# bm_cg_ctrl

Figure 1. Cell classes on the final placement (bm_cg_ctrl).
Fill, decap, tap and diode cells in grey.
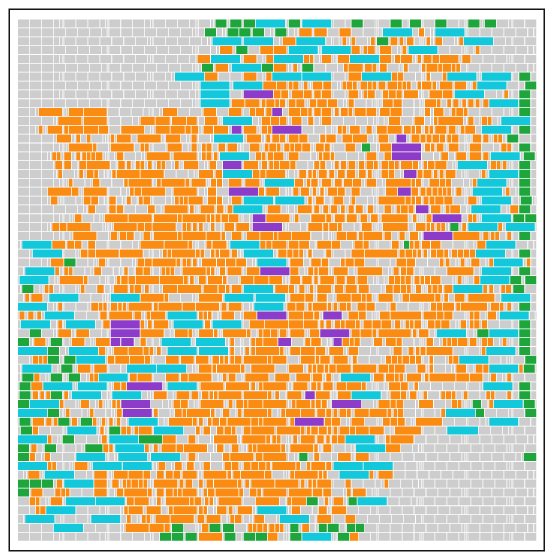
Figure 2. Pin map (bm_cg_ctrl).
Pins as bars across the die edge, other pins in grey.
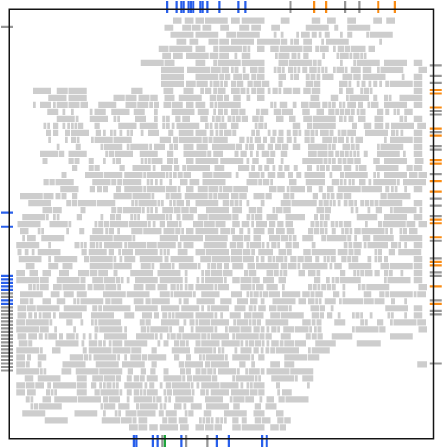
<file path="config.mk">
export PLATFORM = sky130hd
export DESIGN_NAME = bm_cg_ctrl
export DESIGN_NICKNAME = d
export VERILOG_FILES = /design/src/rtl/bm_cg_ctrl.sv
export SDC_FILE = /design/constraint.sdc
export NUM_CORES = 1
export LEC_CHECK = 0
export CAP_MARGIN = 30
export CORE_AREA = 2 2 162 164
export CTS_CLUSTER_SIZE = 8
export DETAILED_ROUTE_END_ITERATION = 7
export DIE_AREA = 0 0 164 166
export PLACE_DENSITY = 0.78
export SLEW_MARGIN = 25
export SYNTH_ARGS = -nofsm -noshare
export SYNTH_HDL_FRONTEND = slang
export SYNTH_SLANG_ARGS = --single-unit
</file>
<file path="constraint.sdc">
create_clock -name clock -period 9.1 [get_ports clock]
set_input_delay 1.82 -clock clock [delete_from_list [all_inputs] [get_ports clock]]
set_output_delay 1.82 -clock clock [all_outputs]
set_load 0.1 [all_outputs]
</file>
<file path="src/rtl/bm_cg_ctrl.sv">
// Phase-to-(cos, sin) sequencer: folds a 16-bit phase into the first quadrant,
// interpolates two shared-ROM lookups and applies quadrant signs.
// Build option: define BM_CG_CTRL_ROUND_EN for a round-half-up interpolation term.
module bm_cg_ctrl (
  input  logic               clock,
  input  logic               reset_n,
  input  logic               in_valid,
  output logic               in_ready,
  input  logic [15:0]        in_phase,
  output logic [6:0]         rom_addr,
  input  logic [30:0]        rom_rdata,
  output logic               out_valid,
  input  logic               out_ready,
  output logic signed [19:0] out_cos,
  output logic signed [19:0] out_sin
);

`ifdef BM_CG_CTRL_ROUND_EN
  localparam logic [18:0] RoundBias = 19'd64;
`else
  localparam logic [18:0] RoundBias = 19'd0;
`endif

  typedef enum logic [2:0] {
    IDLE  = 3'd0,
    LOOK0 = 3'd1,
    LOOK1 = 3'd2,
    CAP   = 3'd3,
    CALC  = 3'd4,
    DONE  = 3'd5
  } state_e;

  // ROM entry {19-bit base, 12-bit drop}; the drop is the fall across one
  // 128-step segment, so base - drop*frac/128 never goes negative.
  function automatic logic [19:0] interp(input logic [30:0] entry,
                                         input logic [6:0]  frac);
    logic [18:0] prod;
    logic [18:0] term;
    prod = 19'(entry[11:0]) * 19'(frac);
    term = (prod + RoundBias) >> 7;
    return {1'b0, entry[30:12] - term};
  endfunction

  state_e      state_q, state_d;
  logic [1:0]  quad_q, quad_d;
  logic [6:0]  x_lo_q, x_lo_d;
  logic [13:0] xc_q, xc_d;
  logic [6:0]  rom_addr_q, rom_addr_d;
  logic [30:0] ent_a_q, ent_a_d;
  logic [30:0] ent_b_q, ent_b_d;
  logic [19:0] cos_q, cos_d;
  logic [19:0] sin_q, sin_d;
  logic [19:0] f_x, f_xc;

  assign f_x  = interp(ent_a_q, x_lo_q);
  assign f_xc = interp(ent_b_q, xc_q[6:0]);

  // NOTE: every variable gets its hold value first so no path leaves it
  // unassigned; otherwise synthesis infers a latch.
  always_comb begin
    state_d    = state_q;
    quad_d     = quad_q;
    x_lo_d     = x_lo_q;
    xc_d       = xc_q;
    rom_addr_d = rom_addr_q;
    ent_a_d    = ent_a_q;
    ent_b_d    = ent_b_q;
    cos_d      = cos_q;
    sin_d      = sin_q;

    unique case (state_q)
      IDLE: begin
        if (in_valid) begin
          quad_d     = in_phase[15:14];
          x_lo_d     = in_phase[6:0];
          xc_d       = ~in_phase[13:0];
          rom_addr_d = in_phase[13:7];
          state_d    = LOOK0;
        end
      end
      LOOK0: begin
        rom_addr_d = xc_q[13:7];
        state_d    = LOOK1;
      end
      LOOK1: begin
        ent_a_d = rom_rdata;
        state_d = CAP;
      end
      CAP: begin
        ent_b_d = rom_rdata;
        state_d = CALC;
      end
      CALC: begin
        // Quadrant fold: the mirrored lookup f(x') supplies the complementary angle.
        unique case (quad_q)
          2'd0: begin cos_d = f_x;   sin_d = f_xc;  end
          2'd1: begin cos_d = -f_xc; sin_d = f_x;   end
          2'd2: begin cos_d = -f_x;  sin_d = -f_xc; end
          default: begin cos_d = f_xc; sin_d = -f_x; end
        endcase
        state_d = DONE;
      end
      DONE: begin
        if (out_ready) state_d = IDLE;
      end
      default: state_d = IDLE;
    endcase
  end

  // NOTE: state registers use non-blocking assignments so every flop samples
  // the pre-edge values regardless of statement order.
  always_ff @(posedge clock or negedge reset_n) begin
    if (!reset_n) begin
      state_q    <= IDLE;
      quad_q     <= 2'd0;
      x_lo_q     <= 7'd0;
      xc_q       <= 14'd0;
      rom_addr_q <= 7'd0;
      ent_a_q    <= 31'd0;
      ent_b_q    <= 31'd0;
      cos_q      <= 20'd0;
      sin_q      <= 20'd0;
    end else begin
      state_q    <= state_d;
      quad_q     <= quad_d;
      x_lo_q     <= x_lo_d;
      xc_q       <= xc_d;
      rom_addr_q <= rom_addr_d;
      ent_a_q    <= ent_a_d;
      ent_b_q    <= ent_b_d;
      cos_q      <= cos_d;
      sin_q      <= sin_d;
    end
  end

  assign in_ready  = (state_q == IDLE);
  assign out_valid = (state_q == DONE);
  assign rom_addr  = rom_addr_q;
  assign out_cos   = cos_q;
  assign out_sin   = sin_q;

endmodule

</file>
==> qor.yml <==
run:
  warnings: 26
synth:
  flop_cell: "dfrtp_1"
  ys_sh_xor_pct: 3.73
  top_cell_area_share_pct: 24.5
  ys_sh_simple_pct: 20.3
  yosysUniqueCellTypes: 92
  netlist_instances: 1524
drt:
  via_per_inst: 5.88
  num_vias: 11340
worst_setup_path:
  arrival_ns: 8.35
  crit_type: "flip-flop to flip-flop"
global_route:
  grt_pass1_vias: 11339
  grt_max_degree: 85
final_timing:
  fin_crit_sh_pct: 88.3
  fin_setup_tns_ns: 0
  setup_viol: 0
clocking:
  clk_path_buf_depth: 2
  clkTransAtPathRegs_ns: 0.07
  hold_buffers: 0
layout:
  drive_gt1_share_pct: 10.2
  logic_area_um2: 9620
outcome:
  status: "complete, no violations"
Notes on Figure 1 above:
Cyan is flops, cells 135, share of their area 22%. Green is other buffers and delay cells, cells 112, share of their area 7.3%. Purple is clock drivers and dummy loads, cells 32, share of their area 4.0%. Orange is combinational and other logic, cells 1316, share of their area 67%.

Notes on Figure 2 above:
Orange is `out_sin`, pins 20, direction output, edge 16 right, 4 top. Blue is `rom_rdata`, pins 31, direction input, edge 13 top, 9 left, 9 bottom. Green is `in_valid`, pins 1, direction input, edge bottom.
All pins by edge: 36 right, 31 left, 20 top, 13 bottom.

==> registers in the layout, indices dropped and copies added, names as in the netlist <==
name      count
rom_addr      7
state_q       3
out_sin      20
ent_a_q      31
xc_q         14
quad_q        2
out_cos      20
x_lo_q        7
ent_b_q      31
==> critical path: cells and delay by family (launching register included) <==
kind,cells,cell delay [ns]
muxes,1,0.33
AOI/OAI and AO/OA,12,3.15
DFF,1,0.51
and+or+nand+nor,5,0.95
xor gates and xnor gates,1,0.14
buffers and inverters,2,0.09
adders and majority gates,6,2.73
==> per-layer routing <==
layer  GRT usage, %  part of all wire (%)
met1           36.5                    45
met2           43.1                    48
met3           3.80                   5.5
met4           6.94                   2.1
met5              0                     0
==> cells by family after synthesis <==
family | Yosys count
simple gates | 555
compound gates | 285
buf+inv | 206
fa+ha+maj | 194
flops | 135
mux | 94
xor+xnor | 55

# updown_step_scheduler

`src/rtl/updown_step_scheduler.sv`:
```
// ----------------------------------------------------------------------------
// updown_step_scheduler
//
// Shares one 2-bit modulo-4 up/down counter between two requesters. A command
// (direction + step count) is accepted over valid/ready with round-robin
// arbitration when both requesters compete. The block then pulses step_en once
// per cycle for the requested number of steps while tracking where the counter
// should end up. It waits for the counter's registered output to settle,
// compares it with the tracked position, and reports completion with a
// match/mismatch flag.
//
// Ports:
//   clk, reset            clock, asynchronous active-high reset
//   i_reqN_valid/dir/steps command from requester N (dir 0 = up, 1 = down)
//   o_reqN_ready          combinational; high only in IDLE for the granted one
//   i_pos_in              registered counter output {Q_B,Q_A}
//   o_step_en/o_step_dir  one counter step per high cycle of o_step_en
//   o_busy                command in progress
//   o_done/o_done_id/o_done_err  single-cycle completion report
//   o_expected_pos        tracked counter position
//   o_err_sticky/i_err_clr  sticky mismatch flag and its synchronous clear
// ----------------------------------------------------------------------------
module updown_step_scheduler #(
  parameter int STEP_W        = 4,
  parameter int SETTLE_CYCLES = 2
) (
  input  logic              clk,
  input  logic              reset,
  input  logic              i_req0_valid,
  input  logic              i_req0_dir,
  input  logic [STEP_W-1:0] i_req0_steps,
  output logic              o_req0_ready,
  input  logic              i_req1_valid,
  input  logic              i_req1_dir,
  input  logic [STEP_W-1:0] i_req1_steps,
  output logic              o_req1_ready,
  input  logic [1:0]        i_pos_in,
  output logic              o_step_en,
  output logic              o_step_dir,
  output logic              o_busy,
  output logic              o_done,
  output logic              o_done_id,
  output logic              o_done_err,
  output logic [1:0]        o_expected_pos,
  output logic              o_err_sticky,
  input  logic              i_err_clr
);

  localparam int SET_W = (SETTLE_CYCLES > 1) ? $clog2(SETTLE_CYCLES) : 1;
  localparam logic [SET_W-1:0] SETTLE_LAST = SET_W'(SETTLE_CYCLES - 1);

  typedef enum logic [1:0] {
    S_IDLE   = 2'd0,
    S_RUN    = 2'd1,
    S_SETTLE = 2'd2,
    S_REPORT = 2'd3
  } state_t;

  state_t              r_state;
  logic                r_rr;          // requester favoured when both are valid
  logic                r_id;
  logic [STEP_W-1:0]   r_steps_left;
  logic [SET_W-1:0]    r_settle_cnt;
  logic                r_step_en;
  logic                r_step_dir;
  logic                r_busy;
  logic                r_done;
  logic                r_done_id;
  logic                r_done_err;
  logic [1:0]          r_expected_pos;
  logic                r_err_sticky;

  logic                w_grant;
  logic                w_idle;
  logic                w_accept;
  logic                w_sel_dir;
  logic [STEP_W-1:0]   w_sel_steps;
  logic                w_check;
  logic                w_mismatch;

  // Next modulo-4 position after one step; both wraps fall out of 2-bit math.
  function automatic logic [1:0] f_step_pos(input logic [1:0] pos, input logic dir);
    logic [1:0] nxt;
    if (dir) begin
      nxt = pos - 2'd1;
    end else begin
      nxt = pos + 2'd1;
    end
    return nxt;
  endfunction

  // Grant selection: a lone valid wins, otherwise the round-robin pointer decides.
  always_comb begin
    w_grant = r_rr;
    if (i_req0_valid && !i_req1_valid) begin
      w_grant = 1'b0;
    end else if (i_req1_valid && !i_req0_valid) begin
      w_grant = 1'b1;
    end else begin
      w_grant = r_rr;
    end
  end

  // Command fields of the granted requester.
  always_comb begin
    w_sel_dir   = i_req0_dir;
    w_sel_steps = i_req0_steps;
    if (w_grant) begin
      w_sel_dir   = i_req1_dir;
      w_sel_steps = i_req1_steps;
    end else begin
      w_sel_dir   = i_req0_dir;
      w_sel_steps = i_req0_steps;
    end
  end

  assign w_idle       = (r_state == S_IDLE);
  assign o_req0_ready = w_idle & ~w_grant;
  assign o_req1_ready = w_idle & w_grant;
  assign w_accept     = (o_req0_ready & i_req0_valid) | (o_req1_ready & i_req1_valid);

  // The counter output is only trusted in the last settle cycle.
  assign w_check    = (r_state == S_SETTLE) && (r_settle_cnt == {SET_W{1'b0}});
  assign w_mismatch = w_check && (i_pos_in != r_expected_pos);

  // Command FSM with registered outputs and the sticky error flag.
  always_ff @(posedge clk or posedge reset) begin
    if (reset) begin
      r_state        <= S_IDLE;
      r_rr           <= 1'b0;
      r_id           <= 1'b0;
      r_steps_left   <= {STEP_W{1'b0}};
      r_settle_cnt   <= {SET_W{1'b0}};
      r_step_en      <= 1'b0;
      r_step_dir     <= 1'b0;
      r_busy         <= 1'b0;
      r_done         <= 1'b0;
      r_done_id      <= 1'b0;
      r_done_err     <= 1'b0;
      r_expected_pos <= 2'b00;
      r_err_sticky   <= 1'b0;
    end else begin
      case (r_state)
        S_IDLE: begin
          if (w_accept) begin
            r_id       <= w_grant;
            r_rr       <= ~w_grant;
            r_busy     <= 1'b1;
            r_step_dir <= w_sel_dir;
            if (w_sel_steps != {STEP_W{1'b0}}) begin
              r_state      <= S_RUN;
              r_step_en    <= 1'b1;
              r_steps_left <= w_sel_steps;
            end else begin
              // Zero-step command still goes through the position check.
              r_state      <= S_SETTLE;
              r_settle_cnt <= SETTLE_LAST;
            end
          end
        end
        S_RUN: begin
          // Every RUN cycle is a step cycle; track the counter on its edge.
          r_expected_pos <= f_step_pos(r_expected_pos, r_step_dir);
          r_steps_left   <= r_steps_left - STEP_W'(1);
          if (r_steps_left == STEP_W'(1)) begin
            r_step_en    <= 1'b0;
            r_state      <= S_SETTLE;
            r_settle_cnt <= SETTLE_LAST;
          end
        end
        S_SETTLE: begin
          if (r_settle_cnt == {SET_W{1'b0}}) begin
            r_state    <= S_REPORT;
            r_done     <= 1'b1;
            r_done_id  <= r_id;
            r_done_err <= w_mismatch;
          end else begin
            r_settle_cnt <= r_settle_cnt - SET_W'(1);
          end
        end
        S_REPORT: begin
          r_state    <= S_IDLE;
          r_done     <= 1'b0;
          r_done_id  <= 1'b0;
          r_done_err <= 1'b0;
          r_busy     <= 1'b0;
        end
        default: begin
          r_state   <= S_IDLE;
          r_step_en <= 1'b0;
          r_busy    <= 1'b0;
          r_done    <= 1'b0;
        end
      endcase

      // A mismatch seen in the same cycle as a clear request keeps the flag set.
      if (w_mismatch) begin
        r_err_sticky <= 1'b1;
      end else if (i_err_clr) begin
        r_err_sticky <= 1'b0;
      end
    end
  end

  assign o_step_en      = r_step_en;
  assign o_step_dir     = r_step_dir;
  assign o_busy         = r_busy;
  assign o_done         = r_done;
  assign o_done_id      = r_done_id;
  assign o_done_err     = r_done_err;
  assign o_expected_pos = r_expected_pos;
  assign o_err_sticky   = r_err_sticky;

endmodule

```
`config.mk`:
```
export PLATFORM = sky130hd
export DESIGN_NAME = updown_step_scheduler
export DESIGN_NICKNAME = d
export VERILOG_FILES = /design/src/rtl/updown_step_scheduler.sv
export SDC_FILE = /design/constraint.sdc
export NUM_CORES = 1
export LEC_CHECK = 0
export CORE_AREA = 4 4 44 75
export DETAILED_ROUTE_END_ITERATION = 10
export DIE_AREA = 0 0 48 79
export PLACE_DENSITY = 0.73
export SLEW_MARGIN = 20
export SYNTH_ARGS = -nofsm -noshare
export SYNTH_HDL_FRONTEND = slang
export SYNTH_SLANG_ARGS = --single-unit
```
`constraint.sdc`:
```
create_clock -name clk -period 1.85 [get_ports clk]
set_input_delay 0.185 -clock clk [delete_from_list [all_inputs] [get_ports clk]]
set_output_delay 0.185 -clock clk [all_outputs]
set_load 0.01 [all_outputs]
```
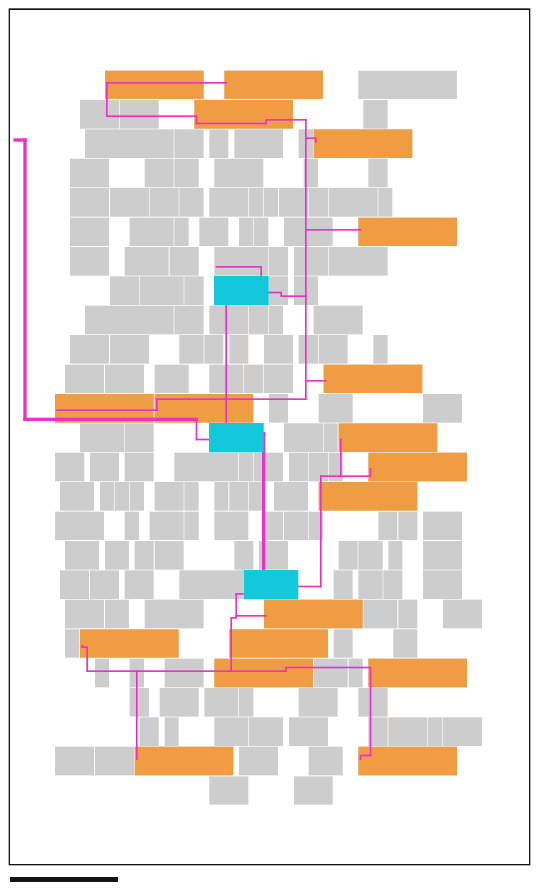
Figure 3: updown_step_scheduler, clock network drawn from the DEF.
Scale bar: 10 um.
Orange is flip-flops, count 18. Magenta is clock wires, length 271 um. Cyan is clock drivers, count 3.
There are 4 routed clock nets.

==> qor.yml <==
outcome:
  status: "complete, no violations"
floorplanning:
  die_width_um: 48
  top_level_ports: 28
  die_area_um2: 3790
drt:
  final_antenna_net_count: 0
  via_per_inst: 5.72
  highest_layer: "met4"
global_route:
  use_met1_pct: 19.7
  grt_use_met2_pct: 32.5
  grt_busiest_layer: "met2"
  grt_max_degree: 19
pwr:
  p_per_area_nw_per_um2: 1660
  p_clk_share_pct: 11.6
  seqPwrFrac_pct: 27.4
  combPwrFrac_pct: 61.1
  leakage_nw: 0.790
  netSwitchingFraction_pct: 41.9
  seq-power_uw: 784
  p_sw_mw: 1.20
synth:
  most_common_cell: "dfrtp_1"
  top_logic_kind: "AND-OR/OR-AND gates"
  async_flop_share_pct: 100
  yosysUniqueCellTypes: 42
  synth.cell_area_um2: 1160
  ys_seq_elements: 18
  flop_cell: "dfrtp_1"
  synth.area.mux_share_pct: 6.49
  ys_seq_share_pct: 38.9
  fa_ha_area_share_pct: 8.54
clocking:
  cts_tree: "done"
  ctsRootBufferMaster: "clkbuf_8"
  cts_resized: 7
placed_design:
  dp_hpwl_um: 2450
  port_buffers: 27
worst_hold_path:
  hold_path_class: "input pin to asynchronous set/reset pin"
worst_setup_path:
  arrival_ns: 2.03
  crit_type: "flip-flop to flip-flop"
  r2r-end: "r_steps_left[3]"
final_timing:
  setup_viol: 0
  slew_headroom_pct: 71.9
  fmax_ghz: 0.545
  slew_violations: 0
layout:
  nNetsFinal: 202
  diodes: 0
  nonClkBufAreaFrac_pct: 24.3
  biggestCellCategory: "combinational gates"
  logic_area_um2: 716
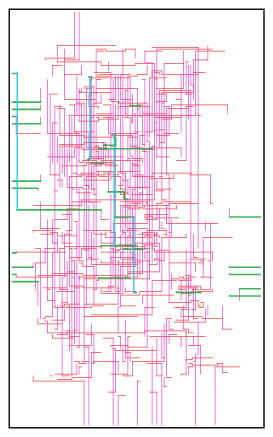
Figure 4: updown_step_scheduler, signal wires by layer.
Magenta is metal 2, wire length 1920 um. Red is metal 1, wire length 1230 um. Green is metal 3, wire length 129 um. Cyan is metal 4, wire length 76.8 um.

state kept, by name, summed over array words and instances (netlist names):
| name | flops |
|---|---|
| r_steps_left | 4 |
| o_expected_pos | 2 |
| r_state | 2 |
| o_busy | 1 |
| o_done | 1 |
| o_done_err | 1 |
| o_done_id | 1 |
| o_err_sticky | 1 |
| o_step_dir | 1 |
| o_step_en | 1 |
| r_id | 1 |
| r_rr | 1 |
| r_settle_cnt | 1 |
worst max-delay path, stage by stage (launching register included):
cell	delay, ns
dfrtp_1	0.38
maj3_2	0.35
mux2i_1	0.29
buf_4	0.19
nand3_2	0.10
mux2_4	0.32
a21oi_2	0.13
worst max-delay path by stage:
stage,depth (start not counted),startpoint,to,slack (ns)
CTS,9,i_req0_valid,r_steps_left[3],0.005
global placement,7,i_req0_valid,o_step_en,-0.25
detailed placement,7,i_req0_valid,r_state[0],-0.31
finish,6,r_rr,r_steps_left[3],0.02
floorplan,6,r_rr,r_steps_left[3],0.08
global route,7,r_rr,r_steps_left[3],-0.03

# cache_req_arbiter

Figure 5. Placed standard cells (cache_req_arbiter).
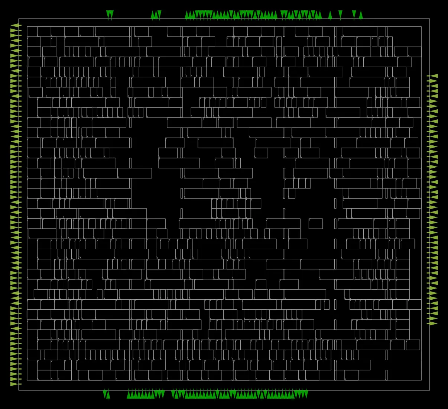
Figure 6. Pin map (cache_req_arbiter).
Pins as bars across the die edge, other pins in grey.
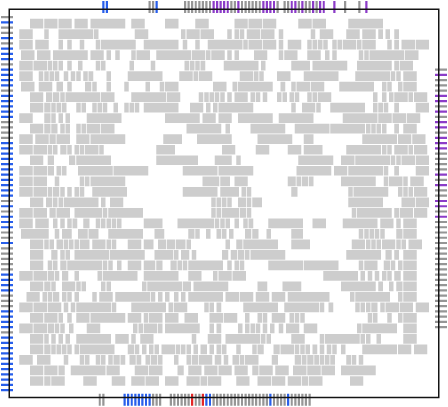
$ cat src/rtl/cache_req_arbiter.sv
// Round-robin arbiter that serialises N_REQ requesters onto a single cache_controller port.
// One transaction is in flight at a time; each completes with a one-cycle tagged response.
module cache_req_arbiter #(
  parameter int N_REQ  = 2,
  parameter int ADDR_W = 16,
  parameter int DATA_W = 32,
  parameter int RD_LAT = 2,
  localparam int ID_W  = (N_REQ > 1) ? $clog2(N_REQ) : 1,
  localparam int LAT_W = (RD_LAT > 1) ? $clog2(RD_LAT) : 1
) (
  input  logic                    clk,
  input  logic                    rst,
  input  logic [N_REQ-1:0]        req_valid,
  output logic [N_REQ-1:0]        req_ready,
  input  logic [N_REQ-1:0]        req_wr,
  input  logic [N_REQ*ADDR_W-1:0] req_addr,
  input  logic [N_REQ*DATA_W-1:0] req_wdata,
  output logic                    rsp_valid,
  output logic [ID_W-1:0]         rsp_id,
  output logic                    rsp_is_wr,
  output logic [DATA_W-1:0]       rsp_rdata,
  output logic                    cache_rd,
  output logic                    cache_wr,
  output logic [ADDR_W-1:0]       cache_addr,
  output logic [DATA_W-1:0]       cache_wdata,
  input  logic [DATA_W-1:0]       cache_rdata,
  output logic [1:0]              dbg_state
);

  typedef enum logic [1:0] {
    IDLE = 2'd0,
    WR   = 2'd1,
    RD   = 2'd2,
    RESP = 2'd3
  } state_t;

  state_t            state_q, state_d;
  logic [ID_W-1:0]   rr_ptr_q, rr_ptr_d;
  logic [ID_W-1:0]   id_q, id_d;
  logic [LAT_W-1:0]  lat_cnt_q, lat_cnt_d;
  logic              rsp_valid_q, rsp_valid_d;
  logic [ID_W-1:0]   rsp_id_q, rsp_id_d;
  logic              rsp_is_wr_q, rsp_is_wr_d;
  logic [DATA_W-1:0] rsp_rdata_q, rsp_rdata_d;
  logic              cache_rd_q, cache_rd_d;
  logic              cache_wr_q, cache_wr_d;
  logic [ADDR_W-1:0] cache_addr_q, cache_addr_d;
  logic [DATA_W-1:0] cache_wdata_q, cache_wdata_d;

  logic              found;
  logic [ID_W-1:0]   win;

  // Handshake: a request transfers on the rising edge where req_valid[i] and req_ready[i]
  // are both high; the requester holds valid and its fields stable until that edge.
  always_comb begin
    found = 1'b0;
    win   = '0;
    for (int k = 1; k <= N_REQ; k++) begin
      if (!found && req_valid[(int'(rr_ptr_q) + k) % N_REQ]) begin
        found = 1'b1;
        win   = ID_W'((int'(rr_ptr_q) + k) % N_REQ);
      end
    end
    req_ready = '0;
    if (!rst && state_q == IDLE && found) req_ready[win] = 1'b1;
  end

  always_comb begin
    state_d       = state_q;
    rr_ptr_d      = rr_ptr_q;
    id_d          = id_q;
    lat_cnt_d     = lat_cnt_q;
    rsp_valid_d   = 1'b0;
    rsp_id_d      = rsp_id_q;
    rsp_is_wr_d   = rsp_is_wr_q;
    rsp_rdata_d   = rsp_rdata_q;
    cache_rd_d    = 1'b0;
    cache_wr_d    = 1'b0;
    cache_addr_d  = cache_addr_q;
    cache_wdata_d = cache_wdata_q;
    case (state_q)
      IDLE: begin
        if (found) begin
          rr_ptr_d      = win;
          id_d          = win;
          cache_addr_d  = req_addr[int'(win)*ADDR_W +: ADDR_W];
          cache_wdata_d = req_wdata[int'(win)*DATA_W +: DATA_W];
          lat_cnt_d     = '0;
          if (req_wr[win]) begin
            cache_wr_d = 1'b1;
            state_d    = WR;
          end else begin
            cache_rd_d = 1'b1;
            state_d    = RD;
          end
        end
      end
      WR: begin
        rsp_valid_d = 1'b1;
        rsp_id_d    = id_q;
        rsp_is_wr_d = 1'b1;
        state_d     = RESP;
      end
      RD: begin
        // rdata is sampled on the last edge of the read window.
        if (lat_cnt_q == LAT_W'(RD_LAT - 1)) begin
          rsp_rdata_d = cache_rdata;
          rsp_valid_d = 1'b1;
          rsp_id_d    = id_q;
          rsp_is_wr_d = 1'b0;
          lat_cnt_d   = '0;
          state_d     = RESP;
        end else begin
          cache_rd_d = 1'b1;
          lat_cnt_d  = lat_cnt_q + 1'b1;
        end
      end
      RESP: begin
        state_d = IDLE;
      end
      default: state_d = IDLE;
    endcase
  end

  always_ff @(posedge clk or posedge rst) begin
    if (rst) begin
      state_q       <= IDLE;
      rr_ptr_q      <= ID_W'(N_REQ - 1);
      id_q          <= '0;
      lat_cnt_q     <= '0;
      rsp_valid_q   <= 1'b0;
      rsp_id_q      <= '0;
      rsp_is_wr_q   <= 1'b0;
      rsp_rdata_q   <= '0;
      cache_rd_q    <= 1'b0;
      cache_wr_q    <= 1'b0;
      cache_addr_q  <= '0;
      cache_wdata_q <= '0;
    end else begin
      state_q       <= state_d;
      rr_ptr_q      <= rr_ptr_d;
      id_q          <= id_d;
      lat_cnt_q     <= lat_cnt_d;
      rsp_valid_q   <= rsp_valid_d;
      rsp_id_q      <= rsp_id_d;
      rsp_is_wr_q   <= rsp_is_wr_d;
      rsp_rdata_q   <= rsp_rdata_d;
      cache_rd_q    <= cache_rd_d;
      cache_wr_q    <= cache_wr_d;
      cache_addr_q  <= cache_addr_d;
      cache_wdata_q <= cache_wdata_d;
    end
  end

  assign rsp_valid   = rsp_valid_q;
  assign rsp_id      = rsp_id_q;
  assign rsp_is_wr   = rsp_is_wr_q;
  assign rsp_rdata   = rsp_rdata_q;
  assign cache_rd    = cache_rd_q;
  assign cache_wr    = cache_wr_q;
  assign cache_addr  = cache_addr_q;
  assign cache_wdata = cache_wdata_q;
  assign dbg_state   = state_q;

endmodule

$ cat config.mk
export PLATFORM = sky130hd
export DESIGN_NAME = cache_req_arbiter
export DESIGN_NICKNAME = d
export VERILOG_FILES = /design/src/rtl/cache_req_arbiter.sv
export SDC_FILE = /design/constraint.sdc
export NUM_CORES = 1
export LEC_CHECK = 0
export ABC_AREA = 1
export CORE_ASPECT_RATIO = 0.9
export CORE_MARGIN = 2
export CORE_UTILIZATION = 41
export CTS_BUF_LIST = sky130_fd_sc_hd__clkbuf_8
export DETAILED_ROUTE_END_ITERATION = 10
export PLACE_DENSITY = 0.83
export SKIP_CTS_REPAIR_TIMING = 1
export SYNTH_ARGS = -nofsm -noshare
export SYNTH_HDL_FRONTEND = slang
export SYNTH_SLANG_ARGS = --single-unit
export TNS_END_PERCENT = 30
$ cat constraint.sdc
create_clock -name clk -period 3.4 [get_ports clk]
set_input_delay 0.51 -clock clk [delete_from_list [all_inputs] [get_ports clk]]
set_output_delay 0.51 -clock clk [all_outputs]
set_load 0.05 [all_outputs]
==> qor.yml <==
clocking:
  clock_latency_ns: 0.35
  clk_path_buf_depth: 2
  clkSinkCount: 90
layout:
  lay_top_count: "nand2_1"
  final_area_um2: 6730
  area_growth_pct: 60.0
  drive_gt1_share_pct: 4.22
global_route:
  grt_use_total_pct: 22.3
  grt_max_degree: 91
  grt_pass1_wl_um: 20200
  grt_util_met3_pct: 5.86
final_timing:
  fmax_ghz: 0.392
  period_minus_slack_ns: 2.55
  setup_viol: 0
pwr:
  vdd_drop_max_mv: 0.660
  netSwitchingFraction_pct: 51.2
  p_sw_mw: 3.53
  leakage_nw: 3.42
  p_clk_share_pct: 11.4
synth:
  yosys-stat-cells: 568
  synth.cell_area_um2: 4210
  area_leaders: "dfrtp_1, nand2_1, nand3_1"
  aoi_share_pct: 1.04
  ys_seq_elements: 90
  yosys_warnings: 0
  ys_seq_share_pct: 53.6
  ys_sh_xor_pct: 0
  syn_avg_cell_area_um2: 7.40
  synth_top_cell_by_area: "dfrtp_1"
  ys_sh_simple_pct: 39.2
  yosysUniqueCellTypes: 21
floorplanning:
  die_width_um: 111
  coreArea_um2: 10100
  rows: 35
  die_area_um2: 11100
  fp_util_pct: 41.6
  dieHeight_um: 100
worst_setup_path:
  crit_fanout: 23
  ff2ff_path_depth: 6
  path_delay_family: "simple AND/OR/NAND/NOR gates"
  path_cells: "clkdlybuf4s50_1 > nand2_2 > nand3_1 > nand2_2 > nor3_1 > buf_12"
  r2r_slack_ns: 0.91
  crit_path_max_incr_delay_ns: 0.50
  worstReg2RegStart: "dbg_state[0]"
drt:
  dr_wl_met3_um: 1020
  wirelength_um: 12100
  drt_drc_violations_left: 0
  routedWlPerCell_um: 13.3
  num_vias: 4324
  final_antenna_net_count: 0
  drtPass1Iterations: 4
placed_design:
  place.gp.congestion: 0.808
  dp_hpwl_um: 9070
  placed_area_um2: 6510
worst_hold_path:
  min_delay_path_depth: 2
  hold_path_class: "flip-flop to flip-flop"
outcome:
  status: "complete, no violations"
## Picture notes: Figure 5
Tapcells: 129
Flops: 90

## Picture notes: Figure 6
Red is `req_valid`, pins 2, direction input, edge bottom. Purple is `rsp_rdata`, pins 32, direction output, edge 18 top, 14 right. Blue is `req_wdata`, pins 64, direction input, edge 49 left, 12 bottom, 3 top.
All pins by edge: 72 left, 53 bottom, 50 right, 48 top.

## power groups by stage
stage               Clock [mW]  Combinational (mW)  Sequential (mW)
global placement             0                4.17             1.87
floorplan                    0                1.09             3.57
detailed placement           0                4.25             1.90
CTS                      0.808                4.26             1.89
finish                   0.785                4.23             1.88
global route             0.851                4.51             1.95
## metrics by stage
step	power (mW)	utilization [%]	hold slack (ns)	cells
after floorplan	4.67	-	0.454	568
after global placement	6.04	64.4	0.461	895
after detailed placement	6.15	64.4	0.466	895
after CTS	6.96	66.5	0.488	911
after global routing	7.31	66.5	0.502	911
final	6.89	66.5	0.482	911
## layout make-up
class	instances	area, um^2
clock buffer	9	124
clock inverter	7	93.8
fill	842	3390
inverter	17	67.6
multi-input combinational	429	1730
sequential	90	2250
tap	129	161
timing repair buffer	230	2300
## synthesized netlist by cell type
library cell and n:
nor3_1 1, a21oi_1 2, buf_6 2, o21a_1 1, clkbuf_1 8, or2_2 1, a31oi_1 1, clkinv_1 1
nand3_1 54, nand2_2 2, dfstp_2 1, nor2_1 1, ha_1 3, inv_2 1, dfrtp_1 89, buf_1 3
nand2_1 358, inv_1 15, nand4_1 1, o21ai_0 4, buf_2 19

# dmem_arb

### src/rtl/dmem_arb.sv
// dmem_arb: shares data-memory port 0 between the MA/MO pipeline stages and
// the loader/debug engine. The pipeline wins by default; a saturating
// starvation counter forces a loader grant, and a lock FSM lets the loader
// keep the port for a burst. Pipeline grant loss is raised as a stall.

`ifndef SIZE_ADDR
`define SIZE_ADDR 16
`endif
`ifndef SIZE_DATA
`define SIZE_DATA 32
`endif

module dmem_arb #(
    parameter int ADDR_W     = `SIZE_ADDR,
    parameter int DATA_W     = `SIZE_DATA,
    parameter int STARVE_MAX = 8
) (
    input  logic              iw_clk,
    input  logic              iw_rst_n,
    input  logic              iw_p_req,
    input  logic              iw_p_we,
    input  logic [ADDR_W-1:0] iw_p_addr,
    input  logic [DATA_W-1:0] iw_p_wdata,
    output logic              ow_p_gnt,
    output logic              ow_p_rvalid,
    output logic [DATA_W-1:0] ow_p_rdata,
    output logic              ow_stall,
    input  logic              iw_l_req,
    input  logic              iw_l_we,
    input  logic              iw_l_lock,
    input  logic [ADDR_W-1:0] iw_l_addr,
    input  logic [DATA_W-1:0] iw_l_wdata,
    output logic              ow_l_gnt,
    output logic              ow_l_rvalid,
    output logic [DATA_W-1:0] ow_l_rdata,
    output logic              ow_mem_we,
    output logic [ADDR_W-1:0] ow_mem_addr,
    output logic [DATA_W-1:0] ow_mem_wdata,
    input  logic [DATA_W-1:0] iw_mem_rdata
);

    typedef enum logic {
        ST_PIPE = 1'b0,
        ST_LOAD = 1'b1
    } state_t;

    localparam logic [7:0] LP_STARVE_MAX = 8'(STARVE_MAX);

    state_t     r_state;
    state_t     w_next;
    logic [7:0] r_starve;
    logic       r_p_rd;
    logic       r_l_rd;
    logic       w_p_gnt;
    logic       w_l_gnt;

    // Lock FSM state register; reset always returns ownership to the pipeline.
    always_ff @(posedge iw_clk or negedge iw_rst_n) begin
        if (!iw_rst_n) begin
            r_state <= ST_PIPE;
        end else begin
            r_state <= w_next;
        end
    end

    // Grant decision and next state; lock release takes effect at the edge
    // after a lock-low cycle, and that cycle's loader grant is still issued.
    always_comb begin
        w_p_gnt = 1'b0;
        w_l_gnt = 1'b0;
        w_next  = r_state;
        if (r_state == ST_PIPE) begin
            if ((r_starve == LP_STARVE_MAX) && iw_l_req) begin
                w_l_gnt = 1'b1;
            end else if (iw_p_req) begin
                w_p_gnt = 1'b1;
            end else if (iw_l_req) begin
                w_l_gnt = 1'b1;
            end
            if (w_l_gnt && iw_l_lock) begin
                w_next = ST_LOAD;
            end
        end else begin
            w_l_gnt = iw_l_req;
            if (!iw_l_lock) begin
                w_next = ST_PIPE;
            end
        end
    end

    // Starvation counter: counts consecutive denied loader cycles, saturating.
    always_ff @(posedge iw_clk or negedge iw_rst_n) begin
        if (!iw_rst_n) begin
            r_starve <= 8'd0;
        end else if (w_l_gnt || !iw_l_req) begin
            r_starve <= 8'd0;
        end else if (r_starve != LP_STARVE_MAX) begin
            r_starve <= r_starve + 8'd1;
        end
    end

    // Read-return tracking: remembers which requester issued a read last cycle.
    always_ff @(posedge iw_clk or negedge iw_rst_n) begin
        if (!iw_rst_n) begin
            r_p_rd <= 1'b0;
            r_l_rd <= 1'b0;
        end else begin
            r_p_rd <= w_p_gnt && !iw_p_we;
            r_l_rd <= w_l_gnt && !iw_l_we;
        end
    end

    // Memory port mux; the bus is driven to zero when nobody is granted.
    always_comb begin
        ow_mem_we    = 1'b0;
        ow_mem_addr  = '0;
        ow_mem_wdata = '0;
        if (w_p_gnt) begin
            ow_mem_we    = iw_p_we;
            ow_mem_addr  = iw_p_addr;
            ow_mem_wdata = iw_p_wdata;
        end else if (w_l_gnt) begin
            ow_mem_we    = iw_l_we;
            ow_mem_addr  = iw_l_addr;
            ow_mem_wdata = iw_l_wdata;
        end
    end

    assign ow_p_gnt    = w_p_gnt;
    assign ow_l_gnt    = w_l_gnt;
    assign ow_stall    = iw_p_req && !w_p_gnt;
    assign ow_p_rvalid = r_p_rd;
    assign ow_l_rvalid = r_l_rd;
    assign ow_p_rdata  = r_p_rd ? iw_mem_rdata : '0;
    assign ow_l_rdata  = r_l_rd ? iw_mem_rdata : '0;

endmodule

### config.mk
export PLATFORM = sky130hd
export DESIGN_NAME = dmem_arb
export DESIGN_NICKNAME = d
export VERILOG_FILES = /design/src/rtl/dmem_arb.sv
export SDC_FILE = /design/constraint.sdc
export NUM_CORES = 1
export LEC_CHECK = 0
export ABC_AREA = 0
export CORE_AREA = 2 2 98 100
export CTS_CLUSTER_DIAMETER = 40
export DETAILED_ROUTE_END_ITERATION = 10
export DIE_AREA = 0 0 100 102
export PLACE_DENSITY = 0.67
export SYNTH_ARGS = -nofsm -noshare
export SYNTH_HDL_FRONTEND = slang
export SYNTH_SLANG_ARGS = --single-unit
### constraint.sdc
create_clock -name iw_clk -period 1.5 [get_ports iw_clk]
set_input_delay 0.15 -clock iw_clk [delete_from_list [all_inputs] [get_ports iw_clk]]
set_output_delay 0.15 -clock iw_clk [all_outputs]
set_load 0.1 [all_outputs]
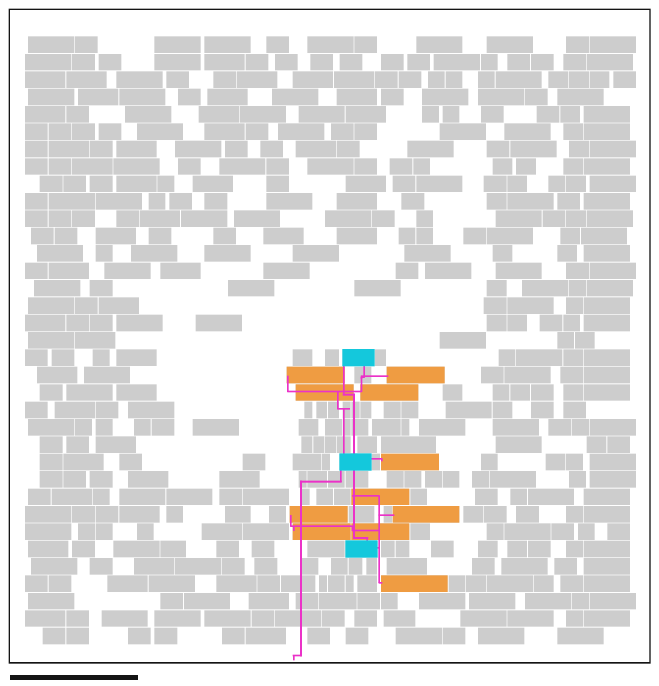
Figure 7: dmem_arb, clock network drawn from the DEF.
Scale bar: 20 um.
Cyan is clock drivers, count 3. Magenta is clock wires, length 157 um. Orange is flip-flops, count 11.
Position of the flops: bottom middle.

==> qor.yml <==
placed_design:
  dp.cells: 563
  place.gp.congestion: 0.728
  dp_hpwl_um: 8640
pwr:
  seq-power_uw: 329
  power_mw: 3.99
  intPower_mw: 1.94
  p_sw_mw: 2.05
  netSwitchingFraction_pct: 51.4
  leakage_nw: 2.71
  seqPwrFrac_pct: 8.2
layout:
  nNonClkInverters: 3
  clock_buffers: 4
  comb_share_pct: 26.5
  nFillCells: 639
  diodes: 0
  nNetsFinal: 597
  lay_top_cells: "clkdlybuf4s50_1, buf_12, a22o_4"
  seq_cells: 11
  logic_gate_count: 150
  logic_area_um2: 1660
  nonClkBufAreaFrac_pct: 65.8
drt:
  dr_wl_met3_um: 912
  num_vias: 2557
  highest_layer: "met4"
  drt_drc_violations_left: 0
  dr_wl_met2_um: 5530
floorplanning:
  taps: 111
  coreArea_um2: 9110
  top_level_ports: 253
worst_setup_path:
  cp_slowest_cell: "dfrtp_1"
  required_ns: 1.35
  worstReg2RegStart: "r_starve[0]"
  r2r-end: "r_starve[1]"
  ff2ff_path_depth: 7
clocking:
  clk_path_buf_depth: 2
  numCtsBuffers: 3
  clkSinkCount: 11
  ctsRootBufferMaster: "clkbuf_8"
  hold_buffers: 0
  cts_setup_buffers: 2
  cts_resized: 5
global_route:
  grt_use_met2_pct: 37.1
  grt_pass1_wl_um: 14800
  antenna_found_initial: 0
outcome:
  status: "complete, but fails checks"
  violations: "setup timing"
final_timing:
  slew_violations: 0
  slew_headroom_pct: 67.5
  skew_ns: 0.00216
  whs_ns: 0.243
  setup_slack_ns: -0.650
  setup_viol: 53
  fmax_ghz: 0.465
synth:
  ys_chip_area_um2: 1490
  synth.cell_area_um2: 1490
  ys_seq_elements: 11
  ys_seq_share_pct: 18.5
run:
  warnings: 30
## cells in the mapped netlist
cell type	instances	area share, %
and2_1	65	27
a22o_1	50	29
dfrtp_1	11	18
buf_6	6	4.5
clkbuf_1	6	1.5
buf_2	5	1.7
nor2_1	5	1.3
a21oi_1	3	1.0
inv_1	3	0.75
nand2_1	3	0.75
nand3_1	3	1.0
ha_1	2	1.7
nor2b_1	2	0.84
o21ai_0	2	0.67
or3_1	2	0.84
xor2_1	2	1.2
a211o_1	1	0.59
a21oi_2	1	0.59
and3_1	1	0.42
and4bb_4	1	1.1
nand2b_1	1	0.42
nor3_1	1	0.34
nor4b_4	1	1.6
o31a_1	1	0.59
o31ai_1	1	0.50
or4_1	1	0.50
xnor2_1	1	0.59
## cells by family (layout without fill, tap and decap cells)
logic type / Yosys count / after routing / synth area share, %
simple gates: 86 / 86 / 36.3
compound gates: 59 / 59 / 33.3
buf+inv: 20 / 298 / 8.47
flops: 11 / 11 / 18.5
xor+xnor: 3 / 3 / 1.76
fa+ha+maj: 2 / 2 / 1.68
## state kept, by name (all words and copies together) (netlist names)
register	cells
r_starve	8
ow_l_rvalid	1
ow_p_rvalid	1
r_state	1

# fwd_hazard_unit

<file path="src/rtl/fwd_hazard_unit.sv">
// Forwarding-select and load-use stall unit with its own destination-tag pipeline (EX .. last result stage).
// Optional saturating stall counter and stall_cnt port enabled by defining FWD_STALL_CNT_EN.
module fwd_hazard_unit #(
  parameter int unsigned REG_AW     = 5,
  parameter int unsigned NUM_SRC    = 2,
  parameter int unsigned DEPTH      = 3,
  parameter int unsigned LOAD_READY = 2,
  parameter int unsigned CNT_W      = 16,
  localparam int unsigned SEL_W     = $clog2(DEPTH)
) (
  input  logic                       clk,
  input  logic                       rst_n,
  input  logic                       id_valid,
  input  logic                       id_reg_write,
  input  logic                       id_is_load,
  input  logic [REG_AW-1:0]          id_dst,
  input  logic [NUM_SRC*REG_AW-1:0]  id_src,
  input  logic [NUM_SRC-1:0]         id_src_used,
  input  logic                       freeze,
  input  logic                       flush,
  output logic                       stall_id,
  output logic [NUM_SRC*SEL_W-1:0]   ex_fwd_sel
`ifdef FWD_STALL_CNT_EN
  ,output logic [CNT_W-1:0]          stall_cnt
`endif
);

  // The last tracked stage is never a forwarding candidate, so only slots 0..DEPTH-2 are stored.
  localparam int unsigned NSLOT = DEPTH - 1;

  logic              slot_valid [NSLOT];
  logic              slot_rw    [NSLOT];
  logic              slot_ld    [NSLOT];
  logic [REG_AW-1:0] slot_dst   [NSLOT];

  logic [NUM_SRC*SEL_W-1:0] cand_sel;
  logic                     hazard;
  logic                     found;
  logic [REG_AW-1:0]        src;
  logic                     issue;

  always_comb begin
    cand_sel = '0;
    hazard   = 1'b0;
    found    = 1'b0;
    src      = '0;
    for (int unsigned i = 0; i < NUM_SRC; i++) begin
      src   = id_src[i*REG_AW +: REG_AW];
      found = 1'b0;
      if (id_src_used[i] && src != '0) begin
        for (int unsigned j = 0; j < NSLOT; j++) begin
          if (!found && slot_valid[j] && slot_rw[j] && slot_dst[j] == src) begin
            found                        = 1'b1;
            cand_sel[i*SEL_W +: SEL_W]   = SEL_W'(j + 1);
            if (slot_ld[j] && (j + 1) < LOAD_READY)
              hazard = 1'b1;
          end
        end
      end
    end
  end

  assign stall_id = id_valid & ~flush & hazard;
  assign issue    = ~stall_id & ~flush;

  always_ff @(posedge clk or negedge rst_n) begin
    if (!rst_n) begin
      for (int unsigned k = 0; k < NSLOT; k++) begin
        slot_valid[k] <= 1'b0;
        slot_rw[k]    <= 1'b0;
        slot_ld[k]    <= 1'b0;
        slot_dst[k]   <= '0;
      end
      ex_fwd_sel <= '0;
    end else if (!freeze) begin
      for (int unsigned k = 1; k < NSLOT; k++) begin
        slot_valid[k] <= slot_valid[k-1];
        slot_rw[k]    <= slot_rw[k-1];
        slot_ld[k]    <= slot_ld[k-1];
        slot_dst[k]   <= slot_dst[k-1];
      end
      slot_valid[0] <= issue & id_valid;
      slot_rw[0]    <= issue & id_reg_write;
      slot_ld[0]    <= issue & id_is_load;
      slot_dst[0]   <= issue ? id_dst : '0;
      ex_fwd_sel    <= issue ? cand_sel : '0;
    end
  end

`ifdef FWD_STALL_CNT_EN
  always_ff @(posedge clk or negedge rst_n) begin
    if (!rst_n)
      stall_cnt <= '0;
    else if (stall_id && !freeze && stall_cnt != '1)
      stall_cnt <= stall_cnt + 1'b1;
  end
`endif

endmodule
</file>
<file path="config.mk">
export PLATFORM = sky130hd
export DESIGN_NAME = fwd_hazard_unit
export DESIGN_NICKNAME = d
export VERILOG_FILES = /design/src/rtl/fwd_hazard_unit.sv
export SDC_FILE = /design/constraint.sdc
export NUM_CORES = 1
export LEC_CHECK = 0
export CORE_UTILIZATION = 51
export CTS_CLUSTER_DIAMETER = 200
export DETAILED_ROUTE_END_ITERATION = 12
export PLACE_DENSITY = 0.9
export SLEW_MARGIN = 20
export SYNTH_ARGS = -nofsm -noshare
export SYNTH_HDL_FRONTEND = slang
export SYNTH_SLANG_ARGS = --single-unit
</file>
<file path="constraint.sdc">
create_clock -name clk -period 3.1 [get_ports clk]
set_input_delay 0.31 -clock clk [delete_from_list [all_inputs] [get_ports clk]]
set_output_delay 0.31 -clock clk [all_outputs]
set_load 0.02 [all_outputs]
</file>
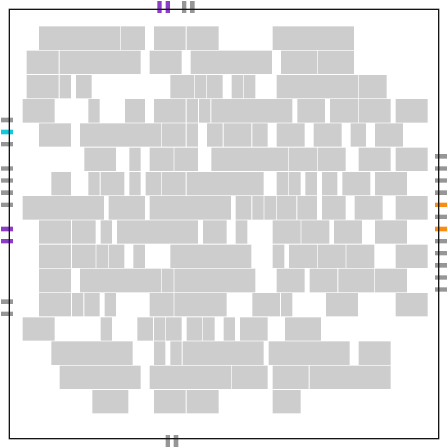
Figure 8: fwd_hazard_unit, pin map.
Pins as bars across the die edge, other pins in grey.
Orange is `id_src_used`, pins 2, direction input, edge right. Purple is `ex_fwd_sel`, pins 4, direction output, edge 2 top, 2 left. Cyan is `id_is_load`, pins 1, direction input, edge left.
All pins by edge: 12 right, 11 left, 4 top, 2 bottom.

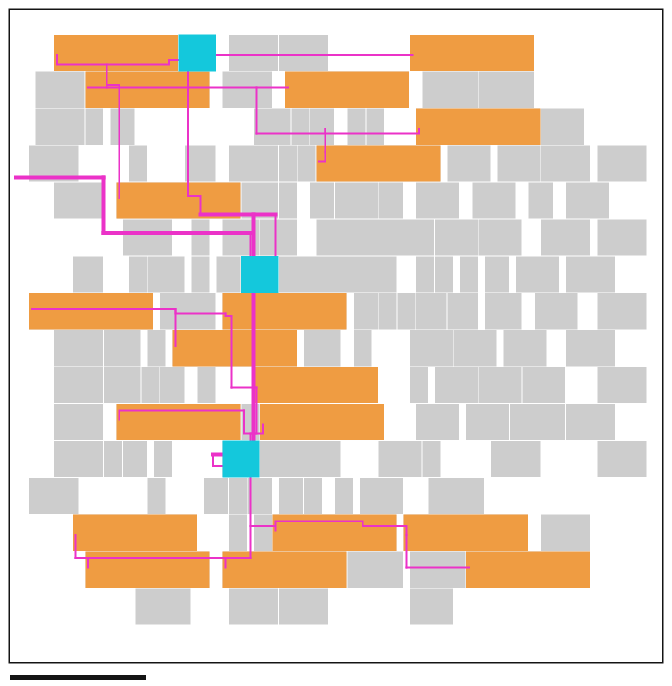
Figure 9: fwd_hazard_unit, clock network drawn from the DEF.
Scale bar: 10 um.
Cyan is clock drivers, count 3. Orange is flip-flops, count 19. Magenta is clock wires, length 228 um.
There are 4 routed clock nets.

==> qor.yml <==
outcome:
  status: "complete, no violations"
synth:
  syn_avg_cell_area_um2: 10.0
  yosys-stat-cells: 108
  common_cells: "nand2_1, dfrtp_1, xor2_1, o21ai_1"
  yosysUniqueCellTypes: 20
  netlist_instances: 108
  most_common_cell: "nand2_1"
  synth.cell_area_um2: 1080
  area_leaders: "dfrtp_1, xor2_1, nand2_1"
  yosys_warnings: 0
  edf_count: 0
  ys_chip_area_um2: 1080
  syn-num-nets: 132
  ys_seq_share_pct: 44.0
worst_setup_path:
  crit_cells: 7
  crit_fanout: 10
  arrival_ns: 2.53
  crit_buf_inv: 2
  crit_path_end_kind: "output pin"
  crit_path_start_kind: "input pin"
  worstReg2RegStart: "slot_dst[6]"
  startpoint: "id_src[1]"
  crit_type: "input pin to output pin"
  r2r-end: "ex_fwd_sel[1]"
  cp_slowest_cell: "clkdlybuf4s50_1"
floorplanning:
  rows: 16
  coreArea_um2: 1980
  die_area_um2: 2310
  die_width_um: 48.0
  top_level_ports: 29
clocking:
  clkSinkCount: 19
  hold_buffers: 0
  clkTransAtPathRegs_ns: 0.12
  h-tree-depth: 1
  cts_resized: 0
  ctsRootBufferMaster: "clkbuf_4"
  clock_latency_ns: 0.31
drt:
  routedWlPerCell_um: 14.4
  drtPass1Iterations: 4
  wirelength_um: 2400
  drt_iter0_drc: 13
  via_per_inst: 5.26
final_timing:
  fin_setup_tns_ns: 0
  rsz0062_at_grt: "false"
  slew_violations: 0
  whs_ns: 0.456
  fmax_ghz: 0.353
  setup_slack_ns: 0.263
  setup_viol: 0
  hold_viol_final: 0
layout:
  fin_util_pct: 72.3
  drive_gt1_share_pct: 13.6
  diodes: 0
  final_cells: 167
  nNetsFinal: 165
  lay_top_cells: "clkdlybuf4s50_1, nand2_1, dfrtp_1"
  lay_top_count: "clkdlybuf4s50_1"
pwr:
  power_uw: 537
  p_per_area_nw_per_um2: 375
  vdd_drop_max_mv: 0.370
global_route:
  grt_use_total_pct: 23.2
  grt_pass1_wl_um: 3620
placed_design:
  place.gp.congestion: 0.957
  dp_hpwl_um: 1780
  place_ws_ns: 0.276
## layer usage
metal  part of all wire [%]  global-route usage [%]
met5                      0                       0
met4                    1.3                    8.89
met3                    5.1                    4.91
met2                     46                    38.9
met1                     47                    29.3
## layout make-up
cell class	instances	area (um^2)
Clock buffer	3	22.5
Clock inverter	1	7.51
Fill cell	149	549
Multi-Input combinational cell	87	598
Sequential cell	19	475
Tap cell	27	33.8
Timing Repair Buffer	30	295
## worst register-to-register path, stage by stage (launching register included)
cell and delay [ns]:
dfrtp_1 0.46, xor2_1 0.19, nor2_1 0.26, nand4b_4 0.17, a21oi_4 0.31, o31ai_1 0.13
## power breakdown
group	leakage [nW]	switching (mW)	total (mW)	internal, mW
registers	0.251	0.0198	0.286	0.266
logic	0.374	0.0527	0.117	0.0642
clock network	0.0139	0.0855	0.135	0.0494
total	0.639	0.158	0.537	0.379
## flip-flops by register name, summed over array words and instances (netlist names)
register,cells
ex_fwd_sel,4
slot_ld,1
slot_dst,10
slot_rw,2
slot_valid,2
## cells by family after synthesis
logic type,after synthesis,synth area share (%)
flops,19,44.0
mux,7,7.29
xor+xnor,20,16.2
buf+inv,2,0.694
compound gates,16,10.3
simple gates,44,21.5

# pwm_ramp_ctrl

`src/rtl/pwm_pkg.sv`:
```
// Shared definitions for the PWM duty ramp controller: default widths and
// the ramp sequencer state encoding.
package pwm_pkg;

    localparam int COMPARE_SIZE_DEF = 8;
    localparam int PERIOD_SIZE_DEF  = 16;

    typedef enum logic [2:0] {
        ST_IDLE  = 3'd0,
        ST_STEP  = 3'd1,
        ST_WR_HI = 3'd2,
        ST_WR_LO = 3'd3,
        ST_WAIT  = 3'd4
    } ramp_state_e;

endpackage

```
`src/rtl/pwm_tick_timer.sv`:
```
// Loadable down-counter that times the pause between ramp steps; expire is
// high during the last enabled cycle of the loaded count.
module pwm_tick_timer #(
    parameter int WIDTH = 16
) (
    input  logic             sys_clk,
    input  logic             rst_n,
    input  logic             load,
    input  logic             en,
    input  logic [WIDTH-1:0] load_val,
    output logic             expire
);

    localparam logic [WIDTH-1:0] ONE = WIDTH'(1);

    logic [WIDTH-1:0] count;

    // NOTE: asynchronous active-low reset lives in the sensitivity list; sequential state uses <= only.
    always_ff @(posedge sys_clk or negedge rst_n) begin
        if (!rst_n) begin
            count <= '0;
        end else if (load) begin
            count <= load_val;
        end else if (en && count != '0) begin
            count <= count - ONE;
        end
    end

    assign expire = en && (count == ONE);

endmodule

```
`src/rtl/pwm_ramp_ctrl.sv`:
```
// Steps a PWM compare value toward a commanded target, issuing a one-cycle
// write strobe per step with a programmable pause between steps.
module pwm_ramp_ctrl
    import pwm_pkg::*;
#(
    parameter int COMPARE_SIZE = COMPARE_SIZE_DEF,
    parameter int PERIOD_SIZE  = PERIOD_SIZE_DEF
) (
    input  logic                    sys_clk,
    input  logic                    rst_n,
    input  logic                    cmd_valid,
    output logic                    cmd_ready,
    input  logic [COMPARE_SIZE-1:0] cmd_target,
    input  logic [COMPARE_SIZE-1:0] cmd_step,
    input  logic [PERIOD_SIZE-1:0]  cmd_period,
    input  logic                    abort,
    output logic [COMPARE_SIZE-1:0] compare_out,
    output logic                    wr,
    output logic                    busy,
    output logic                    done
);

    ramp_state_e             state;
    logic [COMPARE_SIZE-1:0] target_q;
    logic [COMPARE_SIZE-1:0] step_q;
    logic [PERIOD_SIZE-1:0]  period_q;

    logic                    timer_load;
    logic                    timer_expire;

    logic                    ramp_up;
    logic [COMPARE_SIZE:0]   cmp_ext;
    logic [COMPARE_SIZE:0]   tgt_ext;
    logic [COMPARE_SIZE:0]   step_ext;
    logic [COMPARE_SIZE:0]   up_sum;
    logic [COMPARE_SIZE:0]   down_diff;
    logic [COMPARE_SIZE-1:0] next_value;

    assign cmd_ready = (state == ST_IDLE);
    assign busy      = (state != ST_IDLE);

    // One extra bit lets the sum/difference be clamped to the target instead of wrapping.
    // NOTE: combinational logic uses blocking assignments, every output given a value on every path so no latch is inferred.
    always_comb begin
        ramp_up   = (target_q > compare_out);
        cmp_ext   = {1'b0, compare_out};
        tgt_ext   = {1'b0, target_q};
        if (step_q == '0) begin
            step_ext = ramp_up ? (tgt_ext - cmp_ext) : (cmp_ext - tgt_ext);
        end else begin
            step_ext = {1'b0, step_q};
        end
        up_sum    = cmp_ext + step_ext;
        down_diff = cmp_ext - step_ext;
        if (ramp_up) begin
            next_value = (up_sum > tgt_ext) ? target_q : up_sum[COMPARE_SIZE-1:0];
        end else begin
            next_value = (down_diff[COMPARE_SIZE] || (down_diff < tgt_ext))
                         ? target_q : down_diff[COMPARE_SIZE-1:0];
        end
    end

    assign timer_load = (state == ST_WR_LO) && !abort && (period_q != '0);

    pwm_tick_timer #(
        .WIDTH (PERIOD_SIZE)
    ) u_tick_timer (
        .sys_clk  (sys_clk),
        .rst_n    (rst_n),
        .load     (timer_load),
        .en       (state == ST_WAIT),
        .load_val (period_q),
        .expire   (timer_expire)
    );

    always_ff @(posedge sys_clk or negedge rst_n) begin
        if (!rst_n) begin
            state       <= ST_IDLE;
            target_q    <= '0;
            step_q      <= '0;
            period_q    <= '0;
            compare_out <= '0;
            wr          <= 1'b0;
            done        <= 1'b0;
        end else begin
            // NOTE: pulse outputs default low each cycle and are raised only on the edge that earns them.
            done <= 1'b0;
            case (state)
                ST_IDLE: begin
                    if (cmd_valid) begin
                        target_q <= cmd_target;
                        step_q   <= cmd_step;
                        period_q <= cmd_period;
                        state    <= ST_STEP;
                    end
                end
                ST_STEP: begin
                    if (abort) begin
                        state <= ST_IDLE;
                    end else if (compare_out == target_q) begin
                        done  <= 1'b1;
                        state <= ST_IDLE;
                    end else begin
                        compare_out <= next_value;
                        wr          <= 1'b1;
                        state       <= ST_WR_HI;
                    end
                end
                ST_WR_HI: begin
                    wr    <= 1'b0;
                    state <= abort ? ST_IDLE : ST_WR_LO;
                end
                ST_WR_LO: begin
                    if (abort) begin
                        state <= ST_IDLE;
                    end else if (period_q == '0) begin
                        state <= ST_STEP;
                    end else begin
                        state <= ST_WAIT;
                    end
                end
                ST_WAIT: begin
                    if (abort) begin
                        state <= ST_IDLE;
                    end else if (timer_expire) begin
                        state <= ST_STEP;
                    end
                end
                default: begin
                    wr    <= 1'b0;
                    state <= ST_IDLE;
                end
            endcase
        end
    end

endmodule

```
`config.mk`:
```
export PLATFORM = sky130hd
export DESIGN_NAME = pwm_ramp_ctrl
export DESIGN_NICKNAME = d
export VERILOG_FILES = /design/src/rtl/pwm_pkg.sv /design/src/rtl/pwm_tick_timer.sv /design/src/rtl/pwm_ramp_ctrl.sv
export SDC_FILE = /design/constraint.sdc
export NUM_CORES = 1
export LEC_CHECK = 0
export CORE_ASPECT_RATIO = 1.5
export CORE_MARGIN = 1.5
export CORE_UTILIZATION = 53
export CTS_BUF_LIST = sky130_fd_sc_hd__clkbuf_16
export CTS_CLUSTER_DIAMETER = 200
export DETAILED_ROUTE_END_ITERATION = 7
export PLACE_DENSITY = 0.79
export SYNTH_ARGS = -nofsm -noshare
export SYNTH_HDL_FRONTEND = slang
export SYNTH_HIERARCHICAL = 1
export SYNTH_SLANG_ARGS = --single-unit
```
`constraint.sdc`:
```
create_clock -name sys_clk -period 5.32 [get_ports sys_clk]
set_input_delay 1.596 -clock sys_clk [delete_from_list [all_inputs] [get_ports sys_clk]]
set_output_delay 1.596 -clock sys_clk [all_outputs]
set_load 0.01 [all_outputs]
```
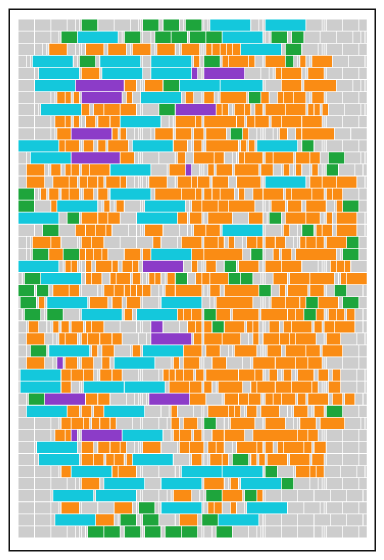
Figure 10: pwm_ramp_ctrl, cell classes on the final placement.
Fill, decap, tap and diode cells in grey.
Purple is clock drivers and dummy loads, cells 16, share of their area 5.2%. Orange is combinational and other logic, cells 457, share of their area 58%. Cyan is flops, cells 61, share of their area 26%. Green is other buffers and delay cells, cells 72, share of their area 11%.

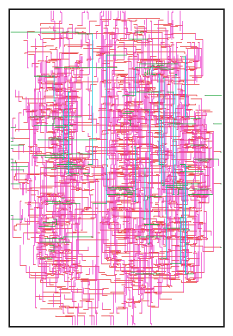
Figure 11: pwm_ramp_ctrl, signal wires by layer.
Green is metal 3, wire length 599 um. Magenta is metal 2, wire length 7510 um. Red is metal 1, wire length 5200 um. Cyan is metal 4, wire length 583 um.

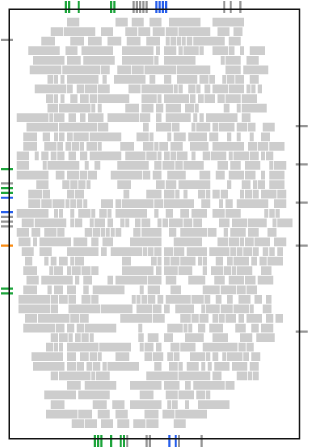
Figure 12: pwm_ramp_ctrl, pin map.
Pins as bars across the die edge, other pins in grey.
Blue is `cmd_target`, pins 8, direction input, edge 4 top, 2 left, 2 bottom. Orange is `abort`, pins 1, direction input, edge left. Green is `cmd_period`, pins 16, direction input, edge 6 bottom, 5 top, 5 left.

==> qor.yml <==
outcome:
  status: "complete, no violations"
synth:
  edf_count: 0
  area_leaders: "dfrtp_1, ha_1, mux2_2"
  top_cell_area_share_pct: 30.6
  common_cells: "dfrtp_1, ha_1, nor2_1, inv_1, nand2_1"
  netlist_instances: 538
  aoi_share_pct: 16.5
  fa_ha_area_share_pct: 14.2
  yosys-stat-cells: 538
  syn-num-nets: 628
  top_logic_kind: "simple AND/OR/NAND/NOR gates"
  ys_sh_xor_pct: 3.49
  ys_sh_simple_pct: 22.3
  ys_seq_share_pct: 30.6
drt:
  dr_wl_met3_um: 599
  final_antenna_net_count: 0
  drt_iter0_drc: 286
  dr_wl_met2_um: 7510
  num_vias: 4525
clocking:
  clkSinkCount: 61
  h-tree-depth: 3
  numCtsBuffers: 9
  cts_setup_buffers: 0
layout:
  nFillCells: 748
  drive_gt1_share_pct: 18.6
  diodes: 0
  nNetsFinal: 691
  area_growth_pct: 22.5
  lay_top_cells: "dfrtp_1, clkdlybuf4s50_1, ha_1"
final_timing:
  setup_slack_ns: 0.204
  slew_violations: 0
  setup_viol: 0
global_route:
  grt_pass1_wl_um: 22500
  grt_busiest_layer: "met2"
  grt_max_degree: 41
  grt_use_met2_pct: 53.2
  gr-total-overflow: 0
floorplanning:
  dieHeight_um: 122
  die_width_um: 82.2
worst_setup_path:
  crit_fanout: 7
  cp_slowest_cell: "or3_1"
run:
  warnings: 43
==> layout make-up <==
| cell class | instances | area share [%] |
|---|---|---|
| multi-input cells | 422 | 54.8 |
| flip-flops and latches | 61 | 25.0 |
| repair buffers | 72 | 10.7 |
| clock buffers | 9 | 3.69 |
| well taps | 112 | 2.30 |
| inverters | 35 | 2.15 |
| clock inverters | 7 | 1.35 |
==> sequential cells by signal, indices dropped and copies added (netlist names) <==
register	cells
compare_out	8
done	1
period_q	16
state	3
step_q	8
target_q	8
u_tick_timer/count	16
wr	1
==> worst paths after layout <==
check	start	end	slack [ns]	cells after the start
worst max-delay path	compare_out[6]	compare_out[6]	0.20	23
worst min-delay path	period_q[2]	u_tick_timer/count[2]	0.52	2
worst max register to register	compare_out[6]	compare_out[6]	0.20	23
worst min register to register	period_q[2]	u_tick_timer/count[2]	0.52	2
max in group asynchronous	rst_n	u_tick_timer/count[11]	3.15	2
min in group asynchronous	rst_n	target_q[0]	1.27	1
==> stage by stage <==
step	util, %	std cells
finish	66.4	718
global route	66.4	718
detailed placement	61.4	697
global placement	61.4	697
floorplan	-	538
CTS	64.8	713

# mfp_ahb_intc

Figure 13. Pin map (mfp_ahb_intc).
Pins as bars across the die edge, other pins in grey.
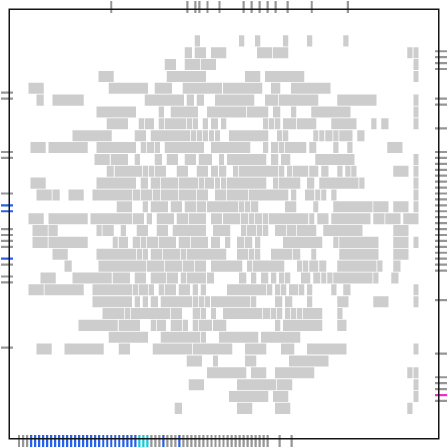
Figure 14. Clock network drawn from the DEF (mfp_ahb_intc).
Scale bar: 20 um.
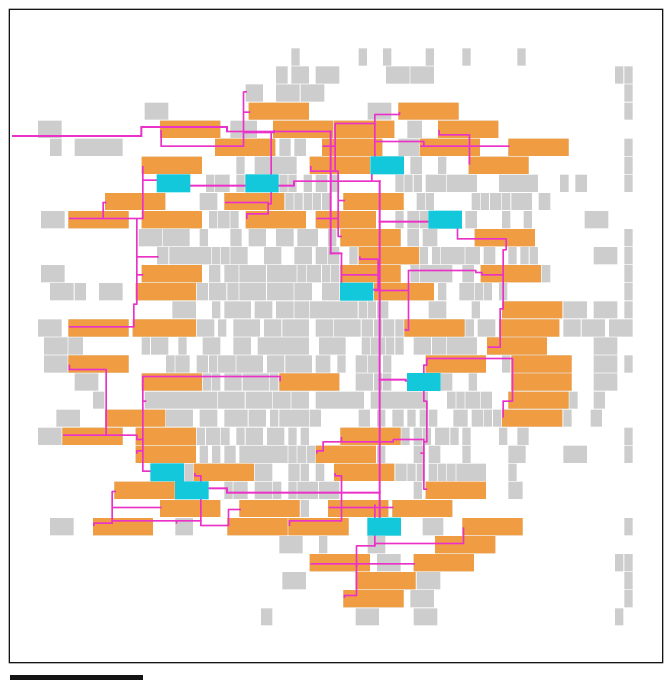
Figure 15. Signal wires by layer (mfp_ahb_intc).
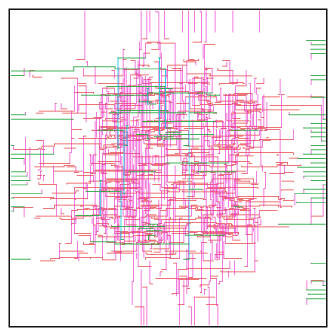
## src/rtl/mfp_ahb_intc.sv

```systemverilog
// mfp_ahb_intc: AHB-Lite interrupt controller slave for the microAptiv core.
// External sources are synchronised, latched as level or rising-edge, masked
// and priority-encoded. The result drives SI_Int, IRQ_OUT and IRQ_ID.
// The bus side is a zero-wait-state slave with a 3-bit word-offset register map.
module mfp_ahb_intc #(
  parameter int N_IRQ       = 8,
  parameter int SYNC_STAGES = 2,
  parameter int N_INT_OUT   = 8
) (
  input  logic                 HCLK,
  input  logic                 HRESETn,
  input  logic                 HSEL,
  input  logic [31:0]          HADDR,
  input  logic [1:0]           HTRANS,
  input  logic                 HWRITE,
  input  logic [2:0]           HSIZE,
  input  logic [31:0]          HWDATA,
  input  logic                 HREADY,
  output logic [31:0]          HRDATA,
  output logic                 HREADYOUT,
  output logic                 HRESP,
  input  logic [N_IRQ-1:0]     IRQ_IN,
  output logic [N_INT_OUT-1:0] SI_Int,
  output logic                 IRQ_OUT,
  output logic [4:0]           IRQ_ID
);

  // Word offsets decoded from HADDR[4:2]
  localparam logic [2:0] A_PENDING = 3'd0;
  localparam logic [2:0] A_ENABLE  = 3'd1;
  localparam logic [2:0] A_MODE    = 3'd2;
  localparam logic [2:0] A_STATUS  = 3'd3;
  localparam logic [2:0] A_RAW     = 3'd4;
  localparam logic [2:0] A_SWSET   = 3'd5;

  // SI_Int folding: sources are grouped in chunks of N_INT_OUT and OR-ed together
  localparam int CHUNKS = (N_IRQ + N_INT_OUT - 1) / N_INT_OUT;
  localparam int PAD_W  = CHUNKS * N_INT_OUT;

  // Lowest set index of a source vector, 0 when empty
  function automatic logic [4:0] lowest_set(input logic [N_IRQ-1:0] v);
    logic [4:0] id;
    id = '0;
    for (int i = N_IRQ - 1; i >= 0; i--) begin
      if (v[i]) id = 5'(i);
    end
    return id;
  endfunction

  // Zero-extend a per-source vector to a bus word
  function automatic logic [31:0] widen(input logic [N_IRQ-1:0] v);
    logic [31:0] w;
    w = '0;
    w[N_IRQ-1:0] = v;
    return w;
  endfunction

  logic [N_IRQ-1:0] sync_q [SYNC_STAGES];
  logic [N_IRQ-1:0] sync;
  logic [N_IRQ-1:0] prev_q;
  logic [N_IRQ-1:0] enable_q;
  logic [N_IRQ-1:0] mode_q;
  logic [N_IRQ-1:0] latch_q;
  logic [N_IRQ-1:0] pend;
  logic [N_IRQ-1:0] masked;
  logic [N_IRQ-1:0] wdata;
  logic [N_IRQ-1:0] latch_set;
  logic [N_IRQ-1:0] latch_clr;
  logic [PAD_W-1:0] masked_pad;
  logic [N_INT_OUT-1:0] si_fold;

  logic       vld_p1;
  logic       wr_p1;
  logic [2:0] addr_p1;
  logic       addr_ok;
  logic       wr_en;
  logic       we_pending;
  logic       we_enable;
  logic       we_mode;
  logic       we_swset;

  logic unused_bus;
  assign unused_bus = ^{HSIZE, HTRANS[0], HADDR[31:5], HADDR[1:0], HWDATA};

  assign HREADYOUT = 1'b1;
  assign HRESP     = 1'b0;

  // ---- stage p0: input synchroniser and edge-detect history
  // Shift IRQ_IN through SYNC_STAGES flops; prev holds last cycle's sync value
  always_ff @(posedge HCLK or negedge HRESETn) begin
    if (!HRESETn) begin
      for (int s = 0; s < SYNC_STAGES; s++) sync_q[s] <= '0;
      prev_q <= '0;
    end else begin
      sync_q[0] <= IRQ_IN;
      for (int s = 1; s < SYNC_STAGES; s++) sync_q[s] <= sync_q[s-1];
      prev_q <= sync_q[SYNC_STAGES-1];
    end
  end

  assign sync = sync_q[SYNC_STAGES-1];

  // ---- stage p1: AHB address phase captured for the data phase
  assign addr_ok = HSEL & HTRANS[1] & HREADY;

  // Register the accepted address phase; an abandoned transfer leaves vld_p1 low
  always_ff @(posedge HCLK or negedge HRESETn) begin
    if (!HRESETn) begin
      vld_p1  <= 1'b0;
      wr_p1   <= 1'b0;
      addr_p1 <= '0;
    end else begin
      vld_p1  <= addr_ok;
      wr_p1   <= HWRITE;
      addr_p1 <= HADDR[4:2];
    end
  end

  // Data-phase write strobes per register
  always_comb begin
    wr_en      = vld_p1 & wr_p1;
    wdata      = HWDATA[N_IRQ-1:0];
    we_pending = wr_en && (addr_p1 == A_PENDING);
    we_enable  = wr_en && (addr_p1 == A_ENABLE);
    we_mode    = wr_en && (addr_p1 == A_MODE);
    we_swset   = wr_en && (addr_p1 == A_SWSET);
  end

  // Latch set/clear terms; a MODE 1->0 write drops the stale edge latch
  always_comb begin
    latch_set = (mode_q & sync & ~prev_q) | (we_swset ? wdata : '0);
    latch_clr = (we_pending ? wdata : '0) | (we_mode ? (mode_q & ~wdata) : '0);
  end

  // Control registers and edge latches; set beats clear in the same cycle
  always_ff @(posedge HCLK or negedge HRESETn) begin
    if (!HRESETn) begin
      enable_q <= '0;
      mode_q   <= '0;
      latch_q  <= '0;
    end else begin
      if (we_enable) enable_q <= wdata;
      if (we_mode)   mode_q   <= wdata;
      latch_q <= (latch_q & ~latch_clr) | latch_set;
    end
  end

  // Pending view: edge sources come from the latch, level sources track sync
  always_comb begin
    pend   = (mode_q & latch_q) | (~mode_q & sync);
    masked = pend & enable_q;
  end

  // Fold masked sources onto the SI_Int vector (bit k collects i % N_INT_OUT == k)
  always_comb begin
    masked_pad = '0;
    masked_pad[N_IRQ-1:0] = masked;
    si_fold = '0;
    for (int c = 0; c < CHUNKS; c++) begin
      si_fold = si_fold | masked_pad[c*N_INT_OUT +: N_INT_OUT];
    end
  end

  // ---- stage p2: registered interrupt outputs to the core
  // Register IRQ_OUT, IRQ_ID and SI_Int from the masked pending vector
  always_ff @(posedge HCLK or negedge HRESETn) begin
    if (!HRESETn) begin
      IRQ_OUT <= 1'b0;
      IRQ_ID  <= '0;
      SI_Int  <= '0;
    end else begin
      IRQ_OUT <= |masked;
      IRQ_ID  <= lowest_set(masked);
      SI_Int  <= si_fold;
    end
  end

  // Read data driven from the registered address only during a read data phase
  always_comb begin
    HRDATA = '0;
    if (vld_p1 && !wr_p1) begin
      case (addr_p1)
        A_PENDING: HRDATA = widen(pend);
        A_ENABLE:  HRDATA = widen(enable_q);
        A_MODE:    HRDATA = widen(mode_q);
        A_STATUS:  HRDATA = {IRQ_OUT, 26'd0, IRQ_ID};
        A_RAW:     HRDATA = widen(sync);
        default:   HRDATA = '0;
      endcase
    end
  end

endmodule

```

## config.mk

```make
export PLATFORM = sky130hd
export DESIGN_NAME = mfp_ahb_intc
export DESIGN_NICKNAME = d
export VERILOG_FILES = /design/src/rtl/mfp_ahb_intc.sv
export SDC_FILE = /design/constraint.sdc
export NUM_CORES = 1
export LEC_CHECK = 0
export ABC_AREA = 1
export CAP_MARGIN = 10
export CORE_MARGIN = 4
export CORE_UTILIZATION = 35
export CTS_BUF_LIST = sky130_fd_sc_hd__clkbuf_4 sky130_fd_sc_hd__clkbuf_8 sky130_fd_sc_hd__clkbuf_16
export CTS_CLUSTER_DIAMETER = 60
export DETAILED_ROUTE_END_ITERATION = 10
export PLACE_DENSITY = 0.69
export SLEW_MARGIN = 25
export SYNTH_ARGS = -nofsm -noshare
export SYNTH_HDL_FRONTEND = slang
export SYNTH_SLANG_ARGS = --single-unit
```

## constraint.sdc

```tcl
create_clock -name HCLK -period 1.7 [get_ports HCLK]
set_input_delay 0.17 -clock HCLK [delete_from_list [all_inputs] [get_ports HCLK]]
set_output_delay 0.17 -clock HCLK [all_outputs]
set_load 0.005 [all_outputs]
```

==> qor.yml <==
synth:
  edf_count: 0
  syn_avg_cell_area_um2: 9.43
layout:
  drive_gt1_share_pct: 26.4
  sh_seq_area_pct: 41.0
  nNonClkInverters: 41
  nFillCells: 701
outcome:
  status: "complete, but fails checks"
  violations: "setup timing"
clocking:
  numCtsBuffers: 9
drt:
  drt_drc_violations_left: 0
  drtPass1Iterations: 5
placed_design:
  place.gp.congestion: 0.822
  dp_hpwl_um: 4580
final_timing:
  setup_viol: 17
  setup_slack_ns: -0.164
global_route:
  use_met1_pct: 18.0
worst_setup_path:
  crit_path_frequent_cell: "buf_6"
  endpoint: "HRDATA[6]"
  crit_cells: 8
pwr:
  p_per_area_nw_per_um2: 958
  vdd_drop_max_mv: 0.391
About Figure 13:
Blue is `HADDR`, pins 32, direction input, edge 29 bottom, 3 left. Cyan is `HSIZE`, pins 3, direction input, edge bottom. Magenta is `HREADYOUT`, pins 1, direction output, edge right.
All pins by edge: 65 bottom, 35 right, 16 left, 14 top.

About Figure 14:
Magenta is clock wires, length 748 um. Cyan is clock drivers, count 9. Orange is flip-flops, count 65.
There are 10 routed clock nets.

About Figure 15:
Red is metal 1, wire length 2800 um. Green is metal 3, wire length 682 um. Magenta is metal 2, wire length 3610 um. Cyan is metal 4, wire length 178 um.

[report_power, final]
part           internal [mW]  switching [mW]  total [mW]
registers               1.71          0.0914        1.80
logic                  0.323           0.383       0.706
clock network          0.728           0.564        1.29
[per-stage QoR]
stage | instance area (um^2) | hold WS [ns] | setup slack, ns
6_report | 3970 | 0.271 | -0.164
2_1_floorplan | 2940 | -0.126 | 0.367
4_1_cts | 3840 | 0.245 | -0.191
5_1_grt | 3970 | 0.247 | -0.286
3_3_place_gp | 3450 | 0.213 | -0.218
3_5_place_dp | 3450 | 0.212 | -0.268
[state kept, by name (all words and copies together) (netlist names)]
name / flops
sync_q: 8
prev_q: 8
IRQ_ID: 3
wr_p1: 1
latch_q: 8
SI_Int: 8
sync: 8
mode_q: 8
IRQ_OUT: 1
addr_p1: 3
vld_p1: 1
enable_q: 8
[cell families (layout without fill, tap and decap cells)]
| kind of cell | Yosys count | count (layout) | share of synthesized area [%] |
|---|---|---|---|
| buffers and inverters | 70 | 141 | 13.2 |
| AND/OR/NAND/NOR | 112 | 112 | 17.8 |
| AND-OR/OR-AND | 50 | 50 | 10.5 |
| flip-flops | 65 | 65 | 57.1 |
| multiplexers | 3 | 3 | 1.19 |
| other | 2 | 27 | 0.264 |

# rs_write_codifier_flat

Figure 16. Signal wires by layer (rs_write_codifier_flat).
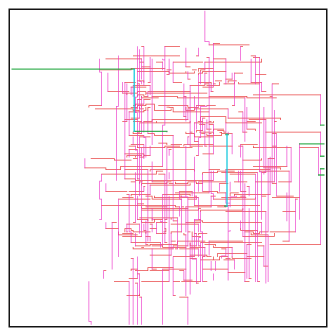
Figure 17. Clock network drawn from the DEF (rs_write_codifier_flat).
Scale bar: 20 um.
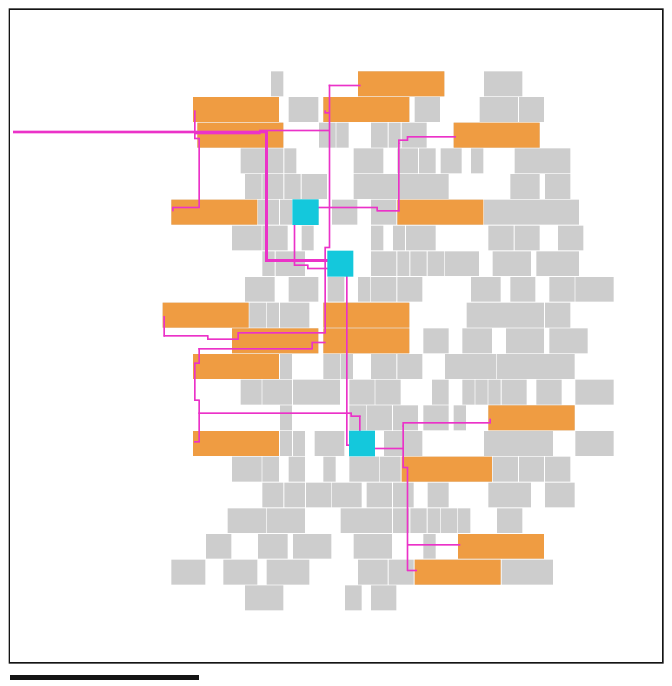
Figure 18. Cell classes on the final placement (rs_write_codifier_flat).
Fill, decap, tap and diode cells in grey.
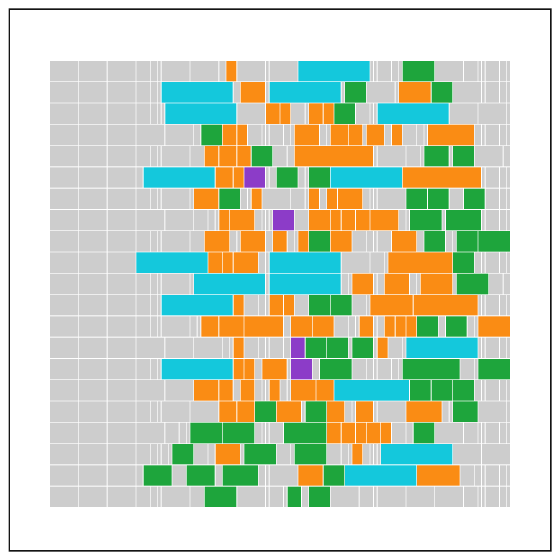
File: config.mk
export PLATFORM = sky130hd
export DESIGN_NAME = rs_write_codifier_flat
export DESIGN_NICKNAME = d
export VERILOG_FILES = /design/src/rtl/rs_write_codifier_if.sv /design/src/rtl/rs_write_codifier.sv /design/src/flat_wrapper.sv
export SDC_FILE = /design/constraint.sdc
export NUM_CORES = 1
export LEC_CHECK = 0
export CORE_MARGIN = 5
export CORE_UTILIZATION = 30
export DETAILED_ROUTE_END_ITERATION = 10
export HOLD_SLACK_MARGIN = 0.1
export PLACE_DENSITY = 0.56
export SYNTH_ARGS = -nofsm -noshare
export SYNTH_HDL_FRONTEND = slang
export SYNTH_SLANG_ARGS = --single-unit
File: constraint.sdc
create_clock -name clk -period 1.73 [get_ports clk]
set_clock_uncertainty 0.05 [all_clocks]
set_input_delay 0.4325 -clock clk [delete_from_list [all_inputs] [get_ports clk]]
set_output_delay 0.4325 -clock clk [all_outputs]
set_load 0.02 [all_outputs]
File: src/rtl/rs_write_codifier_if.sv
// Handshake bundle between a symbol source, the RS(7,3) encoder and its sink.
// The slave modport is the encoder's view; master is the view of whoever drives it.
interface rs_write_codifier_if;
  logic       in_valid;
  logic       in_ready;
  logic [2:0] in_sym;
  logic       out_valid;
  logic       out_ready;
  logic [2:0] out_sym;
  logic       out_parity;
  logic       out_last;

  modport master (
    output in_valid, in_sym, out_ready,
    input  in_ready, out_valid, out_sym, out_parity, out_last
  );

  modport slave (
    input  in_valid, in_sym, out_ready,
    output in_ready, out_valid, out_sym, out_parity, out_last
  );
endinterface

File: src/rtl/rs_write_codifier.sv
// Systematic RS(7,3) encoder over GF(8), field polynomial x^3+x+1.
// Three message symbols pass straight through, then the four remainder
// symbols of m(x)*x^4 mod g(x) are shifted out of a serial LFSR divider,
// with g(x) = x^4 + 3x^3 + x^2 + 2x + 3.
module rs_write_codifier (
  input  logic                 clk,
  input  logic                 rst_n,
  rs_write_codifier_if.slave   bus
);

  typedef enum logic {DATA, PARITY} state_t;

  state_t     r_state;
  logic [1:0] r_dcnt;
  logic [1:0] r_pcnt;
  logic [2:0] r_par3, r_par2, r_par1, r_par0;

  state_t     w_stateNext;
  logic [1:0] w_dcntNext;
  logic [1:0] w_pcntNext;
  logic [2:0] w_par3Next, w_par2Next, w_par1Next, w_par0Next;
  logic [2:0] w_fb;
  logic [2:0] w_fbMul2;
  logic [2:0] w_fbMul3;

  // Multiply by alpha (x): shift left and fold x^3 back as x+1.
  function automatic logic [2:0] gfMulAlpha(input logic [2:0] a);
    return {a[1], a[0] ^ a[2], a[2]};
  endfunction

  // Multiply by alpha^3 = alpha + 1.
  function automatic logic [2:0] gfMul3(input logic [2:0] a);
    return gfMulAlpha(a) ^ a;
  endfunction

  assign w_fb     = bus.in_sym ^ r_par3;
  assign w_fbMul2 = gfMulAlpha(w_fb);
  assign w_fbMul3 = gfMul3(w_fb);

  // State, counters and divider registers load their next values; reset
  // discards any partial codeword at once.
  always_ff @(posedge clk or negedge rst_n) begin
    if (!rst_n) begin
      r_state <= DATA;
      r_dcnt  <= 2'd0;
      r_pcnt  <= 2'd0;
      r_par3  <= 3'd0;
      r_par2  <= 3'd0;
      r_par1  <= 3'd0;
      r_par0  <= 3'd0;
    end else begin
      r_state <= w_stateNext;
      r_dcnt  <= w_dcntNext;
      r_pcnt  <= w_pcntNext;
      r_par3  <= w_par3Next;
      r_par2  <= w_par2Next;
      r_par1  <= w_par1Next;
      r_par0  <= w_par0Next;
    end
  end

  // Next-state and output decode: pass-through with LFSR update in DATA,
  // plain register shift-out in PARITY; nothing moves without a handshake.
  always_comb begin
    w_stateNext    = r_state;
    w_dcntNext     = r_dcnt;
    w_pcntNext     = r_pcnt;
    w_par3Next     = r_par3;
    w_par2Next     = r_par2;
    w_par1Next     = r_par1;
    w_par0Next     = r_par0;
    bus.in_ready   = 1'b0;
    bus.out_valid  = 1'b0;
    bus.out_sym    = 3'd0;
    bus.out_parity = 1'b0;
    bus.out_last   = 1'b0;

    case (r_state)
      DATA: begin
        bus.in_ready  = bus.out_ready;
        bus.out_valid = bus.in_valid;
        bus.out_sym   = bus.in_sym;
        if (bus.in_valid && bus.out_ready) begin
          w_par3Next = r_par2 ^ w_fbMul3;
          w_par2Next = r_par1 ^ w_fb;
          w_par1Next = r_par0 ^ w_fbMul2;
          w_par0Next = w_fbMul3;
          if (r_dcnt == 2'd2) begin
            w_stateNext = PARITY;
            w_dcntNext  = 2'd0;
            w_pcntNext  = 2'd0;
          end else begin
            w_dcntNext = r_dcnt + 2'd1;
          end
        end
      end
      PARITY: begin
        bus.out_valid  = 1'b1;
        bus.out_sym    = r_par3;
        bus.out_parity = 1'b1;
        bus.out_last   = (r_pcnt == 2'd3);
        if (bus.out_ready) begin
          w_par3Next = r_par2;
          w_par2Next = r_par1;
          w_par1Next = r_par0;
          w_par0Next = 3'd0;
          if (r_pcnt == 2'd3) begin
            w_stateNext = DATA;
            w_dcntNext  = 2'd0;
            w_pcntNext  = 2'd0;
          end else begin
            w_pcntNext = r_pcnt + 2'd1;
          end
        end
      end
    endcase
  end

endmodule

File: src/flat_wrapper.sv
// flat-port wrapper written by rule: the top's interface ports become plain ports
module rs_write_codifier_flat 
  (clk, rst_n, bus_in_valid, bus_in_sym, bus_out_ready, bus_in_ready, bus_out_valid, bus_out_sym, bus_out_parity, bus_out_last);
  rs_write_codifier_if bus_i ();
  input  logic clk;
  input  logic rst_n;
  input wire logic [$bits(bus_i.in_valid)-1:0] bus_in_valid;
  input wire logic [$bits(bus_i.in_sym)-1:0] bus_in_sym;
  input wire logic [$bits(bus_i.out_ready)-1:0] bus_out_ready;
  output wire logic [$bits(bus_i.in_ready)-1:0] bus_in_ready;
  output wire logic [$bits(bus_i.out_valid)-1:0] bus_out_valid;
  output wire logic [$bits(bus_i.out_sym)-1:0] bus_out_sym;
  output wire logic [$bits(bus_i.out_parity)-1:0] bus_out_parity;
  output wire logic [$bits(bus_i.out_last)-1:0] bus_out_last;
  assign bus_i.in_valid = bus_in_valid;
  assign bus_i.in_sym = bus_in_sym;
  assign bus_i.out_ready = bus_out_ready;
  assign bus_in_ready = bus_i.in_ready;
  assign bus_out_valid = bus_i.out_valid;
  assign bus_out_sym = bus_i.out_sym;
  assign bus_out_parity = bus_i.out_parity;
  assign bus_out_last = bus_i.out_last;
  rs_write_codifier u_core (.clk(clk), .rst_n(rst_n), .bus(bus_i));
endmodule
==> qor.yml <==
layout:
  clock_buffers: 3
  fin_util_pct: 48.4
  seq_cells: 17
  sh_seq_area_pct: 26.2
  comb_share_pct: 38.7
placed_design:
  place.gp.congestion: 0.759
  dp_hpwl_um: 1780
  place_ws_ns: -0.477
outcome:
  status: "complete, but fails checks"
  violations: "setup timing"
drt:
  drt_drc_violations_left: 0
  drt_iter0_drc: 32
worst_setup_path:
  startpoint: "u_core.r_state"
  worstReg2RegStart: "u_core.r_state"
  ff2ff_path_depth: 6
pwr:
  p_per_area_nw_per_um2: 1830
  intPower_mw: 1.83
  powerComb_mw: 2.03
  combPwrFrac_pct: 68.1
global_route:
  grt_max_degree: 18
synth:
  netlist_instances: 111
  ys_chip_area_um2: 1040
  top_logic_kind: "AND-OR/OR-AND gates"
  synth_top_cell_by_area: "dfrtp_1"
  ys_seq_share_pct: 40.7
final_timing:
  setup_slack_ns: -0.127
  hold_viol_final: 0
  slew_violations: 0
  setup_viol: 5
clocking:
  cts_tree: "done"
floorplanning:
  taps: 46
About Figure 16:
Magenta is metal 2, wire length 1350 um. Cyan is metal 4, wire length 29.2 um. Red is metal 1, wire length 1220 um. Green is metal 3, wire length 42.8 um.

About Figure 17:
Cyan is clock drivers, count 3. Magenta is clock wires, length 261 um. Orange is flip-flops, count 17.
There are 4 routed clock nets.

About Figure 18:
Orange is combinational and other logic, cells 88, share of their area 41%. Cyan is flops, cells 17, share of their area 27%. Purple is clock drivers and dummy loads, cells 4, share of their area 1.8%. Green is other buffers and delay cells, cells 52, share of their area 30%.

cells by family (layout without fill, tap and decap cells):
logic type,count (synthesis),after routing
adder cells (fa/ha/maj),1,1
AND-OR/OR-AND,31,31
flip-flops,17,17
AND/OR/NAND/NOR,34,34
XOR/XNOR,13,13
buffers and inverters,11,61
multiplexers,4,4
timing repair:
action / in CTS / in global routing
gates cloned: 0 / 0
pin swaps: 4 / 8
setup endpoints to repair: 12 / 12
gates resized: 39 / 21
buffers inserted: 6 / 10
cell usage after synthesis (2+ instances only):
master / count
dfrtp_1: 17
nor2_1: 9
o21ai_0: 13
or3_1: 2
xnor2_2: 2
xnor2_1: 9
a21oi_1: 2
clkbuf_1: 6
nor3_1: 2
o22ai_1: 2
nor2b_1: 3
nand2_1: 12
inv_1: 5
mux2_2: 3
a31oi_1: 3
xnor3_1: 2
worst max-delay path, cell delays in order, from the launching register on:
cell and delay [ns]:
dfrtp_2 0.44, buf_12 0.13, buf_4 0.12, mux2_2 0.27
buf_6 0.13
routing by layer:
metal / share of wire (%) / track usage, % / vias up
li1: - / - / 494
met1: 46 / 15.2 / 443
met2: 51 / 17.3 / 8
met3: 1.6 / 2.47 / 4
met4: 1.1 / 4.12 / 0
met5: 0 / 0 / -

# spike_rate_decoder

### src/rtl/spike_rate_decoder.sv
// spike_rate_decoder: receive side of the neuron spike interface.
// Samples bit 0 of the spike bus and recovers two 8-bit values from it:
//  - rate_out: spikes counted over a fixed window of WINDOW samples, delivered
//    on a valid/ready handshake (a newer window overwrites an unaccepted one
//    and raises the sticky overrun flag);
//  - isi_out: number of samples between the two most recent spikes.
// WINDOW legal range is 2..256. All outputs are registered.
module spike_rate_decoder #(
  parameter int WINDOW = 16
) (
  input  logic       clk,
  input  logic       rst_n,       // asynchronous, active-high reset despite the name
  input  logic [7:0] spike_in,
  input  logic       enable,
  input  logic       rate_ready,
  output logic [7:0] rate_out,
  output logic       rate_valid,
  output logic [7:0] isi_out,
  output logic       overrun
);

  typedef enum logic {
    IDLE  = 1'b0,
    COUNT = 1'b1
  } state_t;

  // Last window index; 9 bits so WINDOW=256 (index 255) fits with headroom.
  localparam logic [8:0] WIN_LAST = 9'(WINDOW - 1);

  // Clamp a 9-bit count into the 8-bit output range.
  function automatic logic [7:0] sat255(input logic [8:0] v);
    return v[8] ? 8'hFF : v[7:0];
  endfunction

  // Increment an 8-bit counter, holding at 255.
  function automatic logic [7:0] inc_sat(input logic [7:0] v);
    return (v == 8'hFF) ? v : v + 8'd1;
  endfunction

  state_t     state_q,      state_d;
  logic [8:0] win_cnt_q,    win_cnt_d;
  logic [8:0] spike_cnt_q,  spike_cnt_d;
  logic [7:0] isi_cnt_q,    isi_cnt_d;
  logic       prev_spike_q, prev_spike_d;
  logic [7:0] rate_out_q,   rate_out_d;
  logic       rate_valid_q, rate_valid_d;
  logic [7:0] isi_out_q,    isi_out_d;
  logic       overrun_q,    overrun_d;

  logic       spike;
  logic [8:0] spike_sum;
  logic       unused_spike_bits;

  // Only bit 0 carries the spike; the upper bus bits are don't-care.
  assign spike             = spike_in[0];
  assign unused_spike_bits = ^spike_in[7:1];
  assign spike_sum         = spike_cnt_q + {8'd0, spike};

  // Next-state logic: FSM, window counting, handshake and ISI tracking.
  always_comb begin
    state_d      = state_q;
    win_cnt_d    = win_cnt_q;
    spike_cnt_d  = spike_cnt_q;
    isi_cnt_d    = isi_cnt_q;
    prev_spike_d = prev_spike_q;
    rate_out_d   = rate_out_q;
    rate_valid_d = rate_valid_q;
    isi_out_d    = isi_out_q;
    overrun_d    = overrun_q;

    // Acceptance is independent of the FSM state; a completion on the same
    // edge below re-asserts valid with the new result.
    if (rate_valid_q && rate_ready) begin
      rate_valid_d = 1'b0;
    end

    case (state_q)
      IDLE: begin
        if (enable) begin
          state_d      = COUNT;
          win_cnt_d    = 9'd0;
          spike_cnt_d  = 9'd0;
          isi_cnt_d    = 8'd0;
          prev_spike_d = 1'b0;
        end
      end

      COUNT: begin
        if (!enable) begin
          // Leaving discards the partial window and ISI history; results stay.
          state_d      = IDLE;
          win_cnt_d    = 9'd0;
          spike_cnt_d  = 9'd0;
          isi_cnt_d    = 8'd0;
          prev_spike_d = 1'b0;
        end else begin
          if (win_cnt_q == WIN_LAST) begin
            // The closing sample itself is included in the published count.
            rate_out_d   = sat255(spike_sum);
            rate_valid_d = 1'b1;
            if (rate_valid_q && !rate_ready) begin
              overrun_d = 1'b1;
            end
            win_cnt_d   = 9'd0;
            spike_cnt_d = 9'd0;
          end else begin
            win_cnt_d   = win_cnt_q + 9'd1;
            spike_cnt_d = spike_sum;
          end

          if (spike) begin
            // The first spike after entry has no predecessor: only arm the flag.
            if (prev_spike_q) begin
              isi_out_d = sat255({1'b0, isi_cnt_q} + 9'd1);
            end
            isi_cnt_d    = 8'd0;
            prev_spike_d = 1'b1;
          end else begin
            isi_cnt_d = inc_sat(isi_cnt_q);
          end
        end
      end

      default: begin
        state_d = IDLE;
      end
    endcase
  end

  // State register with asynchronous active-high clear of everything.
  always_ff @(posedge clk or posedge rst_n) begin
    if (rst_n) begin
      state_q      <= IDLE;
      win_cnt_q    <= 9'd0;
      spike_cnt_q  <= 9'd0;
      isi_cnt_q    <= 8'd0;
      prev_spike_q <= 1'b0;
      rate_out_q   <= 8'd0;
      rate_valid_q <= 1'b0;
      isi_out_q    <= 8'd0;
      overrun_q    <= 1'b0;
    end else begin
      state_q      <= state_d;
      win_cnt_q    <= win_cnt_d;
      spike_cnt_q  <= spike_cnt_d;
      isi_cnt_q    <= isi_cnt_d;
      prev_spike_q <= prev_spike_d;
      rate_out_q   <= rate_out_d;
      rate_valid_q <= rate_valid_d;
      isi_out_q    <= isi_out_d;
      overrun_q    <= overrun_d;
    end
  end

  assign rate_out   = rate_out_q;
  assign rate_valid = rate_valid_q;
  assign isi_out    = isi_out_q;
  assign overrun    = overrun_q;

endmodule
### config.mk
export PLATFORM = sky130hd
export DESIGN_NAME = spike_rate_decoder
export DESIGN_NICKNAME = d
export VERILOG_FILES = /design/src/rtl/spike_rate_decoder.sv
export SDC_FILE = /design/constraint.sdc
export NUM_CORES = 1
export LEC_CHECK = 0
export CAP_MARGIN = 0
export CORE_MARGIN = 8
export CORE_UTILIZATION = 41
export DETAILED_ROUTE_END_ITERATION = 16
export MAX_ROUTING_LAYER = met4
export PLACE_DENSITY = 0.59
export SKIP_LAST_GASP = 1
export SLEW_MARGIN = 20
export SYNTH_ARGS = -nofsm -noshare
export SYNTH_HDL_FRONTEND = slang
export SYNTH_SLANG_ARGS = --single-unit
### constraint.sdc
create_clock -name clk -period 3.23 [get_ports clk]
set_clock_uncertainty 0.1 [all_clocks]
set_input_delay 0.4845 -clock clk [delete_from_list [all_inputs] [get_ports clk]]
set_output_delay 0.4845 -clock clk [all_outputs]
set_load 0.005 [all_outputs]
==> qor.yml <==
outcome:
  status: "complete, no violations"
worst_setup_path:
  r2r_slack_ns: 1.07
  crit_buf_inv: 1
worst_hold_path:
  hold_path_end: "overrun"
layout:
  seq_cells: 46
  nFillCells: 507
  clock_buffers: 6
  area_growth_pct: 19.4
  clkCellAreaFrac_pct: 4.20
synth:
  ys_seq_elements: 46
  top_cell_area_share_pct: 52.4
  async_flop_share_pct: 100
pwr:
  p_per_area_nw_per_um2: 462
  power_mw: 1.21
drt:
  num_vias: 1654
  drt_iter0_drc: 104
clocking:
  ctsRootBufferMaster: "clkbuf_8"
  cts_tree: "done"
placed_design:
  port_buffers: 22
final_timing:
  whs_ns: 0.378
floorplanning:
  fp_util_pct: 42.7
layer usage:
layer  share of wire, %  global-route usage [%]  up-vias
met1                 48                    15.9      768
met3                6.0                    3.40        4
met4               0.86                    3.63        0
met2                 45                    18.7       34
li1                   -                       -      848
met5                  0                       -        -
worst register-to-register path: cells and delay by family, from the launching register on:
family | cells | cell delay (ns)
buffers and inverters | 1 | 0.22
AOI/OAI and AO/OA | 1 | 0.28
and+or+nand+nor | 3 | 1.03
DFF | 1 | 0.43
registers in the layout (all words and copies together), names as in the netlist:
name and flops:
isi_cnt_q 8, prev_spike_q 1, state_q 1, rate_valid 1, overrun 1, isi_out 8
win_cnt_q 9, spike_cnt_q 9, rate_out 8
metrics by stage:
| stage | cells | setup WS [ns] |
|---|---|---|
| 5_1_grt | 316 | 0.737 |
| 3_5_place_dp | 308 | 0.570 |
| 2_1_floorplan | 217 | 1.33 |
| 4_1_cts | 316 | 0.892 |
| 3_3_place_gp | 308 | 0.590 |
| 6_report | 316 | 0.921 |
report_power, final:
part           switching (mW)  internal, mW  total, mW
clock network           0.193         0.231      0.424
logic                  0.0674        0.0816      0.149
registers              0.0275         0.612      0.639
total                   0.288         0.924       1.21
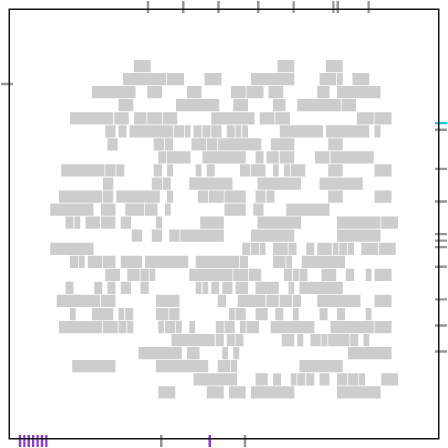
Figure 19: spike_rate_decoder, pin map.
Pins as bars across the die edge, other pins in grey.
Purple is `spike_in`, pins 8, direction input, edge bottom. Cyan is `rst_n`, pins 1, direction input, edge right.

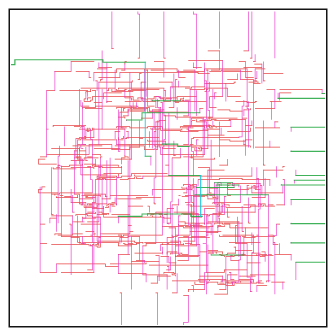
Figure 20: spike_rate_decoder, signal wires by layer.
Green is metal 3, wire length 264 um. Magenta is metal 2, wire length 1980 um. Red is metal 1, wire length 2130 um. Cyan is metal 4, wire length 38.1 um.

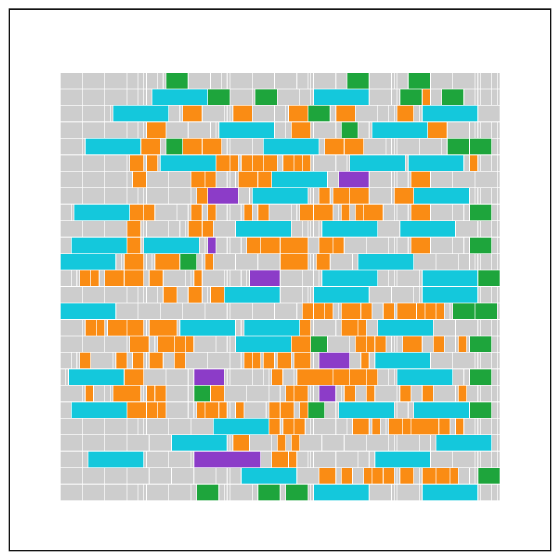
Figure 21: spike_rate_decoder, cell classes on the final placement.
Fill, decap, tap and diode cells in grey.
Purple is clock drivers and dummy loads, cells 8, share of their area 4.3%. Green is other buffers and delay cells, cells 28, share of their area 10%. Orange is combinational and other logic, cells 164, share of their area 40%. Cyan is flops, cells 46, share of their area 45%.


# twiddle_stage_sequencer

Figure 22. Placed standard cells (twiddle_stage_sequencer).
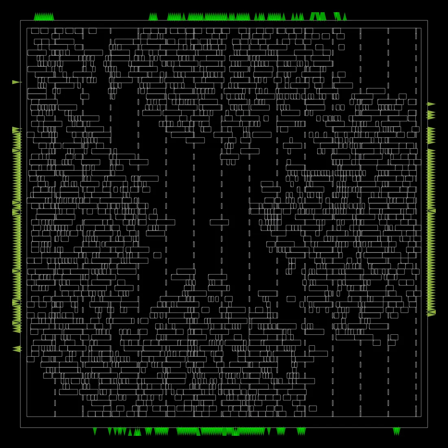
Figure 23. Signal wires by layer (twiddle_stage_sequencer).
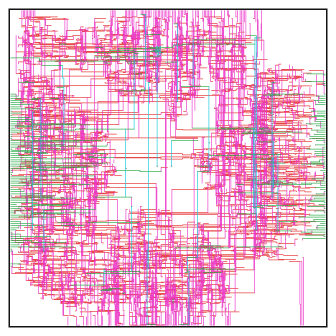
==> src/rtl/twiddle_stage_sequencer_pkg.sv <==
// Shared definitions for the twiddle stage sequencer: FSM encoding,
// stage-count helpers and the packed-vector word-slice macro.
`ifndef TWIDDLE_WORD
`define TWIDDLE_WORD(vec, i, n) vec[(i)*(n) +: (n)]
`endif

package twiddle_stage_sequencer_pkg;

  typedef enum logic [1:0] {
    ST_IDLE = 2'd0,
    ST_RUN  = 2'd1,
    ST_DONE = 2'd2
  } seq_state_t;

  // Number of NTT stages for a vector of d twiddles.
  function automatic int stage_count(input int d);
    return $clog2(d);
  endfunction

  // Bits needed to index s stages; never narrower than one bit.
  function automatic int stage_width(input int s);
    return (s > 1) ? $clog2(s) : 1;
  endfunction

endpackage

==> src/rtl/twiddle_stage_sequencer_bank.sv <==
// D x N twiddle register file: one write port, whole bank read out packed,
// asynchronously cleared to zero.
module twiddle_bank
  import twiddle_stage_sequencer_pkg::*;
#(
  parameter int N = 17,
  parameter int D = 8,
  localparam int IW = $clog2(D)
) (
  input  logic           clk,
  input  logic           rst,
  input  logic           wr_en,
  input  logic [IW-1:0]  wr_idx,
  input  logic [N-1:0]   wr_data,
  output logic [N*D-1:0] words
);

  // Single addressed word write; all other words hold.
  always_ff @(posedge clk or posedge rst) begin
    if (rst) begin
      words <= '0;
    end else if (wr_en) begin
      `TWIDDLE_WORD(words, wr_idx, N) <= wr_data;
    end
  end

endmodule

==> src/rtl/twiddle_stage_sequencer.sv <==
// Twiddle stage sequencer: holds forward/inverse base twiddle banks loaded
// by the host and, on start, walks the log2(D) NTT stages with a
// valid/ready handshake toward the twiddle factor generator.
module twiddle_stage_sequencer
  import twiddle_stage_sequencer_pkg::*;
#(
  parameter  int N  = 17,
  parameter  int D  = 8,
  localparam int S  = stage_count(D),
  localparam int SW = stage_width(S),
  localparam int IW = $clog2(D)
) (
  input  logic           clk,
  input  logic           rst,
  input  logic           load_en,
  input  logic           load_inv,
  input  logic [IW-1:0]  load_idx,
  input  logic [N-1:0]   load_data,
  input  logic           start,
  input  logic           inv_req,
  input  logic           ready,
  output logic           valid,
  output logic [N*D-1:0] tf_in,
  output logic [N*D-1:0] tf_in_inv,
  output logic           inv,
  output logic [SW-1:0]  stage,
  output logic           last,
  output logic           busy,
  output logic           done
);

  localparam logic [SW-1:0] STAGE_LAST = SW'(S - 1);

  seq_state_t state;
  logic       fwd_we;
  logic       inv_we;

  // Banks are writable only while idle so a sweep always sees stable words.
  always_comb begin
    fwd_we = 1'b0;
    inv_we = 1'b0;
    if (state == ST_IDLE && load_en) begin
      fwd_we = !load_inv;
      inv_we = load_inv;
    end
  end

  twiddle_bank #(.N(N), .D(D)) u_fwd_bank (
    .clk     (clk),
    .rst     (rst),
    .wr_en   (fwd_we),
    .wr_idx  (load_idx),
    .wr_data (load_data),
    .words   (tf_in)
  );

  twiddle_bank #(.N(N), .D(D)) u_inv_bank (
    .clk     (clk),
    .rst     (rst),
    .wr_en   (inv_we),
    .wr_idx  (load_idx),
    .wr_data (load_data),
    .words   (tf_in_inv)
  );

  // Sweep FSM with stage counter; every output is a register.
  // last is precomputed from the next stage value so it stays registered.
  always_ff @(posedge clk or posedge rst) begin
    if (rst) begin
      state <= ST_IDLE;
      valid <= 1'b0;
      inv   <= 1'b0;
      stage <= '0;
      last  <= 1'b0;
      busy  <= 1'b0;
      done  <= 1'b0;
    end else begin
      case (state)
        ST_IDLE: begin
          done <= 1'b0;
          if (start && !load_en) begin
            inv   <= inv_req;
            stage <= '0;
            valid <= 1'b1;
            last  <= (STAGE_LAST == '0);
            busy  <= 1'b1;
            state <= ST_RUN;
          end
        end
        ST_RUN: begin
          if (ready) begin
            if (stage == STAGE_LAST) begin
              valid <= 1'b0;
              last  <= 1'b0;
              done  <= 1'b1;
              state <= ST_DONE;
            end else begin
              stage <= stage + SW'(1);
              last  <= ((stage + SW'(1)) == STAGE_LAST);
            end
          end
        end
        ST_DONE: begin
          done  <= 1'b0;
          busy  <= 1'b0;
          state <= ST_IDLE;
        end
        default: begin
          valid <= 1'b0;
          last  <= 1'b0;
          busy  <= 1'b0;
          done  <= 1'b0;
          state <= ST_IDLE;
        end
      endcase
    end
  end

endmodule

==> config.mk <==
export PLATFORM = sky130hd
export DESIGN_NAME = twiddle_stage_sequencer
export DESIGN_NICKNAME = d
export VERILOG_FILES = /design/src/rtl/twiddle_stage_sequencer_pkg.sv /design/src/rtl/twiddle_stage_sequencer_bank.sv /design/src/rtl/twiddle_stage_sequencer.sv
export SDC_FILE = /design/constraint.sdc
export NUM_CORES = 1
export LEC_CHECK = 0
export ABC_AREA = 1
export CORE_MARGIN = 3
export CORE_UTILIZATION = 31
export DETAILED_ROUTE_END_ITERATION = 6
export PLACE_DENSITY = 0.6
export SYNTH_ARGS = -nofsm -noshare
export SYNTH_HDL_FRONTEND = slang
export SYNTH_HIERARCHICAL = 1
export SYNTH_SLANG_ARGS = --single-unit
export TNS_END_PERCENT = 5
==> constraint.sdc <==
create_clock -name clk -period 16.4 [get_ports clk]
set_input_delay 4.92 -clock clk [delete_from_list [all_inputs] [get_ports clk]]
set_output_delay 4.92 -clock clk [all_outputs]
set_load 0.03 [all_outputs]
==> qor.yml <==
pwr:
  p_clk_share_pct: 28.4
  intPower_mw: 1.61
  seq-power_uw: 944
worst_setup_path:
  crit_path_frequent_cell: "nand2_1"
  cp_slowest_cell: "clkinv_1"
  crit_cells: 11
  crit_fanout: 44
  required_ns: 16.90
  arrival_ns: 8.60
  crit_path_end_kind: "flip-flop"
  path_cells: "buf_2 > buf_4 > inv_1 > ha_1 > inv_1 > nand2_1 > nand3_1 > clkinv_1 > nand2_2 > nand2_1 > nand2_1"
  crit_type: "input pin to flip-flop"
clocking:
  clock_latency_ns: 0.56
  numCtsBuffers: 31
  ctsRootBufferMaster: "clkbuf_16"
  cts_tree: "done"
  clk_path_buf_depth: 3
layout:
  lay_top_count: "nand2_1"
  area_growth_pct: 37.7
worst_hold_path:
  min_delay_path_depth: 2
global_route:
  antenna_found_initial: 0
  grt_pass1_wl_um: 64100
  gr-total-overflow: 0
synth:
  async_flop_share_pct: 100
  area_leaders: "dfrtp_1, nand2_1, nand3_1"
  synth.cell_area_um2: 12000
  flop_cell: "dfrtp_1"
  ys_seq_elements: 281
  netlist_instances: 1374
  syn-num-nets: 1410
  ys_seq_share_pct: 58.8
placed_design:
  dp.cells: 2130
floorplanning:
  coreArea_um2: 37800
  top_level_ports: 306
final_timing:
  fmax_ghz: 0.123
  hold_viol_final: 0
drt:
  final_antenna_net_count: 0
outcome:
  status: "complete, no violations"
About Figure 22:
Flops: 281
fin util: 43.5%

About Figure 23:
Green is metal 3, wire length 3440 um. Red is metal 1, wire length 18200 um. Magenta is metal 2, wire length 19400 um. Cyan is metal 4, wire length 1330 um.

==> area by class of cell <==
cell class              count  share of cell area, %
flip-flops and latches    281                   42.7
clock buffers              45                   5.64
well taps                 511                   3.88
inverters                  42                   1.02
clock inverters            12                  0.920
multi-input cells         975                   26.6
repair buffers            321                   19.2
==> cells by family after synthesis <==
| group | count (synthesis) | share of synthesized area (%) |
|---|---|---|
| AND/OR/NAND/NOR | 826 | 29.8 |
| flip-flops | 281 | 58.8 |
| AND-OR/OR-AND | 140 | 5.86 |
| buffers and inverters | 118 | 4.60 |
| adder cells (fa/ha/maj) | 9 | 0.942 |
==> per-stage QoR <==
step,instance area [um^2],hold slack (ns),utilization (%)
detailed placement,15400,0.459,40.6
finish,16500,0.472,43.5
global placement,15400,0.455,40.6
floorplan,12000,0.563,-
CTS,16500,0.474,43.5
global route,16500,0.496,43.5
==> routing by layer <==
layer  vias to the layer above  track usage (%)  part of all wire, %
li1                       4945                -                    -
met1                      5140             27.5                   43
met2                       379             31.3                   46
met3                        73             5.31                  8.1
met4                         0             5.69                  3.1
met5                         -                0                    0

# rr_req_arbiter_flat

Figure 24. Pin map (rr_req_arbiter_flat).
Pins as bars across the die edge, other pins in grey.
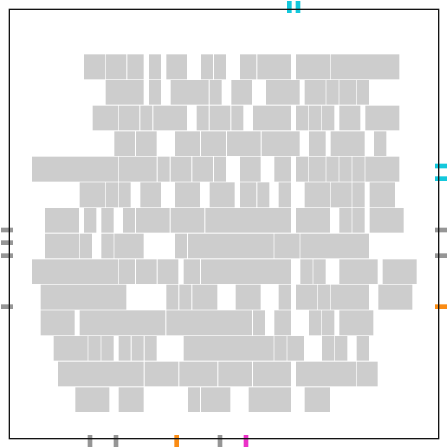
Figure 25. Signal wires by layer (rr_req_arbiter_flat).
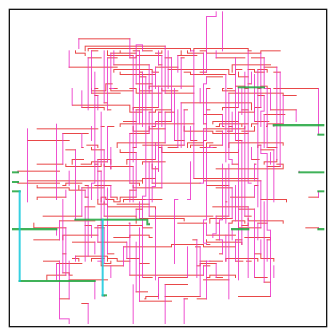
## src/rtl/rr_arb_pkg.sv

```systemverilog
// Shared constants, FSM state type and index-to-one-hot helper for the
// round-robin request arbiter.
package rr_arb_pkg;

    localparam int unsigned NUM_REQ = 4;
    localparam int unsigned IDX_W   = 2;

    typedef enum logic [0:0] {
        IDLE  = 1'b0,
        GRANT = 1'b1
    } state_e;

    function automatic logic [NUM_REQ-1:0] idx_to_onehot(input logic [IDX_W-1:0] idx);
        return NUM_REQ'(1) << idx;
    endfunction

endpackage

```

## src/rtl/rr_req_arbiter_if.sv

```systemverilog
// Request/grant bundle between the requesters, the arbiter and the downstream
// grant consumer; master is the arbiter side.
interface rr_req_arbiter_if;
    import rr_arb_pkg::*;

    logic [NUM_REQ-1:0] req;
    logic               gnt_ready;
    logic               gnt_valid;
    logic [NUM_REQ-1:0] gnt_onehot;
    logic [IDX_W-1:0]   gnt_idx;
    logic [IDX_W-1:0]   ptr_o;

    modport master (
        input  req,
        input  gnt_ready,
        output gnt_valid,
        output gnt_onehot,
        output gnt_idx,
        output ptr_o
    );

    modport slave (
        output req,
        output gnt_ready,
        input  gnt_valid,
        input  gnt_onehot,
        input  gnt_idx,
        input  ptr_o
    );

endinterface

```

## src/rtl/rr_pick.sv

```systemverilog
// Combinational round-robin pick: rotate requests by the pointer, take the
// lowest set bit, then rotate the winner back to an absolute index.
module rr_pick
    import rr_arb_pkg::*;
(
    input  logic [NUM_REQ-1:0] i_req,
    input  logic [IDX_W-1:0]   i_ptr,
    output logic [NUM_REQ-1:0] o_pick_onehot_c,
    output logic [IDX_W-1:0]   o_pick_idx_c,
    output logic               o_pick_any_c
);

    logic [2*NUM_REQ-1:0] w_dbl;
    logic [NUM_REQ-1:0]   w_rot;
    logic [IDX_W-1:0]     w_sel;
    logic                 w_any;

    // Bit k of w_rot is requester (ptr + k) mod NUM_REQ.
    assign w_dbl = {i_req, i_req};
    assign w_rot = w_dbl[i_ptr +: NUM_REQ];

    always_comb begin
        w_sel = '0;
        w_any = 1'b0;
        for (int i = NUM_REQ - 1; i >= 0; i--) begin
            if (w_rot[i]) begin
                w_sel = IDX_W'(i);
                w_any = 1'b1;
            end
        end
    end

    assign o_pick_idx_c    = w_sel + i_ptr;
    assign o_pick_onehot_c = w_any ? idx_to_onehot(o_pick_idx_c) : '0;
    assign o_pick_any_c    = w_any;

endmodule

```

## src/rtl/rr_req_arbiter.sv

```systemverilog
// Round-robin arbiter for NUM_REQ requesters; grant held under valid/ready,
// back-to-back grants on acceptance, pointer advances only when a grant is taken.
module rr_req_arbiter
    import rr_arb_pkg::*;
(
    input  logic              clk,
    input  logic              rst_n,
    rr_req_arbiter_if.master  bus
);

    state_e             r_state;
    state_e             w_state_nxt;
    logic [IDX_W-1:0]   r_ptr;
    logic [IDX_W-1:0]   w_ptr_nxt;
    logic               r_valid;
    logic               w_valid_nxt;
    logic [NUM_REQ-1:0] r_onehot;
    logic [NUM_REQ-1:0] w_onehot_nxt;
    logic [IDX_W-1:0]   r_idx;
    logic [IDX_W-1:0]   w_idx_nxt;

    logic               w_accept;
    logic [IDX_W-1:0]   w_pick_ptr;
    logic [NUM_REQ-1:0] w_pick_onehot;
    logic [IDX_W-1:0]   w_pick_idx;
    logic               w_pick_any;

    // The pick on an accepting cycle already sees the advanced pointer.
    assign w_accept   = (r_state == GRANT) && bus.gnt_ready;
    assign w_pick_ptr = w_accept ? (r_idx + IDX_W'(1)) : r_ptr;

    rr_pick u_pick (
        .i_req           (bus.req),
        .i_ptr           (w_pick_ptr),
        .o_pick_onehot_c (w_pick_onehot),
        .o_pick_idx_c    (w_pick_idx),
        .o_pick_any_c    (w_pick_any)
    );

    always_comb begin
        w_state_nxt  = r_state;
        w_ptr_nxt    = r_ptr;
        w_valid_nxt  = r_valid;
        w_onehot_nxt = r_onehot;
        w_idx_nxt    = r_idx;
        unique case (r_state)
            IDLE: begin
                if (w_pick_any) begin
                    w_state_nxt  = GRANT;
                    w_valid_nxt  = 1'b1;
                    w_onehot_nxt = w_pick_onehot;
                    w_idx_nxt    = w_pick_idx;
                end else begin
                    w_valid_nxt  = 1'b0;
                    w_onehot_nxt = '0;
                    w_idx_nxt    = '0;
                end
            end
            GRANT: begin
                if (w_accept) begin
                    w_ptr_nxt = w_pick_ptr;
                    if (w_pick_any) begin
                        w_onehot_nxt = w_pick_onehot;
                        w_idx_nxt    = w_pick_idx;
                    end else begin
                        w_state_nxt  = IDLE;
                        w_valid_nxt  = 1'b0;
                        w_onehot_nxt = '0;
                        w_idx_nxt    = '0;
                    end
                end
            end
            default: w_state_nxt = IDLE;
        endcase
    end

    always_ff @(posedge clk or negedge rst_n) begin
        if (!rst_n) begin
            r_state  <= IDLE;
            r_ptr    <= '0;
            r_valid  <= 1'b0;
            r_onehot <= '0;
            r_idx    <= '0;
        end else begin
            r_state  <= w_state_nxt;
            r_ptr    <= w_ptr_nxt;
            r_valid  <= w_valid_nxt;
            r_onehot <= w_onehot_nxt;
            r_idx    <= w_idx_nxt;
        end
    end

    assign bus.gnt_valid  = r_valid;
    assign bus.gnt_onehot = r_onehot;
    assign bus.gnt_idx    = r_idx;
    assign bus.ptr_o      = r_ptr;

endmodule

```

## src/flat_wrapper.sv

```systemverilog
// flat-port wrapper written by rule: the top's interface ports become plain ports
module rr_req_arbiter_flat import rr_arb_pkg::*;
  (clk, rst_n, bus_req, bus_gnt_ready, bus_gnt_valid, bus_gnt_onehot, bus_gnt_idx, bus_ptr_o);
  rr_req_arbiter_if bus_i ();
  input  logic clk;
  input  logic rst_n;
  input wire logic [$bits(bus_i.req)-1:0] bus_req;
  input wire logic [$bits(bus_i.gnt_ready)-1:0] bus_gnt_ready;
  output wire logic [$bits(bus_i.gnt_valid)-1:0] bus_gnt_valid;
  output wire logic [$bits(bus_i.gnt_onehot)-1:0] bus_gnt_onehot;
  output wire logic [$bits(bus_i.gnt_idx)-1:0] bus_gnt_idx;
  output wire logic [$bits(bus_i.ptr_o)-1:0] bus_ptr_o;
  assign bus_i.req = bus_req;
  assign bus_i.gnt_ready = bus_gnt_ready;
  assign bus_gnt_valid = bus_i.gnt_valid;
  assign bus_gnt_onehot = bus_i.gnt_onehot;
  assign bus_gnt_idx = bus_i.gnt_idx;
  assign bus_ptr_o = bus_i.ptr_o;
  rr_req_arbiter u_core (.clk(clk), .rst_n(rst_n), .bus(bus_i));
endmodule
```

## config.mk

```make
export PLATFORM = sky130hd
export DESIGN_NAME = rr_req_arbiter_flat
export DESIGN_NICKNAME = d
export VERILOG_FILES = /design/src/rtl/rr_arb_pkg.sv /design/src/rtl/rr_req_arbiter_if.sv /design/src/rtl/rr_pick.sv /design/src/rtl/rr_req_arbiter.sv /design/src/flat_wrapper.sv
export SDC_FILE = /design/constraint.sdc
export NUM_CORES = 1
export LEC_CHECK = 0
export ABC_AREA = 1
export ABC_CLOCK_PERIOD_IN_PS = 1690
export CAP_MARGIN = 5
export CORE_MARGIN = 2
export CORE_UTILIZATION = 44
export CTS_CLUSTER_DIAMETER = 60
export CTS_CLUSTER_SIZE = 14
export DETAILED_ROUTE_END_ITERATION = 10
export PLACE_DENSITY = 0.75
export SKIP_CTS_REPAIR_TIMING = 1
export SYNTH_ARGS = -nofsm -noshare
export SYNTH_HDL_FRONTEND = slang
export SYNTH_SLANG_ARGS = --single-unit
```

## constraint.sdc

```tcl
create_clock -name clk -period 1.69 [get_ports clk]
set_clock_uncertainty 0.1 [all_clocks]
set_input_delay 0.2535 -clock clk [delete_from_list [all_inputs] [get_ports clk]]
set_output_delay 0.2535 -clock clk [all_outputs]
set_load 0.01 [all_outputs]
```

==> qor.yml <==
layout:
  sh_seq_area_pct: 22.0
  register_area_um2: 253
  drive_gt1_share_pct: 42.3
  buffers: 25
  final_cells: 158
  area_growth_pct: 51.7
  nonClkBufAreaFrac_pct: 19.8
  logic_gate_count: 87
  clkCellAreaFrac_pct: 1.96
  clock_buffers: 3
  fin_util_pct: 73.7
synth:
  yosysUniqueCellTypes: 16
  ys_sh_simple_pct: 54.5
  fa_ha_area_share_pct: 0
  ys_sh_xor_pct: 0
  top_logic_kind: "simple AND/OR/NAND/NOR gates"
  area_leaders: "dfrtp_1, nand2_1, nand3_1"
  synth.cell_area_um2: 757
  ys_seq_share_pct: 33.1
  synth_top_cell_by_area: "dfrtp_1"
worst_setup_path:
  crit_path_max_incr_delay_ns: 0.42
  r2r_slack_ns: -0.12
  crit_path_frequent_cell: "nand2_2"
  path_delay_family: "simple AND/OR/NAND/NOR gates"
  crit_buf_inv: 0
final_timing:
  hold_viol_final: 0
  rsz0062_at_grt: "true"
  setup_viol: 7
  setup_slack_ns: -0.117
  whs_ns: 0.188
  fin_crit_sh_pct: 107
  period_minus_slack_ns: 1.81
global_route:
  grt_use_total_pct: 18.8
  grt_use_met2_pct: 30.7
  use_met1_pct: 24.0
  antenna_found_initial: 0
  grt_max_degree: 11
  grt_pass1_vias: 677
outcome:
  status: "complete, but fails checks"
  violations: "setup timing"
drt:
  final_antenna_net_count: 0
  num_vias: 807
  routedWlPerCell_um: 12.5
pwr:
  p_per_area_nw_per_um2: 1930
  combPwrFrac_pct: 73.4
  p_clk_share_pct: 7.3
  power_leader: "combinational cells"
  p_sw_mw: 1.10
clocking:
  h-tree-depth: 1
  clk_path_buf_depth: 2
  clkSinkCount: 10
  numCtsBuffers: 3
  clock_latency_ns: 0.26
  ctsRootBufferMaster: "clkbuf_4"
  cts_tree: "done"
  clkTransAtPathRegs_ns: 0.06
worst_hold_path:
  hold_path_class: "input pin to asynchronous set/reset pin"
placed_design:
  place_ws_ns: -0.531
  port_buffers: 15
  dp.cells: 149
run:
  maxCapViolations: 0
floorplanning:
  coreArea_um2: 1560
  die_area_um2: 2070
Notes on Figure 24 above:
Magenta is `bus_gnt_ready`, pins 1, direction input, edge bottom. Orange is `bus_gnt_idx`, pins 2, direction output, edge 1 right, 1 bottom. Cyan is `bus_req`, pins 4, direction input, edge 2 top, 2 right.
All pins by edge: 5 right, 5 bottom, 4 left, 2 top.

Notes on Figure 25 above:
Red is metal 1, wire length 858 um. Cyan is metal 4, wire length 23.8 um. Magenta is metal 2, wire length 1040 um. Green is metal 3, wire length 49.4 um.

-- cell usage after synthesis, drive strengths merged --
| library cell | n |
|---|---|
| clkinv | 1 |
| dfrtp | 10 |
| inv | 16 |
| nand2 | 59 |
| nand3 | 19 |
| nor2 | 5 |
| o21ai | 3 |
| o21bai | 1 |
-- layer usage --
| metal | vias up | part of all wire [%] |
|---|---|---|
| met2 | 16 | 53 |
| met4 | 0 | 1.2 |
| met1 | 381 | 44 |
| met5 | - | 0 |
| li1 | 406 | - |
| met3 | 4 | 2.5 |
-- path summary, 6_finish.rpt --
path / from / end / depth (start not counted)
min reg2reg: u_core.bus.gnt_onehot[1] / u_core.bus.gnt_onehot[1] / 2
max in group asynchronous: rst_n / u_core.bus.gnt_idx[0] / 1
max reg2reg: u_core.r_state / u_core.bus.gnt_idx[1] / 15
min: rst_n / u_core.bus.gnt_onehot[1] / 1
min in group clk: u_core.bus.gnt_onehot[1] / u_core.bus.gnt_onehot[1] / 2
max: u_core.r_state / u_core.bus.gnt_idx[1] / 15
-- sequential cells by signal (all words and copies together) (netlist names) --
signal                 count
u_core.bus.ptr_o           2
u_core.bus.gnt_valid       1
u_core.r_state             1
u_core.bus.gnt_idx         2
u_core.bus.gnt_onehot      4


==> layout pictures side by side <==
Placed standard cells.
image #1
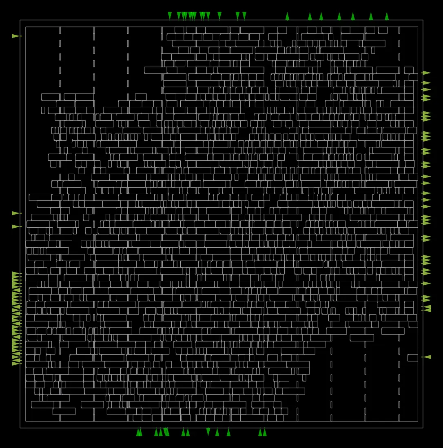
image #2
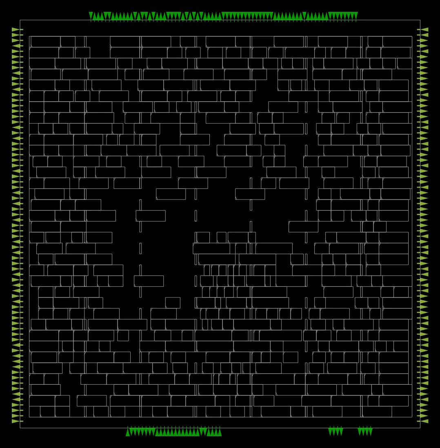
image #3
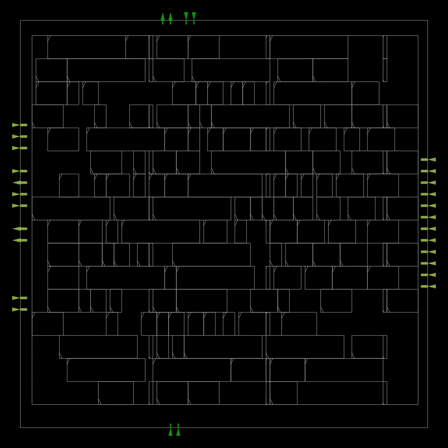
image #4
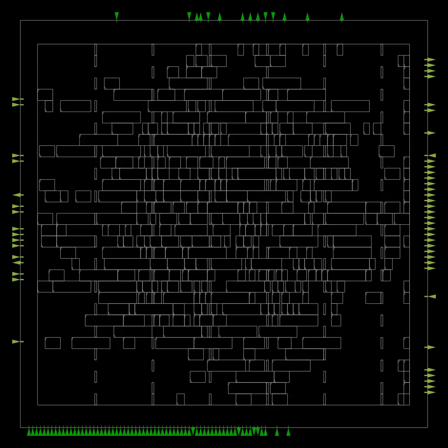
image #5
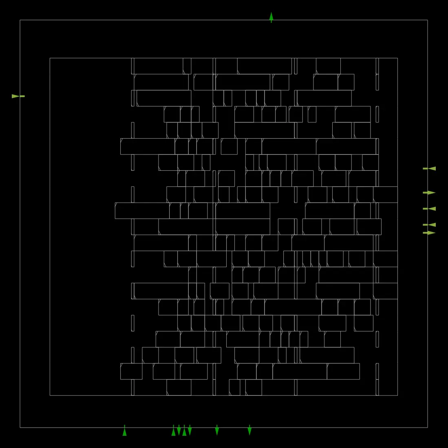
image #6
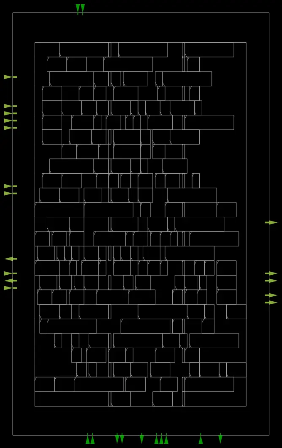
image #4: mfp_ahb_intc
image #2: dmem_arb
image #6: updown_step_scheduler
image #5: rs_write_codifier_flat
image #1: bm_cg_ctrl
image #3: fwd_hazard_unit
Of these, most sequential cells: image #1
Of these, most cells: image #1


## Gallery

Pin map.
Pins as bars across the die edge, other pins in grey.
picture 1
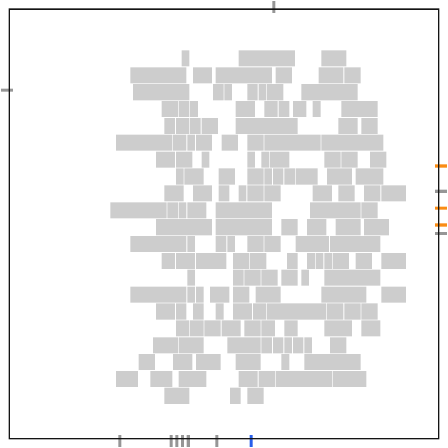
picture 2
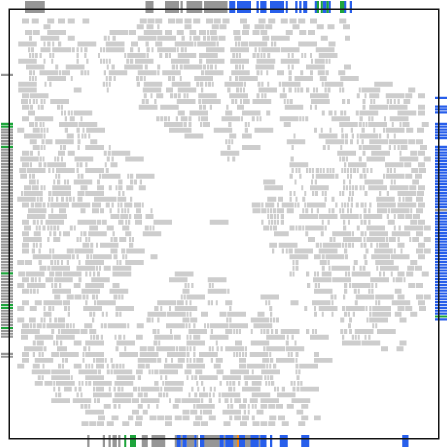
picture 3
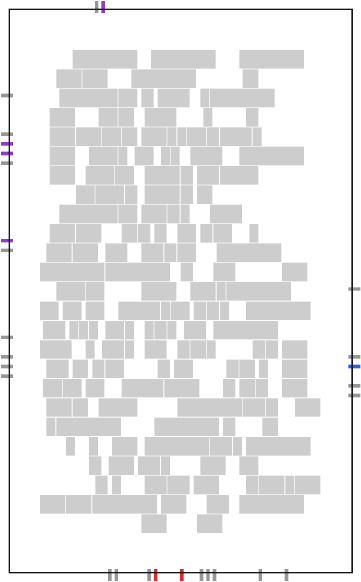
picture 4
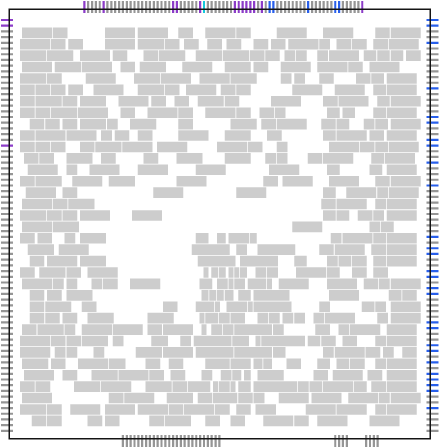
- most pins: picture 2
- fewest pins: picture 1
Picture 2 comes from twiddle_stage_sequencer.
Picture 3 comes from updown_step_scheduler.
Picture 4 comes from dmem_arb.
Picture 1 comes from rs_write_codifier_flat.

Power and IR drop assume default switching activity.
